######## block 1 ########
`config.mk`:
```
export PLATFORM = sky130hd
export DESIGN_NAME = reg_bank
export DESIGN_NICKNAME = d
export VERILOG_FILES = /design/src/rtl/reg_bank.sv
export SDC_FILE = /design/constraint.sdc
export NUM_CORES = 2
export LEC_CHECK = 0
export CORE_ASPECT_RATIO = 1.25
export CORE_MARGIN = 2
export CORE_UTILIZATION = 40
export CTS_CLUSTER_DIAMETER = 80
export DETAILED_ROUTE_END_ITERATION = 16
export GPL_ROUTABILITY_DRIVEN = 1
export PLACE_DENSITY = 0.66
export SLEW_MARGIN = 20
export SYNTH_ARGS = -nofsm -noshare
export SYNTH_HDL_FRONTEND = slang
export SYNTH_SLANG_ARGS = --single-unit
```
`constraint.sdc`:
```
create_clock -name clk -period 37 [get_ports clk]
set_clock_uncertainty 0.1 [all_clocks]
set_input_delay 9.25 -clock clk [delete_from_list [all_inputs] [get_ports clk]]
set_output_delay 9.25 -clock clk [all_outputs]
set_load 0.01 [all_outputs]
```
`src/rtl/reg_bank.sv`:
```
// Register bank with per-register busy (pending-write) scoreboard.
// Two combinational read ports, one write port, one issue port that marks a
// destination register as pending until it is written back.
// Register 0 is hardwired to zero and can never become busy.
// Optional feature macro: REG_BANK_BYPASS_EN -- forwards same-cycle write data
// (and clears the busy indication) on a read address match.
module reg_bank #(
   parameter int unsigned DATA_W = 32,
   parameter int unsigned ADDR_W = 5
) (
   input  logic              clk,
   input  logic              reset,
   input  logic [ADDR_W-1:0] rs_addr,
   input  logic [ADDR_W-1:0] rt_addr,
   output logic [DATA_W-1:0] rs_data,
   output logic [DATA_W-1:0] rt_data,
   input  logic              wr_en,
   input  logic [ADDR_W-1:0] wr_addr,
   input  logic [DATA_W-1:0] wr_data,
   input  logic              issue_en,
   input  logic [ADDR_W-1:0] issue_addr,
   output logic              busy_rs,
   output logic              busy_rt,
   output logic [ADDR_W:0]   pend_cnt
);

   localparam int unsigned DEPTH = 2 ** ADDR_W;

   logic [DATA_W-1:0] mem_q [DEPTH];
   logic [DEPTH-1:0]  busy_q;
   logic [DEPTH-1:0]  busy_d;
   logic [ADDR_W:0]   pend_q;
   logic [ADDR_W:0]   pend_d;

   // Next busy vector: writeback clears, issue sets afterwards so issue wins on a tie.
   always_comb begin
      busy_d = busy_q;
      if (wr_en) begin
         busy_d[wr_addr] = 1'b0;
      end
      if (issue_en && (issue_addr != '0)) begin
         busy_d[issue_addr] = 1'b1;
      end
      busy_d[0] = 1'b0;
      pend_d = '0;
      for (int unsigned i = 0; i < DEPTH; i++) begin
         pend_d = pend_d + {{ADDR_W{1'b0}}, busy_d[i]};
      end
   end

   // Storage, busy bits and pending count; reset discards everything.
   always_ff @(posedge clk or posedge reset) begin
      if (reset) begin
         for (int unsigned i = 0; i < DEPTH; i++) begin
            mem_q[i] <= '0;
         end
         busy_q <= '0;
         pend_q <= '0;
      end else begin
         if (wr_en && (wr_addr != '0)) begin
            mem_q[wr_addr] <= wr_data;
         end
         busy_q <= busy_d;
         pend_q <= pend_d;
      end
   end

   // Zero-latency reads and busy lookups, with optional same-cycle forwarding.
   always_comb begin
      rs_data = (rs_addr == '0) ? '0 : mem_q[rs_addr];
      rt_data = (rt_addr == '0) ? '0 : mem_q[rt_addr];
      busy_rs = busy_q[rs_addr];
      busy_rt = busy_q[rt_addr];
`ifdef REG_BANK_BYPASS_EN
      // Gated by reset so outputs stay zero while reset is held.
      if (!reset && wr_en && (wr_addr != '0)) begin
         if (wr_addr == rs_addr) begin
            rs_data = wr_data;
            busy_rs = 1'b0;
         end
         if (wr_addr == rt_addr) begin
            rt_data = wr_data;
            busy_rt = 1'b0;
         end
      end
`endif
   end

   assign pend_cnt = pend_q;

endmodule

```
######## block 2 ########
--- src/rtl/mem_pkg.sv ---
`default_nettype none
// ============================================================================
//  Module      : mem_pkg
//  Description : Shared arbiter state encoding and default memory timeout.
//  Revision    : 1.0 - initial release
// ============================================================================
package mem_pkg;

    typedef enum logic [1:0] {
        IDLE  = 2'd0,
        IBUSY = 2'd1,
        DBUSY = 2'd2,
        DONE  = 2'd3
    } arb_state_e;

    localparam int DEF_TIMEOUT = 15;
    localparam int DATA_W      = 32;

endpackage
`default_nettype wire

--- src/rtl/mem_arbiter_wait_timer.sv ---
`default_nettype none
// ============================================================================
//  Module      : wait_timer
//  Description : Saturating busy-cycle counter; flags the final allowed cycle.
//  Revision    : 1.0 - initial release
// ============================================================================
module wait_timer
    import mem_pkg::*;
#(
    parameter int TIMEOUT = DEF_TIMEOUT
) (
    input  logic clk_i,
    input  logic rst_ni,
    input  logic clr_i,
    input  logic en_i,
    output logic last_o
);

    localparam int CW = (TIMEOUT > 1) ? $clog2(TIMEOUT) : 1;

    logic [CW-1:0] cnt_q;
    logic [CW-1:0] cnt_d;

    // last_o marks the TIMEOUT-th busy cycle (count starts at 0 on grant)
    assign last_o = (cnt_q == CW'(TIMEOUT - 1));

    always_comb begin
        cnt_d = cnt_q;
        if (clr_i) begin
            cnt_d = '0;
        end else if (en_i && !last_o) begin
            cnt_d = cnt_q + CW'(1);
        end
    end

    always_ff @(posedge clk_i) begin
        if (!rst_ni) begin
            cnt_q <= '0;
        end else begin
            cnt_q <= cnt_d;
        end
    end

endmodule
`default_nettype wire

--- src/rtl/mem_arbiter.sv ---
`default_nettype none
// ============================================================================
//  Module      : mem_arbiter
//  Description : Two-requester (instruction/data) arbiter for one memory port.
//  Revision    : 1.0 - initial release
// ============================================================================
module mem_arbiter
    import mem_pkg::*;
#(
    parameter int TIMEOUT = DEF_TIMEOUT,
    parameter int AW      = 32
) (
    input  logic              CLK,
    input  logic              Reset,
    input  logic              IReq,
    input  logic [AW-1:0]     IA,
    output logic [DATA_W-1:0] IRD,
    output logic              IDone,
    input  logic              DReq,
    input  logic              DWE,
    input  logic [AW-1:0]     DA,
    input  logic [DATA_W-1:0] DWD,
    output logic [DATA_W-1:0] DRD,
    output logic              DDone,
    output logic              MemReq,
    output logic              MemWE,
    output logic [AW-1:0]     MemA,
    output logic [DATA_W-1:0] MemWD,
    input  logic [DATA_W-1:0] MemRD,
    input  logic              MemReady,
    output logic              Stall,
    output logic              Error
);

    arb_state_e        state_q, state_d;
    logic              srv_d_q, srv_d_d;
    logic              last_d_q, last_d_d;
    logic [AW-1:0]     addr_q, addr_d;
    logic              we_q, we_d;
    logic [DATA_W-1:0] wd_q, wd_d;
    logic [DATA_W-1:0] ird_q, ird_d;
    logic [DATA_W-1:0] drd_q, drd_d;
    logic              err_q, err_d;
    logic              busy_w;
    logic              tmo_last_w;
    logic              gnt_d_w;
    logic              gnt_i_w;

    assign busy_w = (state_q == IBUSY) || (state_q == DBUSY);

    wait_timer #(
        .TIMEOUT (TIMEOUT)
    ) u_wait_timer (
        .clk_i  (CLK),
        .rst_ni (Reset),
        .clr_i  (!busy_w),
        .en_i   (busy_w),
        .last_o (tmo_last_w)
    );

    // Contention goes to the port that was not served last
    assign gnt_d_w = DReq && (!IReq || !last_d_q);
    assign gnt_i_w = IReq && !gnt_d_w;

    always_comb begin
        state_d  = state_q;
        srv_d_d  = srv_d_q;
        last_d_d = last_d_q;
        addr_d   = addr_q;
        we_d     = we_q;
        wd_d     = wd_q;
        ird_d    = ird_q;
        drd_d    = drd_q;
        err_d    = err_q;
        unique case (state_q)
            IDLE: begin
                if (gnt_d_w) begin
                    srv_d_d = 1'b1;
                    addr_d  = DA;
                    we_d    = DWE;
                    wd_d    = DWD;
                    if (DA[1:0] != 2'b00) begin
                        err_d   = 1'b1;
                        state_d = DONE;
                    end else begin
                        state_d = DBUSY;
                    end
                end else if (gnt_i_w) begin
                    srv_d_d = 1'b0;
                    addr_d  = IA;
                    we_d    = 1'b0;
                    wd_d    = '0;
                    state_d = IBUSY;
                end
            end
            IBUSY, DBUSY: begin
                if (MemReady) begin
                    if (state_q == IBUSY) begin
                        ird_d = MemRD;
                    end else if (!we_q) begin
                        drd_d = MemRD;
                    end
                    state_d = DONE;
                end else if (tmo_last_w) begin
                    err_d   = 1'b1;
                    state_d = DONE;
                end
            end
            DONE: begin
                last_d_d = srv_d_q;
                state_d  = IDLE;
            end
            default: state_d = IDLE;
        endcase
    end

    always_ff @(posedge CLK) begin
        if (!Reset) begin
            state_q  <= IDLE;
            srv_d_q  <= 1'b0;
            last_d_q <= 1'b0;
            addr_q   <= '0;
            we_q     <= 1'b0;
            wd_q     <= '0;
            ird_q    <= '0;
            drd_q    <= '0;
            err_q    <= 1'b0;
        end else begin
            state_q  <= state_d;
            srv_d_q  <= srv_d_d;
            last_d_q <= last_d_d;
            addr_q   <= addr_d;
            we_q     <= we_d;
            wd_q     <= wd_d;
            ird_q    <= ird_d;
            drd_q    <= drd_d;
            err_q    <= err_d;
        end
    end

    assign MemReq = busy_w;
    assign MemWE  = (state_q == DBUSY) && we_q;
    assign MemA   = addr_q;
    assign MemWD  = wd_q;
    assign IRD    = ird_q;
    assign DRD    = drd_q;
    assign IDone  = (state_q == DONE) && !srv_d_q;
    assign DDone  = (state_q == DONE) && srv_d_q;
    assign Error  = err_q;
    assign Stall  = (IReq && !IDone) || (DReq && !DDone);

endmodule
`default_nettype wire

--- config.mk ---
export PLATFORM = sky130hd
export DESIGN_NAME = mem_arbiter
export DESIGN_NICKNAME = d
export VERILOG_FILES = /design/src/rtl/mem_pkg.sv /design/src/rtl/mem_arbiter_wait_timer.sv /design/src/rtl/mem_arbiter.sv
export SDC_FILE = /design/constraint.sdc
export NUM_CORES = 1
export LEC_CHECK = 0
export ABC_AREA = 0
export CAP_MARGIN = 25
export CORE_MARGIN = 3
export CORE_UTILIZATION = 43
export DETAILED_ROUTE_END_ITERATION = 8
export PLACE_DENSITY = 0.86
export SLEW_MARGIN = 20
export SYNTH_ARGS = -nofsm -noshare
export SYNTH_HDL_FRONTEND = slang
export SYNTH_HIERARCHICAL = 1
export SYNTH_SLANG_ARGS = --single-unit
--- constraint.sdc ---
create_clock -name CLK -period 4 [get_ports CLK]
set_clock_uncertainty 0.15 [all_clocks]
set_input_delay 0.8 -clock CLK [delete_from_list [all_inputs] [get_ports CLK]]
set_output_delay 0.8 -clock CLK [all_outputs]
set_load 0.05 [all_outputs]
######## block 3 ########
File: src/rtl/ahb_arbiter_if.sv
// ahb_arbiter_if
//   Bundles the arbiter's bus-facing signals.
//   Requests/locks come from the managers. The HTRANS/HBURST/HREADY/HRESP
//   group is the muxed bus as seen by the arbiter. Grant, owner index and
//   lock flag flow back out.
//   modport master : manager/bus side (drives requests and bus status)
//   modport slave  : arbiter side (drives HGRANT, HMASTER, HMASTLOCK)
interface ahb_arbiter_if #(
   parameter int NUM_MASTERS = 4
);
   logic [NUM_MASTERS-1:0] HBUSREQ;
   logic [NUM_MASTERS-1:0] HLOCK;
   logic [1:0]             HTRANS;
   logic [2:0]             HBURST;
   logic                   HREADY;
   logic [1:0]             HRESP;
   logic [NUM_MASTERS-1:0] HGRANT;
   logic [3:0]             HMASTER;
   logic                   HMASTLOCK;

   modport master (
      output HBUSREQ, HLOCK, HTRANS, HBURST, HREADY, HRESP,
      input  HGRANT, HMASTER, HMASTLOCK
   );

   modport slave (
      input  HBUSREQ, HLOCK, HTRANS, HBURST, HREADY, HRESP,
      output HGRANT, HMASTER, HMASTLOCK
   );
endinterface

File: src/rtl/ahb_arbiter.sv
// ahb_arbiter
//   Round-robin AHB arbiter for up to 16 managers.
//   Grant handover waits for the end of fixed-length bursts and for the end of
//   locked sequences. Handover is frozen by wait states. When nobody requests,
//   the bus parks on DEFAULT_MASTER.
// Ports
//   HCLK    : bus clock
//   HRESET  : synchronous active-high reset
//   bus     : ahb_arbiter_if.slave
//             requests and locks plus muxed HTRANS/HBURST/HREADY/HRESP in;
//             HGRANT (one-hot), HMASTER and HMASTLOCK out, all registered
//
// state    | meaning
// ---------+-----------------------------------------------------------
// ST_PARK  | default manager granted because nobody requested
// ST_OWN   | a requester owns the grant, handover allowed on HREADY
// ST_BURST | fixed burst with more than one beat still to issue, hold
// ST_LOCK  | owner asserted HLOCK when granted, hold while HLOCK stays
module ahb_arbiter #(
   parameter int NUM_MASTERS    = 4,
   parameter int DEFAULT_MASTER = 0
) (
   input logic          HCLK,
   input logic          HRESET,
   ahb_arbiter_if.slave bus
);

   typedef enum logic [1:0] {
      ST_PARK  = 2'd0,
      ST_OWN   = 2'd1,
      ST_BURST = 2'd2,
      ST_LOCK  = 2'd3
   } state_t;

   localparam logic [1:0] TRANS_NONSEQ = 2'd2;
   localparam logic [1:0] TRANS_SEQ    = 2'd3;
   localparam logic [1:0] RESP_OKAY    = 2'd0;

   localparam logic [3:0] DEF_IDX = 4'(DEFAULT_MASTER);
   localparam logic [NUM_MASTERS-1:0] DEF_GRANT =
      {{(NUM_MASTERS-1){1'b0}}, 1'b1} << DEFAULT_MASTER;

   state_t                 state_q, state_nxt;
   logic [3:0]             gidx_q, gidx_nxt;
   logic [3:0]             last_q, last_nxt;
   logic [4:0]             beat_q, beat_nxt;
   logic [NUM_MASTERS-1:0] grant_q, grant_nxt;
   logic [3:0]             hmaster_q, hmaster_nxt;
   logic                   hmastlock_q, hmastlock_nxt;

   logic [15:0] req_ext;
   logic [15:0] lock_ext;
   logic        resp_abort;
   logic        arb_en;
   logic        rr_found;
   logic [3:0]  rr_idx;

   // Zero-pad to 16 bits so a 4-bit manager index can address either vector
   // whatever NUM_MASTERS is.
   assign req_ext    = 16'(bus.HBUSREQ);
   assign lock_ext   = 16'(bus.HLOCK);
   assign resp_abort = (bus.HRESP != RESP_OKAY);

   // Beats remaining after the accepted one, minus one for the beat in flight.
   function automatic logic [4:0] burst_last_beat(input logic [2:0] hburst);
      logic [4:0] n;
      case (hburst)
         3'd2, 3'd3: n = 5'd3;
         3'd4, 3'd5: n = 5'd7;
         3'd6, 3'd7: n = 5'd15;
         default:    n = 5'd0;
      endcase
      return n;
   endfunction

   function automatic logic [3:0] rr_wrap(input logic [3:0] base, input int ofs);
      int sum;
      sum = int'(base) + ofs;
      if (sum >= NUM_MASTERS) sum = sum - NUM_MASTERS;
      return 4'(sum);
   endfunction

   always_comb begin
      beat_nxt = beat_q;
      if (bus.HREADY) begin
         case (bus.HTRANS)
            TRANS_NONSEQ: beat_nxt = burst_last_beat(bus.HBURST);
            TRANS_SEQ:    beat_nxt = (beat_q == 5'd0) ? 5'd0 : beat_q - 5'd1;
            default:      beat_nxt = beat_q;
         endcase
      end else if (resp_abort) begin
         // First cycle of a two-cycle error/retry/split response: the burst is
         // dead, so release the hold for the following ready edge.
         beat_nxt = 5'd0;
      end
   end

   // The search walks offsets from farthest to nearest. The nearest asserted
   // request after last_grant is therefore the one left standing. The current
   // owner sits at offset NUM_MASTERS and has the lowest priority.
   always_comb begin
      rr_found = 1'b0;
      rr_idx   = last_q;
      for (int ofs = NUM_MASTERS; ofs >= 1; ofs--) begin
         if (req_ext[rr_wrap(last_q, ofs)]) begin
            rr_found = 1'b1;
            rr_idx   = rr_wrap(last_q, ofs);
         end
      end
   end

   always_comb begin
      state_nxt     = state_q;
      gidx_nxt      = gidx_q;
      last_nxt      = last_q;
      hmaster_nxt   = hmaster_q;
      hmastlock_nxt = hmastlock_q;
      arb_en        = 1'b0;

      if (!bus.HREADY) begin
         if (resp_abort && state_q == ST_BURST) state_nxt = ST_OWN;
      end else begin
         hmaster_nxt   = gidx_q;
         hmastlock_nxt = lock_ext[gidx_q];
         if (state_q == ST_LOCK && lock_ext[gidx_q]) begin
            state_nxt = ST_LOCK;
         end else if (beat_nxt > 5'd1) begin
            // This also catches the NONSEQ that opens a burst, so the owner
            // keeps the bus until the last beat's address phase.
            state_nxt = ST_BURST;
         end else begin
            arb_en = 1'b1;
         end
      end

      if (arb_en) begin
         if (rr_found) begin
            gidx_nxt  = rr_idx;
            last_nxt  = rr_idx;
            state_nxt = lock_ext[rr_idx] ? ST_LOCK : ST_OWN;
         end else begin
            gidx_nxt  = DEF_IDX;
            state_nxt = ST_PARK;
         end
      end
   end

   always_comb begin
      grant_nxt = '0;
      for (int i = 0; i < NUM_MASTERS; i++) begin
         grant_nxt[i] = (gidx_nxt == 4'(i));
      end
   end

   always_ff @(posedge HCLK) begin
      if (HRESET) begin
         state_q     <= ST_PARK;
         gidx_q      <= DEF_IDX;
         last_q      <= DEF_IDX;
         beat_q      <= 5'd0;
         grant_q     <= DEF_GRANT;
         hmaster_q   <= DEF_IDX;
         hmastlock_q <= 1'b0;
      end else begin
         state_q     <= state_nxt;
         gidx_q      <= gidx_nxt;
         last_q      <= last_nxt;
         beat_q      <= beat_nxt;
         grant_q     <= grant_nxt;
         hmaster_q   <= hmaster_nxt;
         hmastlock_q <= hmastlock_nxt;
      end
   end

   assign bus.HGRANT    = grant_q;
   assign bus.HMASTER   = hmaster_q;
   assign bus.HMASTLOCK = hmastlock_q;

endmodule

File: src/flat_wrapper.sv
// flat-port wrapper written by rule: the top's interface ports become plain ports
module ahb_arbiter_flat 
#(
   parameter int NUM_MASTERS    = 4,
   parameter int DEFAULT_MASTER = 0
)
  (HCLK, HRESET, bus_HBUSREQ, bus_HLOCK, bus_HTRANS, bus_HBURST, bus_HREADY, bus_HRESP, bus_HGRANT, bus_HMASTER, bus_HMASTLOCK);
  ahb_arbiter_if #(.NUM_MASTERS(NUM_MASTERS)) bus_i ();
  input logic HCLK;
  input logic HRESET;
  input wire logic [$bits(bus_i.HBUSREQ)-1:0] bus_HBUSREQ;
  input wire logic [$bits(bus_i.HLOCK)-1:0] bus_HLOCK;
  input wire logic [$bits(bus_i.HTRANS)-1:0] bus_HTRANS;
  input wire logic [$bits(bus_i.HBURST)-1:0] bus_HBURST;
  input wire logic [$bits(bus_i.HREADY)-1:0] bus_HREADY;
  input wire logic [$bits(bus_i.HRESP)-1:0] bus_HRESP;
  output wire logic [$bits(bus_i.HGRANT)-1:0] bus_HGRANT;
  output wire logic [$bits(bus_i.HMASTER)-1:0] bus_HMASTER;
  output wire logic [$bits(bus_i.HMASTLOCK)-1:0] bus_HMASTLOCK;
  assign bus_i.HBUSREQ = bus_HBUSREQ;
  assign bus_i.HLOCK = bus_HLOCK;
  assign bus_i.HTRANS = bus_HTRANS;
  assign bus_i.HBURST = bus_HBURST;
  assign bus_i.HREADY = bus_HREADY;
  assign bus_i.HRESP = bus_HRESP;
  assign bus_HGRANT = bus_i.HGRANT;
  assign bus_HMASTER = bus_i.HMASTER;
  assign bus_HMASTLOCK = bus_i.HMASTLOCK;
  ahb_arbiter #(.NUM_MASTERS(NUM_MASTERS), .DEFAULT_MASTER(DEFAULT_MASTER)) u_core (.HCLK(HCLK), .HRESET(HRESET), .bus(bus_i));
endmodule
File: config.mk
export PLATFORM = sky130hd
export DESIGN_NAME = ahb_arbiter_flat
export DESIGN_NICKNAME = d
export VERILOG_FILES = /design/src/rtl/ahb_arbiter_if.sv /design/src/rtl/ahb_arbiter.sv /design/src/flat_wrapper.sv
export SDC_FILE = /design/constraint.sdc
export NUM_CORES = 1
export LEC_CHECK = 0
export CORE_UTILIZATION = 50
export CTS_CLUSTER_DIAMETER = 50
export DETAILED_ROUTE_END_ITERATION = 8
export PLACE_DENSITY_LB_ADDON = 0.3
export SLEW_MARGIN = 25
export SYNTH_ARGS = -nofsm -noshare
export SYNTH_HDL_FRONTEND = slang
export SYNTH_SLANG_ARGS = --single-unit
File: constraint.sdc
create_clock -name HCLK -period 3.8 [get_ports HCLK]
set_input_delay 0.76 -clock HCLK [delete_from_list [all_inputs] [get_ports HCLK]]
set_output_delay 0.76 -clock HCLK [all_outputs]
set_load 0.03 [all_outputs]
######## block 4 ########
File: src/rtl/vec_writeback_assembler.sv
// Collects vectorSize memory beats into a lane buffer, then issues one vector register write; scalar writes pass through combinationally and take priority.
// Optional abort input is compiled in when VWB_ABORT_EN is defined.
module vec_writeback_assembler #(
    parameter int registerSize  = 8,
    parameter int vectorSize    = 4,
    parameter int selectionBits = 4
) (
    input  logic                                     clk,
    input  logic                                     reset,
    input  logic                                     start,
    input  logic [selectionBits-1:0]                 destReg,
`ifdef VWB_ABORT_EN
    input  logic                                     abort,
`endif
    input  logic                                     memValid,
    input  logic [registerSize-1:0]                  memData,
    output logic                                     memReady,
    input  logic                                     scWrReq,
    input  logic [selectionBits-1:0]                 scDest,
    input  logic [registerSize-1:0]                  scData,
    output logic                                     regWrEnSc,
    output logic                                     regWrEnVec,
    output logic [selectionBits-1:0]                 regToWrite,
    output logic [vectorSize-1:0][registerSize-1:0]  dataOut_vec,
    output logic [vectorSize-1:0][registerSize-1:0]  dataOut_sc,
    output logic                                     busy,
    output logic                                     done
);
    localparam int CW = (vectorSize > 1) ? $clog2(vectorSize) : 1;
    localparam logic [CW-1:0] LAST = CW'(vectorSize - 1);

    typedef enum logic [1:0] {IDLE, COLLECT, COMMIT} state_t;

    state_t                                   r_state;
    state_t                                   w_next;
    logic [CW-1:0]                            r_count;
    logic [vectorSize-1:0][registerSize-1:0]  r_buf;
    logic [selectionBits-1:0]                 r_dest;
    logic                                     w_abort;
    logic                                     w_beat;
    logic                                     w_load;

`ifdef VWB_ABORT_EN
    assign w_abort = abort;
`else
    assign w_abort = 1'b0;
`endif

    always_ff @(posedge clk or posedge reset) begin
        if (reset) begin
            r_state <= IDLE;
        end else begin
            r_state <= w_next;
        end
    end

    // Abort wins over a same-cycle final beat; a pending scalar write holds the vector write in COMMIT.
    always_comb begin
        w_next     = r_state;
        memReady   = 1'b0;
        regWrEnVec = 1'b0;
        done       = 1'b0;
        w_beat     = 1'b0;
        w_load     = 1'b0;
        case (r_state)
            IDLE: begin
                if (start) begin
                    w_load = 1'b1;
                    w_next = COLLECT;
                end
            end
            COLLECT: begin
                memReady = 1'b1;
                if (w_abort) begin
                    w_next = IDLE;
                end else if (memValid) begin
                    w_beat = 1'b1;
                    if (r_count == LAST) begin
                        w_next = COMMIT;
                    end
                end
            end
            COMMIT: begin
                if (w_abort) begin
                    w_next = IDLE;
                end else if (!scWrReq) begin
                    regWrEnVec = 1'b1;
                    done       = 1'b1;
                    w_next     = IDLE;
                end
            end
            default: w_next = IDLE;
        endcase
    end

    always_ff @(posedge clk or posedge reset) begin
        if (reset) begin
            r_count <= '0;
            r_buf   <= '0;
            r_dest  <= '0;
        end else if (w_load) begin
            r_count <= '0;
            r_buf   <= '0;
            r_dest  <= destReg;
        end else if (w_beat) begin
            r_buf[r_count] <= memData;
            r_count        <= r_count + CW'(1);
        end
    end

    assign regWrEnSc   = scWrReq;
    assign busy        = (r_state != IDLE);
    assign dataOut_vec = r_buf;
    assign regToWrite  = scWrReq ? scDest : (regWrEnVec ? r_dest : '0);

    always_comb begin
        dataOut_sc    = '0;
        dataOut_sc[0] = scData;
    end
endmodule

File: config.mk
export PLATFORM = sky130hd
export DESIGN_NAME = vec_writeback_assembler
export DESIGN_NICKNAME = d
export VERILOG_FILES = /design/src/rtl/vec_writeback_assembler.sv
export SDC_FILE = /design/constraint.sdc
export NUM_CORES = 1
export LEC_CHECK = 0
export CAP_MARGIN = 20
export CELL_PAD_IN_SITES_DETAIL_PLACEMENT = 1
export CELL_PAD_IN_SITES_GLOBAL_PLACEMENT = 1
export CORE_MARGIN = 2
export CORE_UTILIZATION = 31
export DETAILED_ROUTE_END_ITERATION = 10
export GPL_TIMING_DRIVEN = 0
export PLACE_DENSITY_LB_ADDON = 0.2
export SYNTH_ARGS = -nofsm -noshare
export SYNTH_HDL_FRONTEND = slang
export SYNTH_SLANG_ARGS = --single-unit
File: constraint.sdc
create_clock -name clk -period 3.7 [get_ports clk]
set_input_delay 0.74 -clock clk [delete_from_list [all_inputs] [get_ports clk]]
set_output_delay 0.74 -clock clk [all_outputs]
set_load 0.02 [all_outputs]

## Gallery

Sequential cells colored by netlist name.
picture 1
Scale bar: 100 µm.
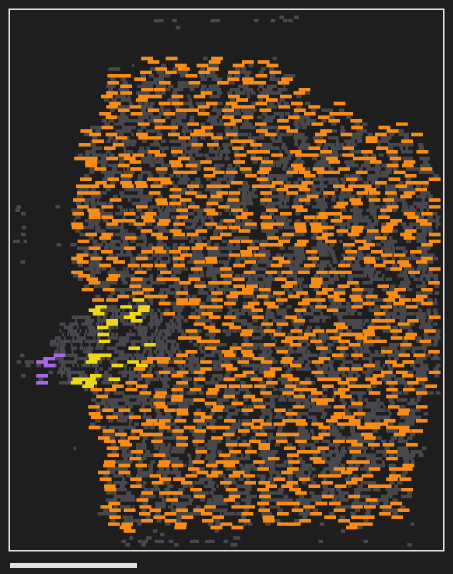
picture 2
Scale bar: 20 µm.
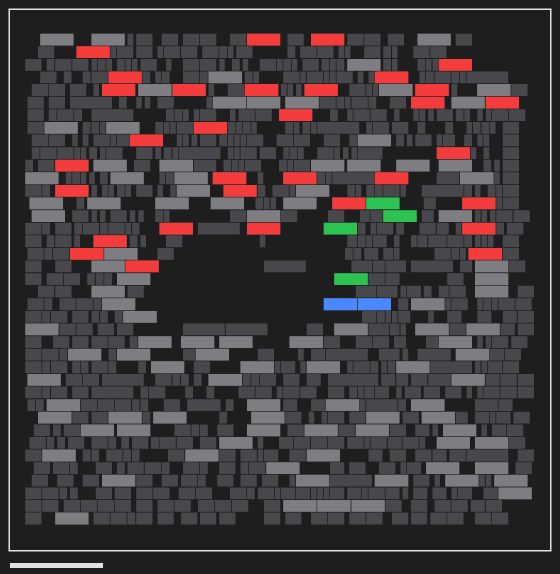
picture 3
Scale bar: 20 µm.
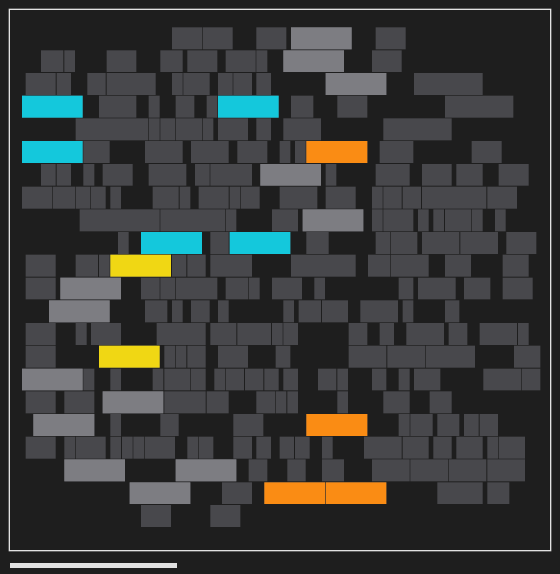
picture 4
Scale bar: 20 µm.
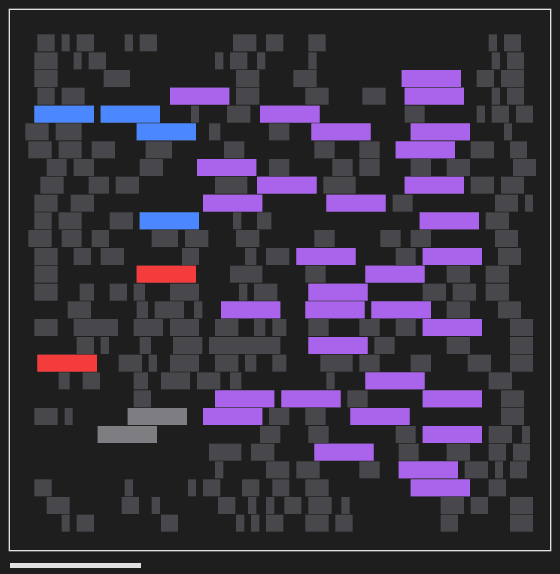
Of these, most sequential cells: picture 1
Block 4 is picture 4.
Block 1 is picture 1.
Block 3 is picture 3.
Block 2 is picture 2.

### Congestion heat map, block 2

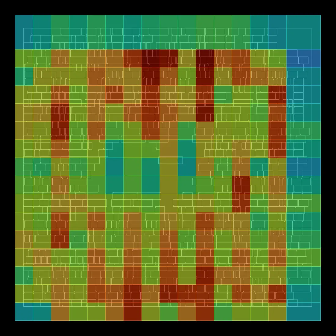
met3 global-route usage: 9.378%
Tot GR Track Use: 24.89%
met1 usage: 26.39%

==> impl_metrics.py, block 2 <==
# Physical implementation metrics
metrics = {
    "final_layout": {
        "logic_area_mm2": 0.002265,
        "lay_top_count": "clkdlybuf4s50_1",
        "comb_area_share_pct": 26.35,
    },
    "sta": {
        "tightest_slew_ns": 0.9826,
        "fin_crit_ns": 3.514,
    },
    "outcome": {
        "outcome": "finished clean",
    },
    "placed_design": {
        "dp.final_hpwl_mm": 12.32,
        "portBuffers": 267,
    },
    "floorplan": {
        "fp_util_pct": 45.06,
        "core_mm2": 0.01166,
    },
    "pwr": {
        "ir_worst_vdd_mv": 0.4702,
        "p_leak_nw": 3.207,
    },
    "synth": {
        "synthTopCellsByArea": "dfxtp_1, a21oi_1, nand2_1",
        "ys.flop_type": "dfxtp_1",
        "ys.flops": 138,
    },
    "clock_network": {
        "cts-root-buf": "clkbuf_16",
    },
}
[block 2: per-stage QoR]
stage          power, mW  setup slack [ns]  instance area, µm²
6_report           6.135            0.4856                8594
5_1_grt            6.429            0.4041                8594
4_1_cts            6.142            0.4814                8574
3_5_place_dp       4.652            0.4954                8015
3_3_place_gp       4.566            0.5135                8000
2_1_floorplan      3.694             1.168                5255
[block 2: report_power, final]
part | leakage [nW] | switching (mW) | internal (mW)
combinational | 1.80 | 1.88 | 0.942
sequential | 1.13 | 0.168 | 1.68
clock | 0.280 | 0.556 | 0.914
[block 2: routing by layer]
| metal | share of wire (%) | vias to the layer above |
|---|---|---|
| li1 | - | 2584 |
| met1 | 37 | 2546 |
| met2 | 53 | 209 |
| met3 | 7.7 | 32 |
| met4 | 2.7 | 0 |
| met5 | 0 | - |
[block 2: critical path, delay by kind of cell]
family          cells  cell delay, ns
mux                 1            0.12
buf+inv             2            1.48
compound gates      1            0.16
[block 2: synth_stat cells, drive strengths merged, types with 3 or more instances]
library cell / n
dfxtp: 138
inv: 9
a32oi: 33
nor2: 40
clkbuf: 37
ha: 6
nor3: 3
mux2i: 34
a21oi: 103
and2: 3
nand2: 129
buf: 15
o21ai: 33
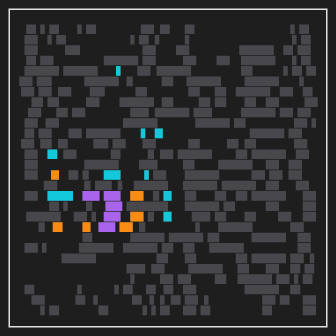
*Gate families picked out, block 4*
legend:
  NOR gates:
    color: cyan
    cells: 9
  adder and majority cells:
    color: purple
    cells: 5
    most_used: ha_1
  AND and OR gates:
    color: orange
    cells: 6
    most_used: and4b_1

==> impl_metrics.py, block 4 <==
# Physical implementation metrics
metrics = {
    "setup_path": {
        "critPathTopFamily": "buffers and inverters",
        "worstPathMaxFanout": 7,
        "timing.rr.end": "dataOut_vec[17]$_DFFE_PP0P_",
        "critPathBufInv": 2,
        "slowest_stage": "clkdlybuf4s50_1",
        "cp_common_cell": "clkdlybuf4s50_1",
    },
    "drt": {
        "totalWireLength_mm": 4.688,
        "wl_met1_mm": 2.068,
        "drt_first_pass_iters": 4,
        "dr_wl_met2_mm": 2.045,
    },
    "floorplan": {
        "boundaryPins": 102,
        "tap_cells": 75,
    },
    "synth": {
        "ys_sh_xor_pct": 0,
        "async_flop_share_pct": 100.0,
        "synthTopCellsByArea": "dfrtp_1, a22o_1, buf_4",
        "ys.flop_type": "dfrtp_1",
    },
    "final_layout": {
        "final-clk-cell-share_pct": 3.734,
        "seqCellArea_mm2": 0.001001,
    },
    "sta": {
        "fin_skew_ns": 0.002734,
        "tightest_slew_ns": 0.8134,
        "finalHoldViolations": 0,
    },
    "worst_hold_path": {
        "min_to": "r_dest[2]$_DFFE_PP0P_",
    },
    "placed_design": {
        "preCtsSetupSlack_ns": 0.2891,
    },
    "pwr": {
        "p_leak_nw": 1.387,
        "ir_worst_vdd_mv": 0.2787,
        "switchingPower_mw": 0.6965,
    },
    "flow_run": {
        "drv_cap": 0,
    },
    "clock_network": {
        "cts_tree": "done",
    },
    "outcome": {
        "outcome": "finished clean",
    },
    "global_routing": {
        "grt.met3_usage_pct": 5.326,
    },
}
[block 4: synthesized netlist by cell type (2+ instances only)]
master,instances
buf_2,4
inv_1,3
dfrtp_1,40
ha_1,5
nor2_2,3
nor2_1,3
mux2_1,4
buf_4,35
a22o_1,33
a21o_1,2
and4b_1,3
mux2i_1,3
[block 4: sequential cells by signal, summed over array words and instances (netlist names)]
register / flops
dataOut_vec: 32
r_count: 2
r_dest: 4
r_state: 2
[block 4: logic make-up (layout without fill, tap and decap cells)]
kind of cell / count (synthesis) / count (layout)
AND-OR/OR-AND: 39 / 39
buffers and inverters: 43 / 119
flip-flops: 40 / 40
adder cells (fa/ha/maj): 5 / 5
AND/OR/NAND/NOR: 18 / 18
other: 1 / 24
multiplexers: 7 / 7
[block 4: worst max-delay path by stage]
stage | end | startpoint | slack, ns | depth (start not counted)
floorplan | regToWrite[0] | scWrReq | 1.08 | 2
global placement | regToWrite[3] | scWrReq | 0.22 | 4
detailed placement | regToWrite[1] | scWrReq | 0.29 | 4
CTS | regToWrite[0] | scWrReq | 0.27 | 4
global route | regToWrite[0] | scWrReq | 0.17 | 4
finish | regToWrite[0] | scWrReq | 0.30 | 4
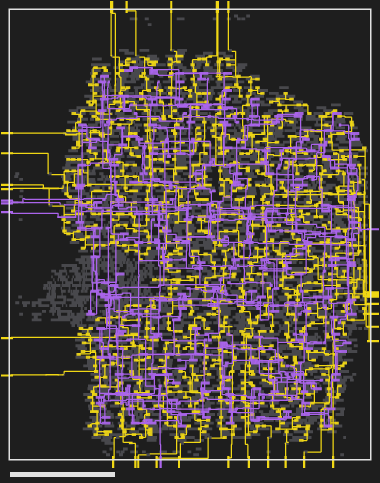
*I/O nets highlighted, block 1*
Scale bar: 100 µm.
legend:
  wr_data:
    color: yellow
    bits: 32
    direction: input
    end_cells: 992
    buffers: 32
    wire: 11,500 µm
  rt_addr:
    color: purple
    bits: 5
    direction: input
    end_cells: 404
    buffers: 17
    wire: 13,700 µm

### Zoomed window, block 1

Scale bar: 10 µm. Region (73, 94) to (98, 119) µm. Cells in gray, sequential cells in the stronger gray; small squares are vias.
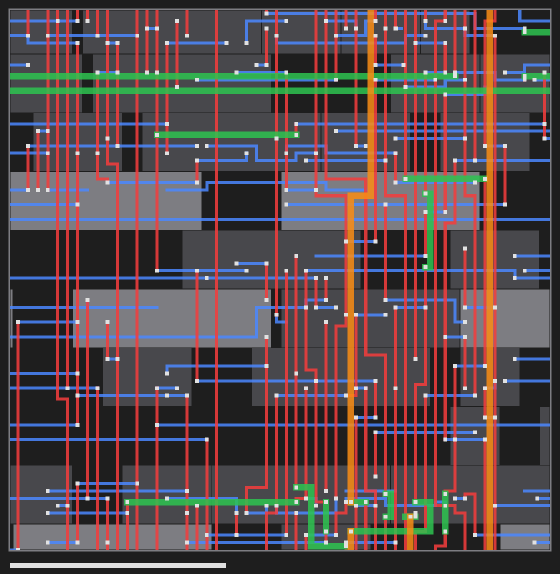
legend:
  metal 1:
    color: blue
  metal 2:
    color: red
  metal 3:
    color: green
  metal 4:
    color: orange
netlist names of flops here include: mem_q (3)
sequential cells in the window: 3
most frequent: mux2_2 (8), mux4_2 (8), dfrtp_1 (3)
cells with their middle in the window: 25

==> impl_metrics.py, block 1 <==
# Physical implementation metrics
metrics = {
    "pwr": {
        "p_comb_share_pct": 27.9,
        "p_seq_share_pct": 41.4,
    },
    "outcome": {
        "outcome": "finished clean",
    },
    "worst_hold_path": {
        "hp-start": "mem_q[993]$_DFFE_PP0P_",
    },
    "global_routing": {
        "grt_pass1_wl_mm": 263.4,
        "gr-total-overflow": 0,
        "use_met2_pct": 39.85,
        "grt_util_met1_pct": 32.11,
        "grt.met3_usage_pct": 5.371,
    },
    "setup_path": {
        "cp-start-kind": "input port",
        "setup.worst_path.start": "rt_addr[2]",
    },
    "synth": {
        "ys.flop_type": "dfrtp_1",
    },
    "floorplan": {
        "rows": 154,
        "core_mm2": 0.1412,
    },
    "final_layout": {
        "nMultiInputCombCells": 2188,
        "stdcell_area_mm2": 0.06333,
        "comb_area_share_pct": 45.17,
    },
    "sta": {
        "worst_slack_ns": 13.91,
    },
}
## block 1: cells by family (layout without fill, tap and decap cells)
kind of cell / after synthesis / count (layout) / share of synthesized area (%)
buffers and inverters: 471 / 444 / 3.615
multiplexers: 1719 / 1719 / 43.54
AND/OR/NAND/NOR: 136 / 136 / 1.274
other: 0 / 7 / 0
flip-flops: 1061 / 1061 / 46.61
AND-OR/OR-AND: 301 / 301 / 3.971
adder cells (fa/ha/maj): 30 / 30 / 0.9620
XOR/XNOR: 2 / 2 / 0.03076
## block 1: critical path: stages
cell and delay (ns):
clkbuf_8 0.39, buf_4 0.51, buf_4 0.80, or4_2 0.25
buf_4 0.30, buf_4 0.46, o21ai_0 0.17, a311oi_1 0.80
clkdlybuf4s50_1 0.69
## block 1: layer usage
metal  wire length [µm]  share of wire (%)
met1              69700                 39
met2              85630                 48
met3              14760                8.3
met4               8480                4.7
met5                 95              0.053
## block 1: sequential cells by signal, indices dropped and copies added (netlist names)
register  count
mem_q      1024
busy_q       31
pend_cnt      6
### I/O nets highlighted, block 3

Scale bar: 20 µm.
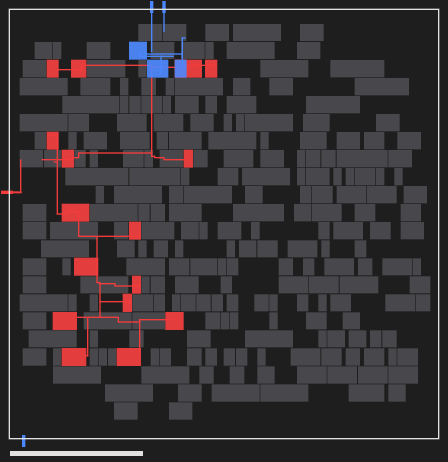
legend:
  bus_HBURST:
    color: blue
    bits: 3
    direction: input
    end_cells: 3
    buffers: 2
    wire: 28.4 µm
  bus_HREADY:
    color: red
    bits: 1
    direction: input
    end_cells: 18
    buffers: 2
    wire: 152 µm
Port Buf Inserts: 25
I/O Pins: 27

### Gate families picked out, block 3

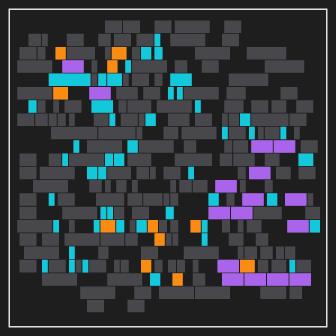
legend:
  NOR gates:
    color: cyan
    cells: 47
    most_used: nor2_1
  AND and OR gates:
    color: orange
    cells: 11
    most_used: and2_1
  adder and majority cells:
    color: purple
    cells: 16
    most_used: ha_1
Comb/total area: 60.18%
final std cells w/o fill: 290
most numerous logic cell after layout: clkdlybuf4s50_1

==> impl_metrics.py, block 3 <==
# Physical implementation metrics
metrics = {
    "outcome": {
        "outcome": "finished clean",
    },
    "clock_network": {
        "cts_max_level": 1,
    },
    "synth": {
        "ys_sh_xor_pct": 2.171,
        "yosys_cells": 219,
        "mux_area_share_pct": 10.28,
    },
    "drt": {
        "dr_wl_met2_mm": 2.002,
        "drc": 0,
    },
    "sta": {
        "period_used_pct": 82.62,
        "fin_crit_ns": 3.140,
        "finalHoldViolations": 0,
        "worst_slack_ns": 0.6604,
    },
    "floorplan": {
        "tap_cells": 48,
        "dieHeight_um": 64.60,
    },
    "pwr": {
        "p_seq_share_pct": 42.0,
        "p_leak_nw": 0.8944,
    },
    "setup_path": {
        "cp-end-kind": "flip-flop",
        "required_ns": 3.98,
    },
    "final_layout": {
        "drive_above_1_share_pct": 11.16,
        "n_antenna_cell": 0,
    },
    "placed_design": {
        "globalplace.congestion": 0.8666,
        "dp.final_hpwl_mm": 3.117,
    },
}
[block 3: state kept, by name (all words and copies together), names as in the netlist]
signal	flops
u_core.bus.HMASTLOCK	1
u_core.state_q	2
u_core.bus.HMASTER	4
u_core.beat_q	5
u_core.last_q	4
u_core.bus.HGRANT	4
u_core.gidx_q	4
[block 3: final timing paths]
path	from	endpoint	slack (ns)	cells after the start
worst max-delay path	u_core.last_q[1]$_SDFFE_PP0P_	u_core.state_q[1]$_SDFFE_PP0P_	0.66	12
worst min register to register	u_core.gidx_q[3]$_SDFF_PP0_	u_core.gidx_q[3]$_SDFF_PP0_	0.48	2
worst min-delay path	u_core.gidx_q[3]$_SDFF_PP0_	u_core.gidx_q[3]$_SDFF_PP0_	0.48	2
worst max register to register	u_core.last_q[1]$_SDFFE_PP0P_	u_core.state_q[1]$_SDFFE_PP0P_	0.66	12
[block 3: per-stage QoR]
step	area, µm²	power [mW]	hold WS, ns
floorplan	1959	0.4262	0.4301
finish	2303	0.6503	0.4759
global placement	2248	0.4801	0.4469
global route	2303	0.6866	0.5016
CTS	2303	0.6552	0.4725
detailed placement	2248	0.4832	0.4605

######## block 5 ########
### Congestion heat map, block 5

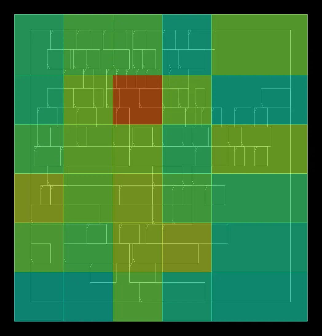

## src/rtl/riscv_controller.sv

```systemverilog
// riscv_controller
//   Sequencing controller for the VeriRISC datapath. A 3-bit phase counter
//   walks an 8-phase instruction cycle. The current phase, the opcode and the
//   accumulator zero flag are decoded combinationally into the datapath
//   control strobes. The phase register is the only state in the block.
//
// Ports
//   clk     in   rising-edge clock
//   reset   in   asynchronous active-low reset (0 = reset)
//   opcode  in   [2:0] opcode field from the instruction register
//   zero    in   accumulator-is-zero flag
//   phase   out  [2:0] current phase (registered, doubles as FSM state debug)
//   sel     out  address mux select: 1 = PC, 0 = IR operand
//   rd      out  memory read enable
//   ld_ir   out  instruction register write enable
//   halt    out  processor halted
//   inc_pc  out  program counter increment
//   ld_ac   out  accumulator write enable
//   ld_pc   out  program counter load (jump)
//   wr      out  memory write enable
//   data_e  out  accumulator-to-data-bus driver enable
//
// There is no valid/ready handshake: the block free-runs one phase per clock.
module riscv_controller (
  input  logic       clk,
  input  logic       reset,
  input  logic [2:0] opcode,
  input  logic       zero,
  output logic [2:0] phase,
  output logic       sel,
  output logic       rd,
  output logic       ld_ir,
  output logic       halt,
  output logic       inc_pc,
  output logic       ld_ac,
  output logic       ld_pc,
  output logic       wr,
  output logic       data_e
);

  typedef enum logic [2:0] {
    INST_ADDR  = 3'd0,
    INST_FETCH = 3'd1,
    INST_LOAD  = 3'd2,
    IDLE       = 3'd3,
    OP_ADDR    = 3'd4,
    OP_FETCH   = 3'd5,
    ALU_OP     = 3'd6,
    STORE      = 3'd7
  } phase_t;

  localparam logic [2:0] OP_HLT = 3'd0;
  localparam logic [2:0] OP_SKZ = 3'd1;
  localparam logic [2:0] OP_ADD = 3'd2;
  localparam logic [2:0] OP_AND = 3'd3;
  localparam logic [2:0] OP_XOR = 3'd4;
  localparam logic [2:0] OP_LDA = 3'd5;
  localparam logic [2:0] OP_STO = 3'd6;
  localparam logic [2:0] OP_JMP = 3'd7;

  phase_t state_q;
  phase_t state_d;

  logic is_hlt;
  logic is_skz;
  logic is_sto;
  logic is_jmp;
  logic alu_op;

  assign is_hlt = (opcode == OP_HLT);
  assign is_skz = (opcode == OP_SKZ);
  assign is_sto = (opcode == OP_STO);
  assign is_jmp = (opcode == OP_JMP);
  assign alu_op = (opcode == OP_ADD) || (opcode == OP_AND) ||
                  (opcode == OP_XOR) || (opcode == OP_LDA);

  assign phase = state_q;

  // Asynchronous reset so strobes of an aborted instruction (notably wr and
  // ld_ac in STORE) drop the instant reset is asserted, not at the next edge.
  always_ff @(posedge clk or negedge reset) begin
    if (!reset) begin
      state_q <= INST_ADDR;
    end else begin
      state_q <= state_d;
    end
  end

  always_comb begin
    state_d = phase_t'(state_q + 3'd1);
    sel     = 1'b0;
    rd      = 1'b0;
    ld_ir   = 1'b0;
    halt    = 1'b0;
    inc_pc  = 1'b0;
    ld_ac   = 1'b0;
    ld_pc   = 1'b0;
    wr      = 1'b0;
    data_e  = 1'b0;
    unique case (state_q)
      INST_ADDR: begin
        sel = 1'b1;
      end
      INST_FETCH: begin
        sel = 1'b1;
        rd  = 1'b1;
      end
      INST_LOAD, IDLE: begin
        sel   = 1'b1;
        rd    = 1'b1;
        ld_ir = 1'b1;
      end
      OP_ADDR: begin
        // HLT parks here; inc_pc stays high and the PC stage gates it with halt.
        inc_pc = 1'b1;
        halt   = is_hlt;
        if (is_hlt) state_d = OP_ADDR;
      end
      OP_FETCH: begin
        rd = alu_op;
      end
      ALU_OP: begin
        rd     = alu_op;
        inc_pc = is_skz && zero;  // second increment skips the next word
        ld_pc  = is_jmp;
        data_e = is_sto;          // bus set up one phase ahead of wr
      end
      STORE: begin
        rd     = alu_op;
        ld_ac  = alu_op;
        ld_pc  = is_jmp;
        wr     = is_sto;
        data_e = is_sto;
      end
      default: begin
        state_d = INST_ADDR;
      end
    endcase
  end

endmodule

```

## config.mk

```make
export PLATFORM = sky130hd
export DESIGN_NAME = riscv_controller
export DESIGN_NICKNAME = d
export VERILOG_FILES = /design/src/rtl/riscv_controller.sv
export SDC_FILE = /design/constraint.sdc
export NUM_CORES = 1
export LEC_CHECK = 0
export ABC_AREA = 1
export CAP_MARGIN = 20
export CORE_AREA = 2 2 39 41
export DETAILED_ROUTE_END_ITERATION = 10
export DIE_AREA = 0 0 41 43
export SYNTH_ARGS = -nofsm -noshare
export SYNTH_HDL_FRONTEND = slang
export SYNTH_SLANG_ARGS = --single-unit
```

## constraint.sdc

```tcl
create_clock -name clk -period 2.1 [get_ports clk]
set_clock_uncertainty 0.2 [all_clocks]
set_input_delay 0.525 -clock clk [delete_from_list [all_inputs] [get_ports clk]]
set_output_delay 0.525 -clock clk [all_outputs]
set_load 0.005 [all_outputs]
```

######## block 6 ########
### src/rtl/forward_queue.sv
`default_nettype none
// ============================================================================
// Module   : forward_queue
// Purpose  : Register-array FIFO with ready/ack handshakes, synchronous flush
//            and optional push-while-full when a pop happens in the same cycle.
// Revision : 1.0 - initial release
// ============================================================================
module forward_queue #(
    parameter int DW    = 8,
    parameter int DEPTH = 4,
    parameter bit FAST  = 1'b1,
    localparam int NW   = $clog2(DEPTH + 1),
    localparam int PW   = $clog2(DEPTH)
) (
    input  logic          clk,
    input  logic          rst,
    input  logic          src_rdy,
    output logic          src_ack,
    input  logic [DW-1:0] src_data,
    output logic          dst_rdy,
    input  logic          dst_ack,
    output logic [DW-1:0] dst_data,
    input  logic          flush,
    output logic [NW-1:0] o_n,
    output logic          o_full,
    output logic          o_empty
);

    localparam logic [PW-1:0] c_last = PW'(DEPTH - 1);
    localparam logic [NW-1:0] c_depth = NW'(DEPTH);

    logic [DW-1:0] r_mem [DEPTH];
    logic [PW-1:0] r_wp;
    logic [PW-1:0] r_rp;
    logic [NW-1:0] r_n;

    logic w_push;
    logic w_pop;

    assign o_n     = r_n;
    assign o_full  = (r_n == c_depth);
    assign o_empty = (r_n == '0);
    assign dst_rdy = !o_empty;
    assign dst_data = r_mem[r_rp];

    // A full queue may still accept when the head leaves in the same cycle.
    assign src_ack = src_rdy && !flush && (!o_full || (FAST && dst_ack && dst_rdy));
    assign w_push  = src_ack;
    assign w_pop   = dst_rdy && dst_ack && !flush;

    always_ff @(posedge clk or negedge rst) begin
        if (!rst) begin
            r_wp <= '0;
            r_rp <= '0;
            r_n  <= '0;
        end else if (flush) begin
            r_wp <= '0;
            r_rp <= '0;
            r_n  <= '0;
        end else begin
            if (w_push) begin
                r_wp <= (r_wp == c_last) ? '0 : r_wp + PW'(1);
            end
            if (w_pop) begin
                r_rp <= (r_rp == c_last) ? '0 : r_rp + PW'(1);
            end
            case ({w_push, w_pop})
                2'b10:   r_n <= r_n + NW'(1);
                2'b01:   r_n <= r_n - NW'(1);
                default: r_n <= r_n;
            endcase
        end
    end

    // Storage is cleared by reset only; flush leaves the contents in place.
    always_ff @(posedge clk or negedge rst) begin
        if (!rst) begin
            for (int i = 0; i < DEPTH; i++) begin
                r_mem[i] <= '0;
            end
        end else if (w_push) begin
            r_mem[r_wp] <= src_data;
        end
    end

endmodule
`default_nettype wire

### config.mk
export PLATFORM = sky130hd
export DESIGN_NAME = forward_queue
export DESIGN_NICKNAME = d
export VERILOG_FILES = /design/src/rtl/forward_queue.sv
export SDC_FILE = /design/constraint.sdc
export NUM_CORES = 1
export LEC_CHECK = 0
export ABC_AREA = 1
export CAP_MARGIN = 20
export CORE_MARGIN = 2
export CORE_UTILIZATION = 32
export DETAILED_ROUTE_END_ITERATION = 6
export GPL_ROUTABILITY_DRIVEN = 0
export HOLD_SLACK_MARGIN = 0.12
export PLACE_DENSITY_LB_ADDON = 0.1
export SETUP_SLACK_MARGIN = 0.2
export SYNTH_ARGS = -nofsm -noshare
export SYNTH_HDL_FRONTEND = slang
export SYNTH_SLANG_ARGS = --single-unit
### constraint.sdc
create_clock -name clk -period 1.95 [get_ports clk]
set_input_delay 0.195 -clock clk [delete_from_list [all_inputs] [get_ports clk]]
set_output_delay 0.195 -clock clk [all_outputs]
set_load 0.01 [all_outputs]
######## block 7 ########
<file path="src/rtl/handshaked_reg_pipe.sv">
// Valid/ready register pipeline: LATENCY stages, full throughput, backpressure and
// bubble collapsing. Ready ripples combinationally from the output end back to a_rd.
module handshaked_reg_pipe #(
  parameter int unsigned DATA_WIDTH = 2,
  parameter int unsigned LATENCY    = 2,
  localparam int unsigned OCC_WIDTH = $clog2(LATENCY + 1)
) (
  input  logic                  clk,
  input  logic                  rst_n,
  input  logic [DATA_WIDTH-1:0] a,
  input  logic                  a_vld,
  output logic                  a_rd,
  output logic [DATA_WIDTH-1:0] b,
  output logic                  b_vld,
  input  logic                  b_rd,
  output logic [OCC_WIDTH-1:0]  occupancy
);

  logic [DATA_WIDTH-1:0] d_q [LATENCY];
  logic [LATENCY-1:0]    v_q;
  logic [LATENCY-1:0]    rdy;

  // A stage can load when it is empty or the stage ahead of it is moving.
  always_comb begin
    rdy = '0;
    rdy[LATENCY-1] = ~v_q[LATENCY-1] | b_rd;
    for (int i = int'(LATENCY) - 2; i >= 0; i--) begin
      rdy[i] = ~v_q[i] | rdy[i+1];
    end
  end

  always_ff @(posedge clk or negedge rst_n) begin
    if (!rst_n) begin
      for (int i = 0; i < int'(LATENCY); i++) begin
        d_q[i] <= '0;
      end
      v_q <= '0;
    end else begin
      // Data is loaded even when the incoming valid is low; it is don't-care then.
      if (rdy[0]) begin
        d_q[0] <= a;
        v_q[0] <= a_vld;
      end
      for (int i = 1; i < int'(LATENCY); i++) begin
        if (rdy[i]) begin
          d_q[i] <= d_q[i-1];
          v_q[i] <= v_q[i-1];
        end
      end
    end
  end

  always_comb begin
    occupancy = '0;
    for (int i = 0; i < int'(LATENCY); i++) begin
      occupancy = occupancy + OCC_WIDTH'(v_q[i]);
    end
  end

  assign a_rd  = rdy[0] & rst_n;
  assign b     = d_q[LATENCY-1];
  assign b_vld = v_q[LATENCY-1];

endmodule
</file>
<file path="config.mk">
export PLATFORM = sky130hd
export DESIGN_NAME = handshaked_reg_pipe
export DESIGN_NICKNAME = d
export VERILOG_FILES = /design/src/rtl/handshaked_reg_pipe.sv
export SDC_FILE = /design/constraint.sdc
export NUM_CORES = 1
export LEC_CHECK = 0
export CAP_MARGIN = 0
export CORE_AREA = 2 2 39 41
export CTS_BUF_LIST = sky130_fd_sc_hd__clkbuf_8
export CTS_CLUSTER_DIAMETER = 200
export DETAILED_ROUTE_END_ITERATION = 8
export DIE_AREA = 0 0 41 43
export GPL_TIMING_DRIVEN = 0
export PLACE_DENSITY = 0.47
export RECOVER_POWER = 50
export SLEW_MARGIN = 30
export SYNTH_ARGS = -nofsm -noshare
export SYNTH_HDL_FRONTEND = slang
export SYNTH_SLANG_ARGS = --single-unit
</file>
<file path="constraint.sdc">
create_clock -name clk -period 1.15 [get_ports clk]
set_input_delay 0.2875 -clock clk [delete_from_list [all_inputs] [get_ports clk]]
set_output_delay 0.2875 -clock clk [all_outputs]
set_load 0.02 [all_outputs]
</file>

==> layout pictures side by side <==
I/O nets highlighted.
Plate I
Scale bar: 10 µm.
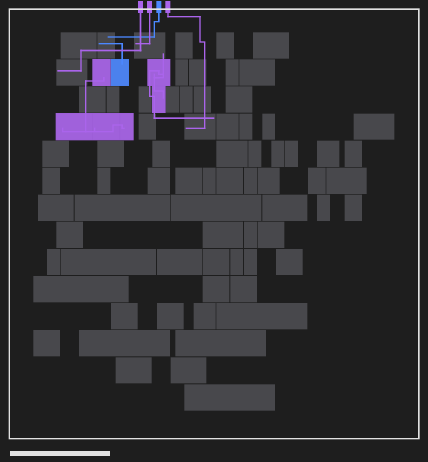
Plate II
Scale bar: 20 µm.
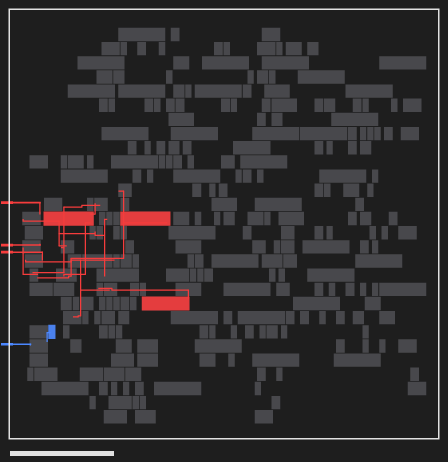
Plate III
Scale bar: 10 µm.
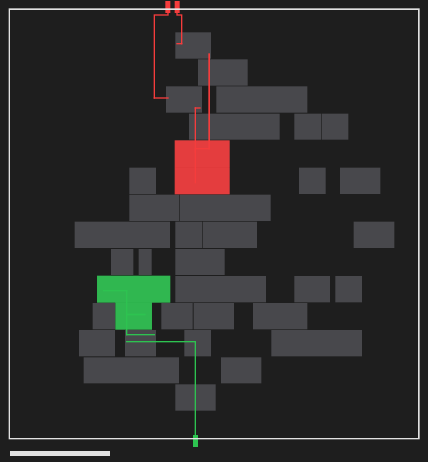
Block 7 is Plate III.
Block 5 is Plate I.
Block 6 is Plate II.

Key to Plate III:
legend:
  b_rd:
    color: green
    bits: 1
    direction: input
    end_cells: 2
    buffers: 1
    wire: 27.6 µm
  a:
    color: red
    bits: 2
    direction: input
    end_cells: 2
    buffers: 2
    wire: 34.6 µm

### Sequential cells colored by netlist name, block 6

Scale bar: 20 µm.
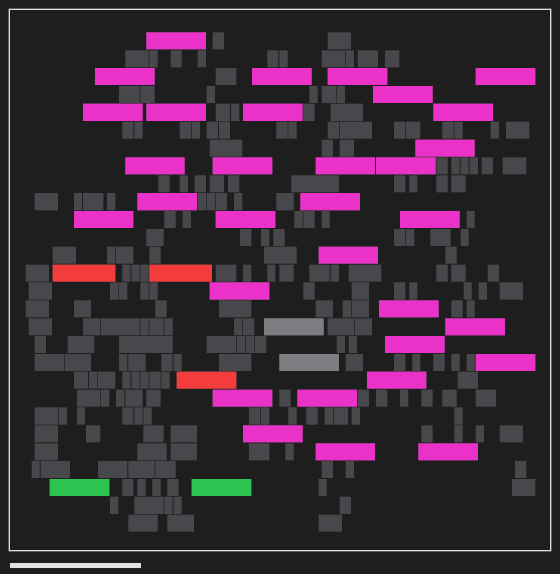
legend:
  r_wp:
    color: green
    flops: 2
  o_n:
    color: red
    flops: 3
  r_mem:
    color: magenta
    flops: 32
not colored: 2
sequential share of cell area: 39.46%
post-layout util: 41.89%
Flop+latch power: 1.34 mW
register area: 978.4 µm²

==> impl_metrics.py, block 6 <==
# Physical implementation metrics
metrics = {
    "synth": {
        "ys.flop_type": "dfrtp_1",
        "async_flop_share_pct": 100.0,
        "ys_sh_xor_pct": 0.4473,
        "yosys_warnings": 0,
        "yosys-top-cells-count": "nand2_1, dfrtp_1, o21ai_1",
        "syn_area_mm2": 0.001958,
        "avgSynthCellArea_um2": 8.941,
    },
    "pwr": {
        "p_seq_share_pct": 38.1,
        "swShare_pct": 37.11,
        "power.share.clock_pct": 17.0,
        "ir_worst_vdd_mv": 0.6194,
        "p_comb_share_pct": 44.9,
    },
    "global_routing": {
        "grt_pass1_vias": 1588,
        "grt_pass1_wl_mm": 7.990,
    },
    "sta": {
        "tns_ns": 0,
        "rsz0062_at_grt": "yes",
        "period_used_pct": 87.08,
        "slew_headroom_pct": 62.00,
        "drv_slew": 0,
    },
    "drt": {
        "via_per_inst": 4.609,
        "avgRoutedWirePerCell_um": 13.51,
    },
    "setup_path": {
        "worstPathMaxFanout": 5,
        "critPathTopFamily": "simple AND/OR/NAND/NOR gates",
        "cp.depth": 11,
        "cp-endpoint": "o_n[2]$_DFFE_PN0P_",
    },
    "outcome": {
        "outcome": "finished clean",
    },
    "clock_network": {
        "post_cts_buffers": 3,
    },
    "worst_hold_path": {
        "hold_path_class": "input port to async pin",
    },
    "final_layout": {
        "logic_area_um2": 838.3,
    },
}
block 6: stage by stage:
step | utilization [%] | setup WS, ns | instances | area (µm²) | power, mW
detailed placement | 39.90 | 0.1008 | 326 | 2362 | 3.017
global placement | 39.90 | 0.1419 | 326 | 2362 | 3.008
finish | 41.89 | 0.2519 | 338 | 2480 | 3.525
floorplan | - | 0.2155 | 219 | 1981 | 2.290
global route | 41.89 | 0.1228 | 338 | 2480 | 3.867
CTS | 41.95 | 0.1583 | 338 | 2484 | 3.581
block 6: sequential cells by signal, indices dropped and copies added, names as in the netlist:
register / count
r_mem: 32
r_wp: 2
r_rp: 2
o_n: 3
block 6: worst reg2reg max path: cells and delay by family (launching register included):
family | cells | cell delay [ns]
XOR/XNOR | 1 | 0.15
buffers and inverters | 2 | 0.12
flip-flops | 1 | 0.45
AND/OR/NAND/NOR | 7 | 0.54
adder cells (fa/ha/maj) | 1 | 0.35
block 6: metal layers:
| metal | global-route usage [%] | vias to the layer above | part of all wire, % |
|---|---|---|---|
| li1 | - | 808 | - |
| met1 | 21.56 | 719 | 52 |
| met2 | 24.84 | 29 | 44 |
| met3 | 3.152 | 2 | 4.1 |
| met4 | 5.333 | 0 | 0.55 |
| met5 | 0 | - | 0 |
### Gate families picked out, block 7

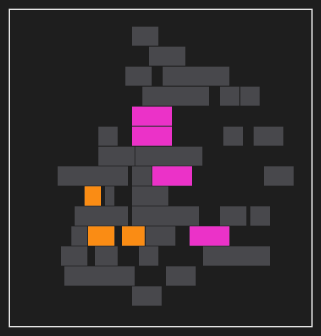
legend:
  AND and OR gates:
    color: orange
    cells: 3
  multiplexers:
    color: magenta
    cells: 4
    most_used: mux2_4
    where: center
most numerous logic cell after layout: buf_4
final std cells w/o fill: 53
Comb/total area: 26.65%

==> impl_metrics.py, block 7 <==
# Physical implementation metrics
metrics = {
    "outcome": {
        "outcome": "finished, violations left",
        "violations": "setup timing",
    },
    "pwr": {
        "p_comb_share_pct": 27.4,
        "switchingPower_mw": 0.1982,
    },
    "synth": {
        "ys_sh_xor_pct": 0,
        "avgSynthCellArea_um2": 15.92,
        "syn_area_um2": 286.5,
        "ys.flop_type": "dfrtp_1",
    },
    "final_layout": {
        "largest_class": "non-clock buffers",
        "inv_count": 0,
    },
    "setup_path": {
        "critPathBufInv": 1,
        "r2r_start": "v_q[1]$_DFFE_PN0P_",
        "critPathArrivalTime_ns": 1.05,
    },
    "global_routing": {
        "grt_usage_pct": 9.375,
        "grt_pass1_wl_mm": 1.041,
        "grt_util_met1_pct": 9.772,
    },
    "clock_network": {
        "clock_path_buffers": 2,
    },
    "drt": {
        "wl_met1_um": 241,
        "avgRoutedWirePerCell_um": 12.17,
    },
    "placed_design": {
        "globalplace.congestion": 0.6416,
    },
    "sta": {
        "setup_viol": 6,
        "worst_slack_ns": -0.1878,
    },
    "floorplan": {
        "fp.dieW_um": 41,
    },
}
## block 7: cells in the final DEF (no fill, tap or decap)
| master | Yosys | routed |
|---|---|---|
| and2_4 | 0 | 1 |
| and2b_4 | 1 | 1 |
| buf_4 | 2 | 7 |
| buf_6 | 0 | 5 |
| clkbuf_8 | 0 | 3 |
| clkdlybuf4s15_1 | 0 | 1 |
| clkdlybuf4s50_1 | 0 | 3 |
| dfrtp_1 | 6 | 4 |
| dfrtp_2 | 0 | 2 |
| dlygate4sd2_1 | 0 | 1 |
| ha_4 | 0 | 1 |
| inv_1 | 0 | 1 |
| mux2_4 | 4 | 4 |
| nand2b_1 | 1 | 1 |
| nand3b_4 | 1 | 1 |
| or2_1 | 1 | 1 |
## block 7: power groups by stage
stage | Combinational, mW | Clock [mW] | Sequential [mW]
floorplan | 0.106 | 0 | 0.257
global placement | 0.180 | 0 | 0.257
detailed placement | 0.181 | 0 | 0.259
CTS | 0.211 | 0.341 | 0.258
global route | 0.235 | 0.357 | 0.261
finish | 0.221 | 0.328 | 0.258
## block 7: flip-flops by register name, indices dropped and copies added, names as in the netlist
signal  flops
d_q         2
b           2
v_q         2
### Zoomed window, block 5

Scale bar: 10 µm. Region (0, 0) to (25, 25) µm. Cells in gray, sequential cells in the stronger gray; small squares are vias.
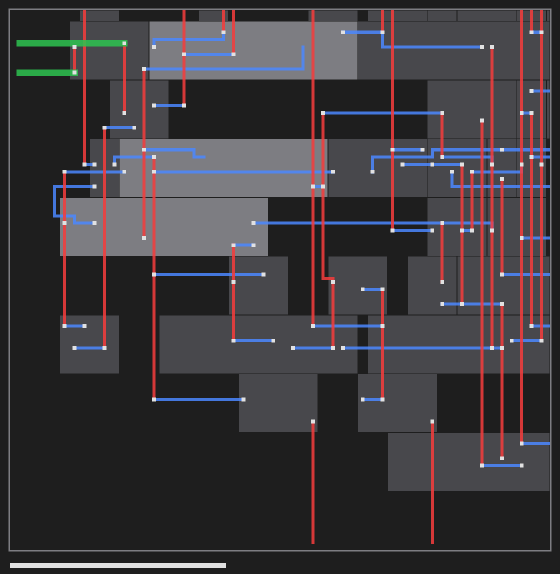
legend:
  metal 3:
    color: green
  metal 1:
    color: blue
  metal 2:
    color: red
cells with their middle in the window: 24
sequential cells in the window: 3
netlist names of flops here include: phase (3)
most frequent: buf_4 (5), ha_4 (4)

About 'Congestion heat map' of block 5:
Tot GR Track Use: 12.19%
grt peak-use layer: met2
Avg WL per Cell: 9.167 µm
met3 global-route usage: 1.571%

==> impl_metrics.py, block 5 <==
# Physical implementation metrics
metrics = {
    "final_layout": {
        "lay_top_count": "buf_4",
        "largest_reg_flops": 3,
    },
    "setup_path": {
        "cp-end-kind": "primary output",
        "timing.reg2reg.setup_slack_ns": 0.69,
        "cp_common_cell": "ha_4",
        "critPathArrivalTime_ns": 1.40,
    },
    "pwr": {
        "ir_worst_vdd_mv": 0.7156,
        "power_density_mw_per_mm2": 1428,
    },
    "synth": {
        "ys.flops": 3,
    },
    "floorplan": {
        "fp.dieW_um": 41,
    },
    "outcome": {
        "violations": "setup timing",
        "outcome": "finished, violations left",
    },
    "drt": {
        "via_per_inst": 4.125,
    },
    "clock_network": {
        "cts_tree": "done",
    },
    "sta": {
        "fin_crit_ns": 2.127,
        "worst_slack_ns": -0.02653,
        "setup_viol": 2,
    },
}
[block 5: layer usage]
metal,GRT usage (%),up-vias,part of all wire (%)
met2,18.75,8,54
met3,1.571,0,3.1
met1,14.94,178,43
met5,0,-,0
li1,-,210,-
met4,8.000,0,0
[block 5: per-stage QoR]
step / power [mW] / cell area (µm²) / std cells / utilization, %
detailed placement: 0.7583 / 600.6 / 90 / 43.40
finish: 0.9847 / 689.4 / 96 / 49.82
global route: 1.077 / 689.4 / 96 / 49.82
CTS: 0.9464 / 671.9 / 96 / 48.55
global placement: 0.7489 / 600.6 / 90 / 43.40
floorplan: 0.3590 / 320.3 / 45 / -
[block 5: final cells by class]
type,count,share of cell area (%)
timing repair buffer,31,34.85
clock buffer,4,3.811
tap,16,2.904
inverter,9,5.626
sequential,3,11.43
multi-input combinational,33,41.38
[block 5: power breakdown]
part | switching (mW) | internal [mW]
sequential | 0.0546 | 0.0959
clock | 0.0270 | 0.0710
combinational | 0.307 | 0.429
[block 5: kinds of logic after synthesis]
family	count (synthesis)	synth area share [%]
buffers and inverters	9	10.55
AOI/OAI and AO/OA	4	7.031
adders and majority gates	7	27.34
and+or+nand+nor	22	31.64
DFF	3	23.44

######## block 8 ########
### Gate families picked out, block 8

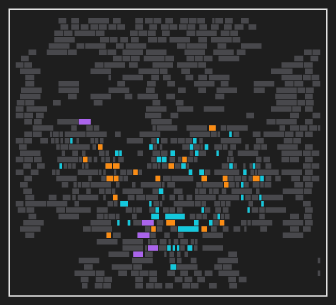

[src/rtl/npc_pkg.sv]
// Shared definitions for the instruction-fetch front end: reset constants and fetch FSM states.
`default_nettype none

package npc_pkg;

    localparam logic [31:0] RESET_PC_DEFAULT = 32'h8000_0000;
    localparam logic [31:0] NOP_INST         = 32'h0000_0013;

    typedef enum logic [1:0] {
        IFU_IDLE = 2'd0,
        IFU_REQ  = 2'd1,
        IFU_WAIT = 2'd2,
        IFU_HOLD = 2'd3
    } ifu_state_t;

    function automatic logic [31:0] pc_next(input logic [31:0] pc);
        return pc + 32'd4;
    endfunction

endpackage

`default_nettype wire

[src/rtl/ifu_fetch.sv]
// Single-request instruction fetch unit with registered output and redirect/drop handling.
// Optional feature: define IFU_MISALIGN_CHECK_EN to turn misaligned redirects into marker entries.
`default_nettype none

module ifu_fetch #(
    parameter logic [31:0] RESET_PC = npc_pkg::RESET_PC_DEFAULT,
    parameter logic [31:0] NOP_INST = npc_pkg::NOP_INST
) (
    input  logic        clock,
    input  logic        reset,
    output logic        imem_req_valid,
    input  logic        imem_req_ready,
    output logic [31:0] imem_req_addr,
    input  logic        imem_rsp_valid,
    input  logic [31:0] imem_rsp_inst,
    output logic        out_valid,
    input  logic        out_ready,
    output logic [31:0] out_pc,
    output logic [31:0] out_inst,
`ifdef IFU_MISALIGN_CHECK_EN
    output logic        out_misalign,
`endif
    input  logic        redirect_valid,
    input  logic [31:0] redirect_pc
);

    import npc_pkg::ifu_state_t;
    import npc_pkg::IFU_IDLE;
    import npc_pkg::IFU_REQ;
    import npc_pkg::IFU_WAIT;
    import npc_pkg::IFU_HOLD;
    import npc_pkg::pc_next;

    ifu_state_t  state_q, state_d;
    logic [31:0] pc_q, pc_d;
    logic        drop_q, drop_d;
    logic        out_valid_q, out_valid_d;
    logic [31:0] out_pc_q, out_pc_d;
    logic [31:0] out_inst_q, out_inst_d;

    logic [31:0] tgt;
    logic        tgt_mis;
    logic        pc_mis;
    logic        marker_go;
    logic [31:0] marker_addr;
    logic        req_fire;

`ifdef IFU_MISALIGN_CHECK_EN
    logic        mis_q, mis_d;
    assign tgt     = redirect_pc;
    assign tgt_mis = (redirect_pc[1:0] != 2'b00);
    assign pc_mis  = (pc_q[1:0] != 2'b00);
`else
    // Without the check, targets are silently word-aligned.
    assign tgt     = {redirect_pc[31:2], 2'b00};
    assign tgt_mis = 1'b0;
    assign pc_mis  = 1'b0;
`endif

    assign imem_req_valid = (state_q == IFU_REQ) && !pc_mis;
    assign imem_req_addr  = pc_q;
    assign req_fire       = imem_req_valid && imem_req_ready;

    always_comb begin
        state_d     = state_q;
        pc_d        = pc_q;
        drop_d      = drop_q;
        out_valid_d = out_valid_q;
        out_pc_d    = out_pc_q;
        out_inst_d  = out_inst_q;
        marker_go   = 1'b0;
        marker_addr = tgt;
`ifdef IFU_MISALIGN_CHECK_EN
        mis_d       = mis_q;
`endif

        case (state_q)
            IFU_IDLE: begin
                state_d = IFU_REQ;
            end
            IFU_REQ: begin
                if (redirect_valid) begin
                    pc_d = tgt;
                    if (tgt_mis) begin
                        marker_go = 1'b1;
                    end else if (req_fire) begin
                        // The accepted request targets the old PC; its response must be dropped.
                        state_d = IFU_WAIT;
                        drop_d  = 1'b1;
                    end
                end else if (pc_mis) begin
                    marker_go   = 1'b1;
                    marker_addr = pc_q;
                end else if (req_fire) begin
                    state_d = IFU_WAIT;
                end
            end
            IFU_WAIT: begin
                if (redirect_valid) begin
                    pc_d = tgt;
                    if (imem_rsp_valid) begin
                        drop_d = 1'b0;
                        if (tgt_mis) begin
                            marker_go = 1'b1;
                        end else begin
                            state_d = IFU_REQ;
                        end
                    end else begin
                        drop_d = 1'b1;
                    end
                end else if (imem_rsp_valid) begin
                    if (drop_q) begin
                        drop_d  = 1'b0;
                        state_d = IFU_REQ;
                    end else begin
                        out_valid_d = 1'b1;
                        out_pc_d    = pc_q;
                        out_inst_d  = imem_rsp_inst;
                        pc_d        = pc_next(pc_q);
                        state_d     = IFU_HOLD;
`ifdef IFU_MISALIGN_CHECK_EN
                        mis_d       = 1'b0;
`endif
                    end
                end
            end
            IFU_HOLD: begin
                if (redirect_valid) begin
                    pc_d        = tgt;
                    out_valid_d = 1'b0;
`ifdef IFU_MISALIGN_CHECK_EN
                    mis_d       = 1'b0;
`endif
                    if (tgt_mis) begin
                        marker_go = 1'b1;
                    end else begin
                        state_d = IFU_REQ;
                    end
                end else if (out_ready) begin
                    out_valid_d = 1'b0;
                    state_d     = IFU_REQ;
`ifdef IFU_MISALIGN_CHECK_EN
                    mis_d       = 1'b0;
`endif
                end
            end
            default: begin
                state_d = IFU_IDLE;
            end
        endcase

        // A misaligned target becomes a NOP marker entry instead of a memory request.
        if (marker_go) begin
            state_d     = IFU_HOLD;
            out_valid_d = 1'b1;
            out_pc_d    = marker_addr;
            out_inst_d  = NOP_INST;
            pc_d        = pc_next(marker_addr);
            drop_d      = 1'b0;
`ifdef IFU_MISALIGN_CHECK_EN
            mis_d       = 1'b1;
`endif
        end
    end

    always_ff @(posedge clock or negedge reset) begin
        if (!reset) begin
            state_q     <= IFU_IDLE;
            pc_q        <= RESET_PC;
            drop_q      <= 1'b0;
            out_valid_q <= 1'b0;
            out_pc_q    <= 32'h0;
            out_inst_q  <= NOP_INST;
`ifdef IFU_MISALIGN_CHECK_EN
            mis_q       <= 1'b0;
`endif
        end else begin
            state_q     <= state_d;
            pc_q        <= pc_d;
            drop_q      <= drop_d;
            out_valid_q <= out_valid_d;
            out_pc_q    <= out_pc_d;
            out_inst_q  <= out_inst_d;
`ifdef IFU_MISALIGN_CHECK_EN
            mis_q       <= mis_d;
`endif
        end
    end

    assign out_valid = out_valid_q;
    assign out_pc    = out_pc_q;
    assign out_inst  = out_inst_q;
`ifdef IFU_MISALIGN_CHECK_EN
    assign out_misalign = mis_q;
`endif

endmodule

`default_nettype wire
[config.mk]
export PLATFORM = sky130hd
export DESIGN_NAME = ifu_fetch
export DESIGN_NICKNAME = d
export VERILOG_FILES = /design/src/rtl/npc_pkg.sv /design/src/rtl/ifu_fetch.sv
export SDC_FILE = /design/constraint.sdc
export NUM_CORES = 1
export LEC_CHECK = 0
export ABC_CLOCK_PERIOD_IN_PS = 2050
export CORE_ASPECT_RATIO = 0.9
export CORE_MARGIN = 2
export CORE_UTILIZATION = 30
export DETAILED_ROUTE_END_ITERATION = 10
export PLACE_DENSITY = 0.62
export SYNTH_ARGS = -nofsm -noshare
export SYNTH_HDL_FRONTEND = slang
export SYNTH_SLANG_ARGS = --single-unit
[constraint.sdc]
create_clock -name clock -period 2.05 [get_ports clock]
set_input_delay 0.205 -clock clock [delete_from_list [all_inputs] [get_ports clock]]
set_output_delay 0.205 -clock clock [all_outputs]
set_load 0.005 [all_outputs]
######## block 9 ########
--- config.mk ---
export PLATFORM = sky130hd
export DESIGN_NAME = rr_arb_mux
export DESIGN_NICKNAME = d
export VERILOG_FILES = /design/src/rtl/rr_arb_mux.sv
export SDC_FILE = /design/constraint.sdc
export NUM_CORES = 1
export LEC_CHECK = 0
export CAP_MARGIN = 25
export CORE_UTILIZATION = 42
export DETAILED_ROUTE_END_ITERATION = 12
export PLACE_DENSITY = 0.87
export SLEW_MARGIN = 10
export SYNTH_ARGS = -nofsm -noshare
export SYNTH_HDL_FRONTEND = slang
export SYNTH_SLANG_ARGS = --single-unit
--- constraint.sdc ---
create_clock -name clk -period 6.2 [get_ports clk]
set_input_delay 0.93 -clock clk [delete_from_list [all_inputs] [get_ports clk]]
set_output_delay 0.93 -clock clk [all_outputs]
set_load 0.02 [all_outputs]
--- src/rtl/rr_arb_mux.sv ---
// rr_arb_mux: N-input arbiter feeding a single registered output slot.
// Selects one requesting channel per cycle (round-robin or fixed
// priority), forwards its data into a one-deep output register and
// handshakes upstream/downstream with valid/ready.
//
// Ports:
//   clk        rising-edge clock
//   reset      asynchronous active-high reset
//   mode       0 = round-robin, 1 = fixed priority (lowest index wins)
//   in_valid   per-channel request
//   in_data    packed channel data, channel i at [i*WIDTH +: WIDTH]
//   in_ready   per-channel accept (combinational, one-hot or zero)
//   out_valid  output register holds valid data
//   out_data   registered selected data
//   out_sel    index of the channel that produced out_data
//   out_ready  downstream accept
module rr_arb_mux #(
  parameter int unsigned WIDTH = 32,
  parameter int unsigned N     = 4,
  parameter int unsigned SELW  = 2
) (
  input  logic                 clk,
  input  logic                 reset,
  input  logic                 mode,
  input  logic [N-1:0]         in_valid,
  input  logic [N*WIDTH-1:0]   in_data,
  output logic [N-1:0]         in_ready,
  output logic                 out_valid,
  output logic [WIDTH-1:0]     out_data,
  output logic [SELW-1:0]      out_sel,
  input  logic                 out_ready
);

  // One extra bit so ptr + k never overflows before the modulo fold.
  localparam int unsigned IW = SELW + 1;

  logic [SELW-1:0]  ptr;
  logic [SELW-1:0]  start;
  logic [IW-1:0]    idx;
  logic [SELW-1:0]  idx_s;
  logic             found;
  logic [N-1:0]     grant;
  logic [SELW-1:0]  gidx;
  logic [WIDTH-1:0] sel_data;
  logic [SELW-1:0]  next_ptr;
  logic             accept;
  logic             load;

  // Output slot can take a new item when empty or draining this cycle.
  assign accept = ~out_valid | out_ready;
  assign load   = accept & (|in_valid);

  // Grant search: walk channels from the start point, first requester wins.
  // Fixed-priority mode simply starts the walk at 0.
  always_comb begin
    grant = '0;
    gidx  = '0;
    found = 1'b0;
    idx   = '0;
    idx_s = '0;
    start = mode ? '0 : ptr;
    for (int k = 0; k < int'(N); k++) begin
      idx = IW'(start) + IW'(k);
      if (idx >= IW'(N)) begin
        idx = idx - IW'(N);
      end
      idx_s = SELW'(idx);
      if (!found && in_valid[idx_s]) begin
        found        = 1'b1;
        grant[idx_s] = 1'b1;
        gidx         = idx_s;
      end
    end
  end

  // Data mux driven by the one-hot grant.
  always_comb begin
    sel_data = '0;
    for (int i = 0; i < int'(N); i++) begin
      if (grant[i]) begin
        sel_data = in_data[i*WIDTH +: WIDTH];
      end
    end
  end

  // Pointer advances past the winner, wrapping explicitly so non-power-of-two
  // N never reaches an out-of-range value.
  assign next_ptr = (gidx == SELW'(N - 1)) ? '0 : gidx + SELW'(1);

  // Ready is forced low during reset so nothing is accepted while clearing.
  assign in_ready = reset ? '0 : (grant & {N{accept}});

  // Output register and round-robin pointer.
  always_ff @(posedge clk or posedge reset) begin
    if (reset) begin
      out_valid <= 1'b0;
      out_data  <= '0;
      out_sel   <= '0;
      ptr       <= '0;
    end else begin
      if (load) begin
        out_valid <= 1'b1;
        out_data  <= sel_data;
        out_sel   <= gidx;
        if (!mode) begin
          ptr <= next_ptr;
        end
      end else if (out_ready) begin
        out_valid <= 1'b0;
      end
    end
  end

endmodule

### I/O nets highlighted, block 9

Scale bar: 20 µm.
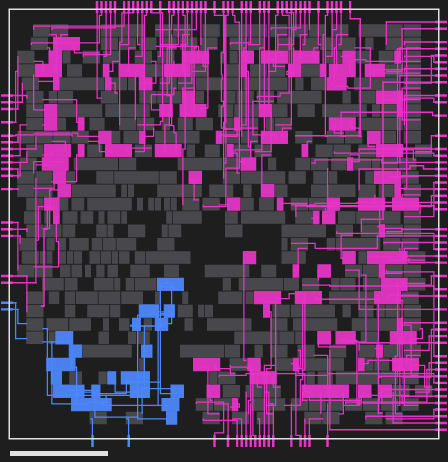
legend:
  in_valid:
    color: blue
    bits: 4
    direction: input
    end_cells: 24
    buffers: 4
    wire: 304 µm
  in_data:
    color: magenta
    bits: 128
    direction: input
    end_cells: 96
    buffers: 128
    wire: 3,160 µm
I/O Pins: 175
Port Buf Inserts: 174

### Sequential cells colored by netlist name, block 9

Scale bar: 20 µm.
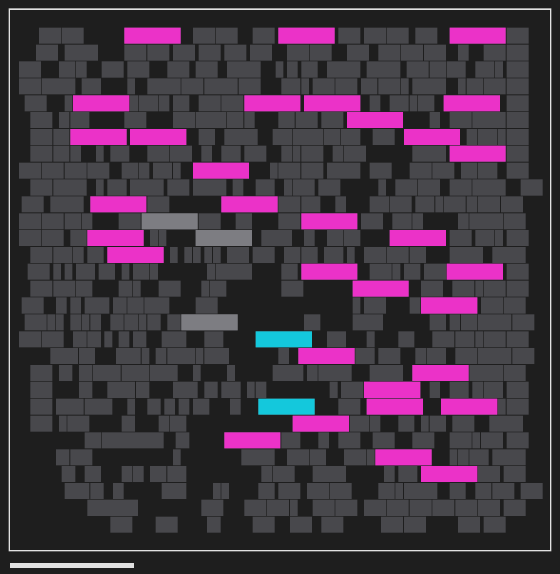
legend:
  out_data:
    color: magenta
    flops: 32
  ptr:
    color: cyan
    flops: 2

==> impl_metrics.py, block 9 <==
# Physical implementation metrics
metrics = {
    "global_routing": {
        "grt_usage_pct": 28.57,
        "antenna_found_initial": 0,
        "grt_pass1_wl_mm": 16.95,
    },
    "final_layout": {
        "fin_nets": 628,
        "lay_top_cells": "clkdlybuf4s50_1, nand2_1, dfrtp_1",
        "drive_above_1_share_pct": 11.96,
    },
    "setup_path": {
        "critPathMaxStageDelay_ns": 0.62,
        "critPathArrivalTime_ns": 4.45,
    },
    "synth": {
        "syn_nets": 475,
        "synth_seq_share_pct": 30.43,
        "synth_top_area_share_pct": 30.43,
        "synth_cell_types": 42,
    },
    "pwr": {
        "comb_power_mw": 1.33,
        "p_seq_mw": 0.419,
        "power.group.top": "combinational logic",
    },
    "clock_network": {
        "cts_buffers": 5,
        "clock_path_buffers": 2,
    },
    "sta": {
        "rsz0062_at_grt": "no",
        "period_used_pct": 86.72,
        "tns_ns": 0,
        "slew_headroom_pct": 32.31,
    },
    "placed_design": {
        "preCtsSetupSlack_ns": 0.8661,
        "placed_cell_area_mm2": 0.004782,
        "globalplace.congestion": 0.8664,
    },
    "floorplan": {
        "rows": 30,
        "fp_util_pct": 44.06,
    },
    "flow_run": {
        "drv_cap": 0,
    },
    "outcome": {
        "outcome": "finished clean",
    },
}
[block 9: final cells by class]
type / count / share of cell area, %
Sequential cell: 37 / 18.93
Timing Repair Buffer: 181 / 37.08
Inverter: 5 / 0.4348
Clock buffer: 6 / 1.483
Tap cell: 96 / 2.455
Multi-Input combinational cell: 254 / 39.41
Clock inverter: 2 / 0.2046
[block 9: per-layer routing]
metal,vias to the layer above,GRT usage [%],share of wire [%]
met3,21,6.635,8.3
li1,1596,-,-
met4,0,7.750,1.6
met5,-,0,0
met2,148,50.75,50
met1,1615,34.59,40
[block 9: flip-flops by register name, indices dropped and copies added, names as in the netlist]
name	flops
out_valid	1
out_data	32
ptr	2
out_sel	2
[block 9: how the worst min path moves through the flow]
stage                                  end  slack [ns]
floorplan           out_sel[1]$_DFFE_PP0P_        0.59
global placement    out_sel[1]$_DFFE_PP0P_        0.46
finish              out_sel[1]$_DFFE_PP0P_        0.50
CTS                 out_sel[1]$_DFFE_PP0P_        0.49
global route        out_sel[1]$_DFFE_PP0P_        0.51
detailed placement  out_sel[1]$_DFFE_PP0P_        0.46
### Congestion heat map, block 8

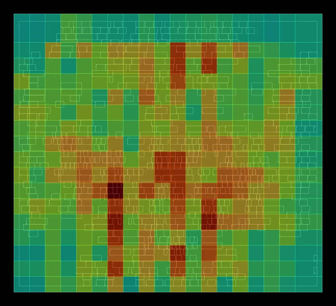
Avg WL per Cell: 17.63 µm
post-layout util: 47.18%
met2 usage: 27.39%

### Sequential cells colored by netlist name, block 8

Scale bar: 50 µm.
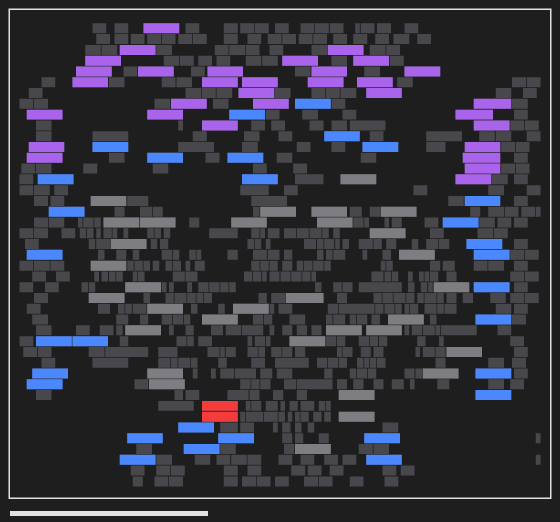
legend:
  state_q:
    color: red
    flops: 2
  out_pc:
    color: blue
    flops: 30
    where: widely spread
  out_inst:
    color: purple
    flops: 32
    where: a horizontal strip, top

## Picture notes: 'Gate families picked out' of block 8
legend:
  adder and majority cells:
    color: purple
    cells: 5
    most_used: ha_2
    where: bottom center
  AND and OR gates:
    color: orange
    cells: 21
    where: center
  NOR gates:
    color: cyan
    cells: 45
    most_used: nor2_1
final std cells w/o fill: 829
most numerous logic cell after layout: clkdlybuf4s50_1

==> impl_metrics.py, block 8 <==
# Physical implementation metrics
metrics = {
    "outcome": {
        "outcome": "finished clean",
    },
    "clock_network": {
        "cts_buffers": 9,
        "cts_resized": 0,
        "cts_tree": "done",
        "cts-root-buf": "clkbuf_16",
        "cts_hold_buffers": 1,
    },
    "drt": {
        "drt_first_pass_iters": 4,
        "drc": 0,
        "via_per_inst": 5.248,
    },
    "setup_path": {
        "critPathTopFamily": "AND-OR/OR-AND gates",
        "critPathBufInv": 2,
        "critPathMaxStageDelay_ns": 0.40,
        "required_ns": 2.25,
    },
    "pwr": {
        "swShare_pct": 33.91,
        "p_seq_share_pct": 33.0,
        "p_comb_share_pct": 49.8,
        "p_seq_mw": 3.52,
    },
    "synth": {
        "top_area_cell": "dfrtp_1",
        "yosys_warnings": 0,
        "yosys.area_share.adder_pct": 1.327,
        "ys_sh_xor_pct": 0,
    },
    "sta": {
        "tns_ns": 0,
        "rsz0062_at_grt": "no",
        "holdWs_ns": 0.4235,
    },
    "placed_design": {
        "dp.final_hpwl_mm": 10.83,
    },
    "worst_hold_path": {
        "hold_path_class": "input port to async pin",
    },
    "floorplan": {
        "rows": 43,
    },
}
[block 8: stage by stage]
step / area [µm²] / cells / worst slack [ns]
floorplan: 4733 / 429 / 0.08133
global placement: 6880 / 812 / 0.05243
detailed placement: 6880 / 812 / 0.01192
CTS: 7212 / 828 / 0.003132
global route: 7259 / 829 / 0.003434
finish: 7259 / 829 / 0.08851
[block 8: area by class of cell]
class / instances / area, µm²
fill: 1417 / 8128
tap: 202 / 252.7
timing repair buffer: 218 / 2085
clock buffer: 12 / 256.5
clock inverter: 3 / 65.06
multi-input combinational: 291 / 2167
inverter: 7 / 26.28
sequential: 96 / 2407
[block 8: metal layers]
layer | vias to the layer above | GRT usage, % | part of all wire, %
met5 | - | 0 | 0
met4 | 0 | 5.924 | 2.1
met3 | 20 | 4.510 | 6.8
met2 | 181 | 27.39 | 47
met1 | 2159 | 24.10 | 44
li1 | 1991 | - | -
[block 8: sequential cells by signal, indices dropped and copies added, names as in the netlist]
| name | flops |
|---|---|
| imem_req_addr | 30 |
| drop_q | 1 |
| out_inst | 32 |
| state_q | 2 |
| out_pc | 30 |
| out_valid | 1 |

==> screenshots <==
Zoomed window.
shot_01.png
Scale bar: 10 µm. Region (9, 9) to (34, 34) µm. Cells in gray, sequential cells in the stronger gray; small squares are vias.
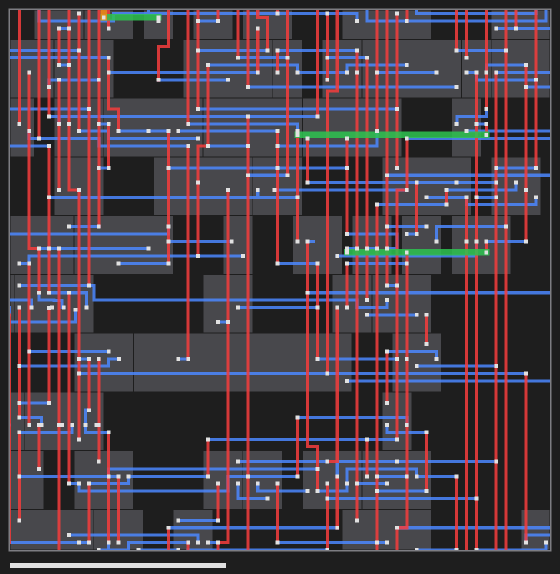
shot_02.png
Scale bar: 10 µm. Region (22, 18) to (47, 43) µm. Cells in gray, sequential cells in the stronger gray; small squares are vias.
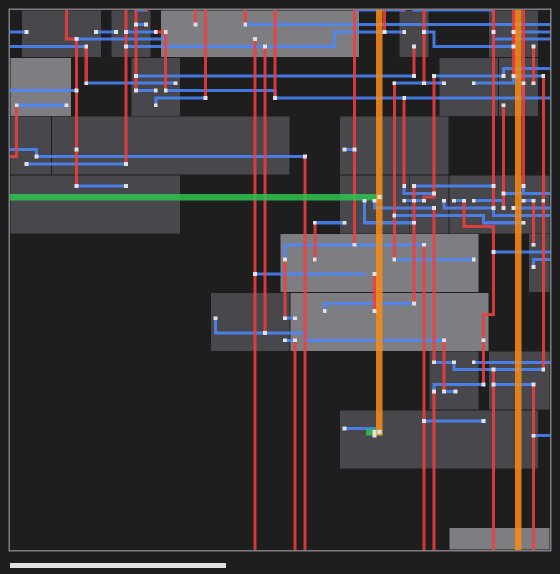
- shot_01.png = block 9
- shot_02.png = block 8
The one with the largest die is shot_02.png.



## Gallery

Zoomed window.
panel A
Scale bar: 10 µm. Region (17, 17) to (42, 42) µm. Cells in gray, sequential cells in the stronger gray; small squares are vias.
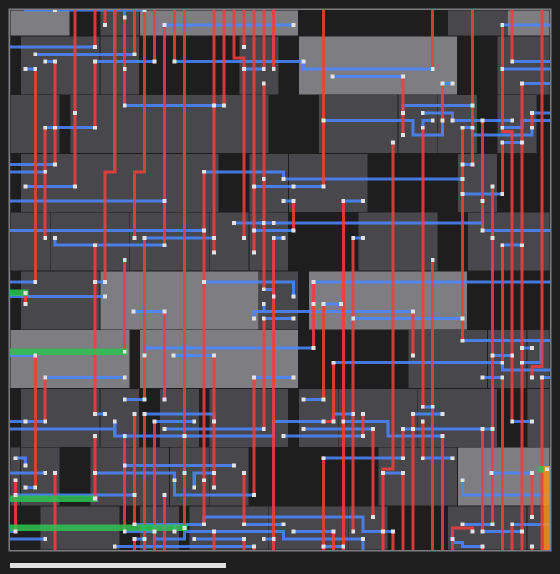
panel B
Scale bar: 10 µm. Region (8, 8) to (33, 33) µm. Cells in gray, sequential cells in the stronger gray; small squares are vias.
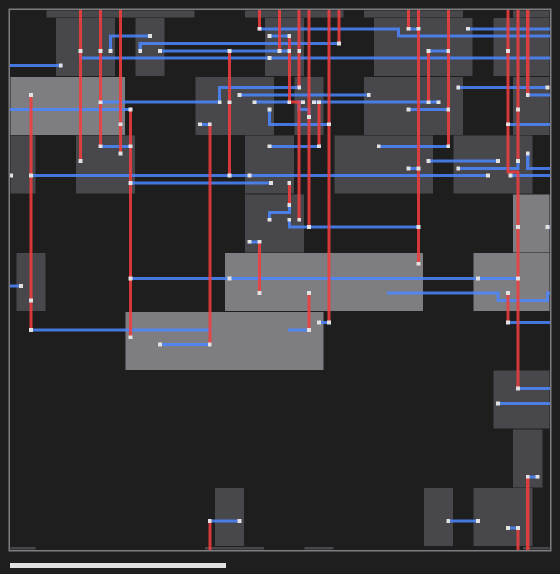
panel C
Scale bar: 10 µm. Region (8, 8) to (33, 33) µm. Cells in gray, sequential cells in the stronger gray; small squares are vias.
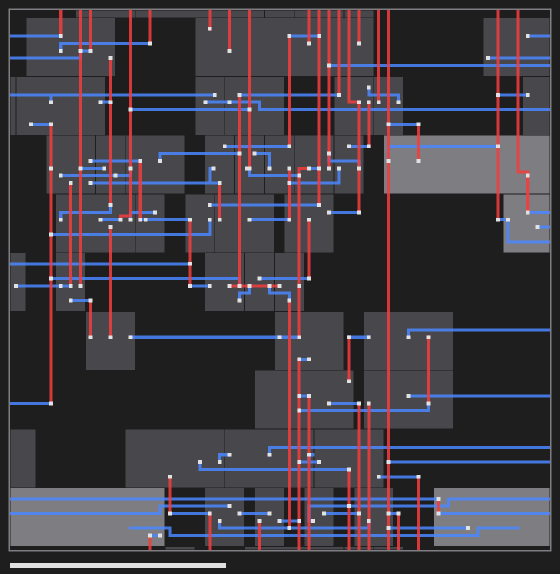
panel D
Scale bar: 10 µm. Region (0, 0) to (25, 25) µm. Cells in gray, sequential cells in the stronger gray; small squares are vias.
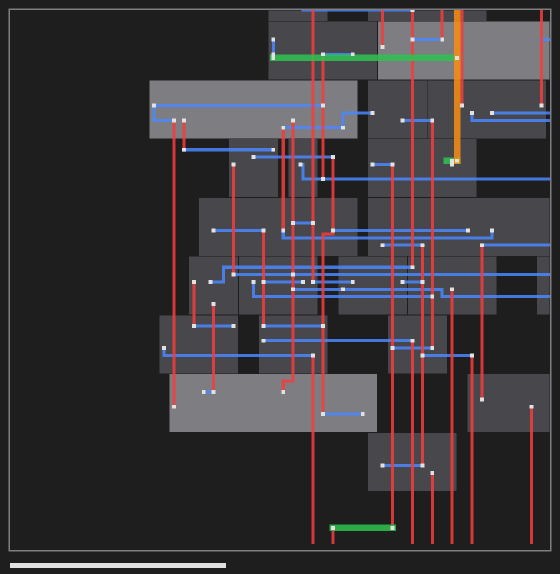
panel E
Scale bar: 10 µm. Region (4, 4) to (29, 29) µm. Cells in gray, sequential cells in the stronger gray; small squares are vias.
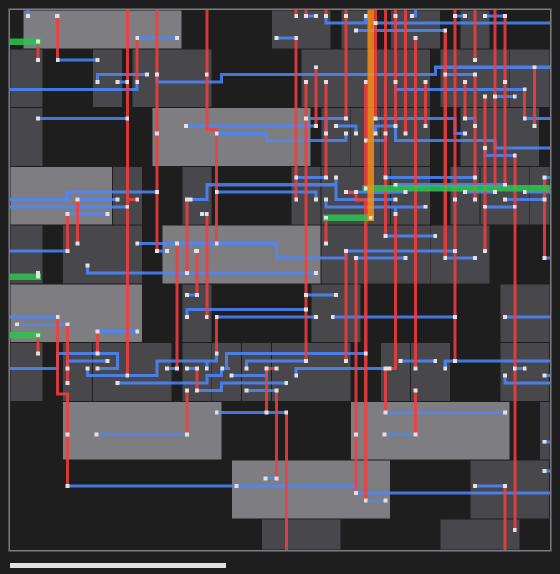
The one with the largest die is panel A.
The one with the smallest die is panel D.
panel C: block 6
panel B: block 4
panel D: block 7
panel A: block 2
panel E: block 3

Key to panel B:
legend:
  metal 1:
    color: blue
  metal 2:
    color: red
cells with their middle in the window: 22
sequential cells in the window: 3
netlist names of flops here include: r_count (2), r_state (1)
most frequent: ha_1 (3), conb_1 (3), dfrtp_1 (3)


==> screenshots <==
I/O nets highlighted.
image #1
Scale bar: 20 µm.
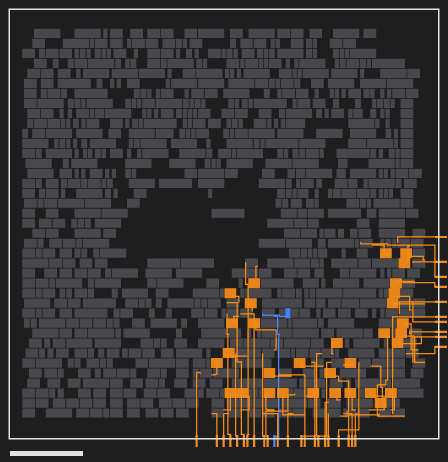
image #2
Scale bar: 20 µm.
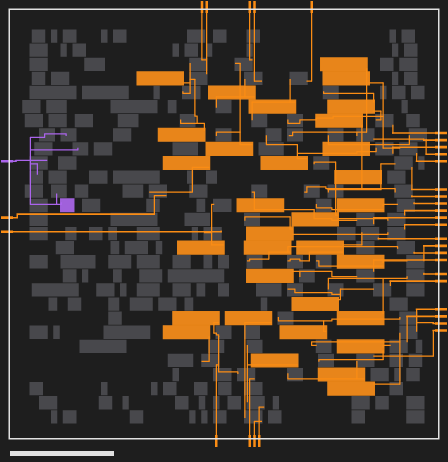
image #3
Scale bar: 50 µm.
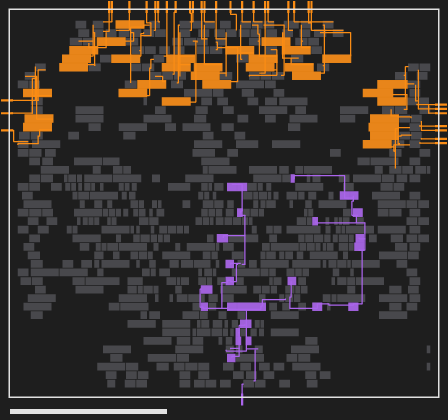
- fewest cells: image #2
- largest die: image #3
- image #1 = block 2
- image #3 = block 8
- image #2 = block 4

Key to image #1:
legend:
  IDone:
    color: blue
    bits: 1
    direction: output
    end_cells: 1
    buffers: 1
    wire: 43.0 µm
  DWD:
    color: orange
    bits: 32
    direction: input
    end_cells: 32
    buffers: 32
    wire: 857 µm

Power figures rest on the tool's default switching activity, not on a simulated workload.
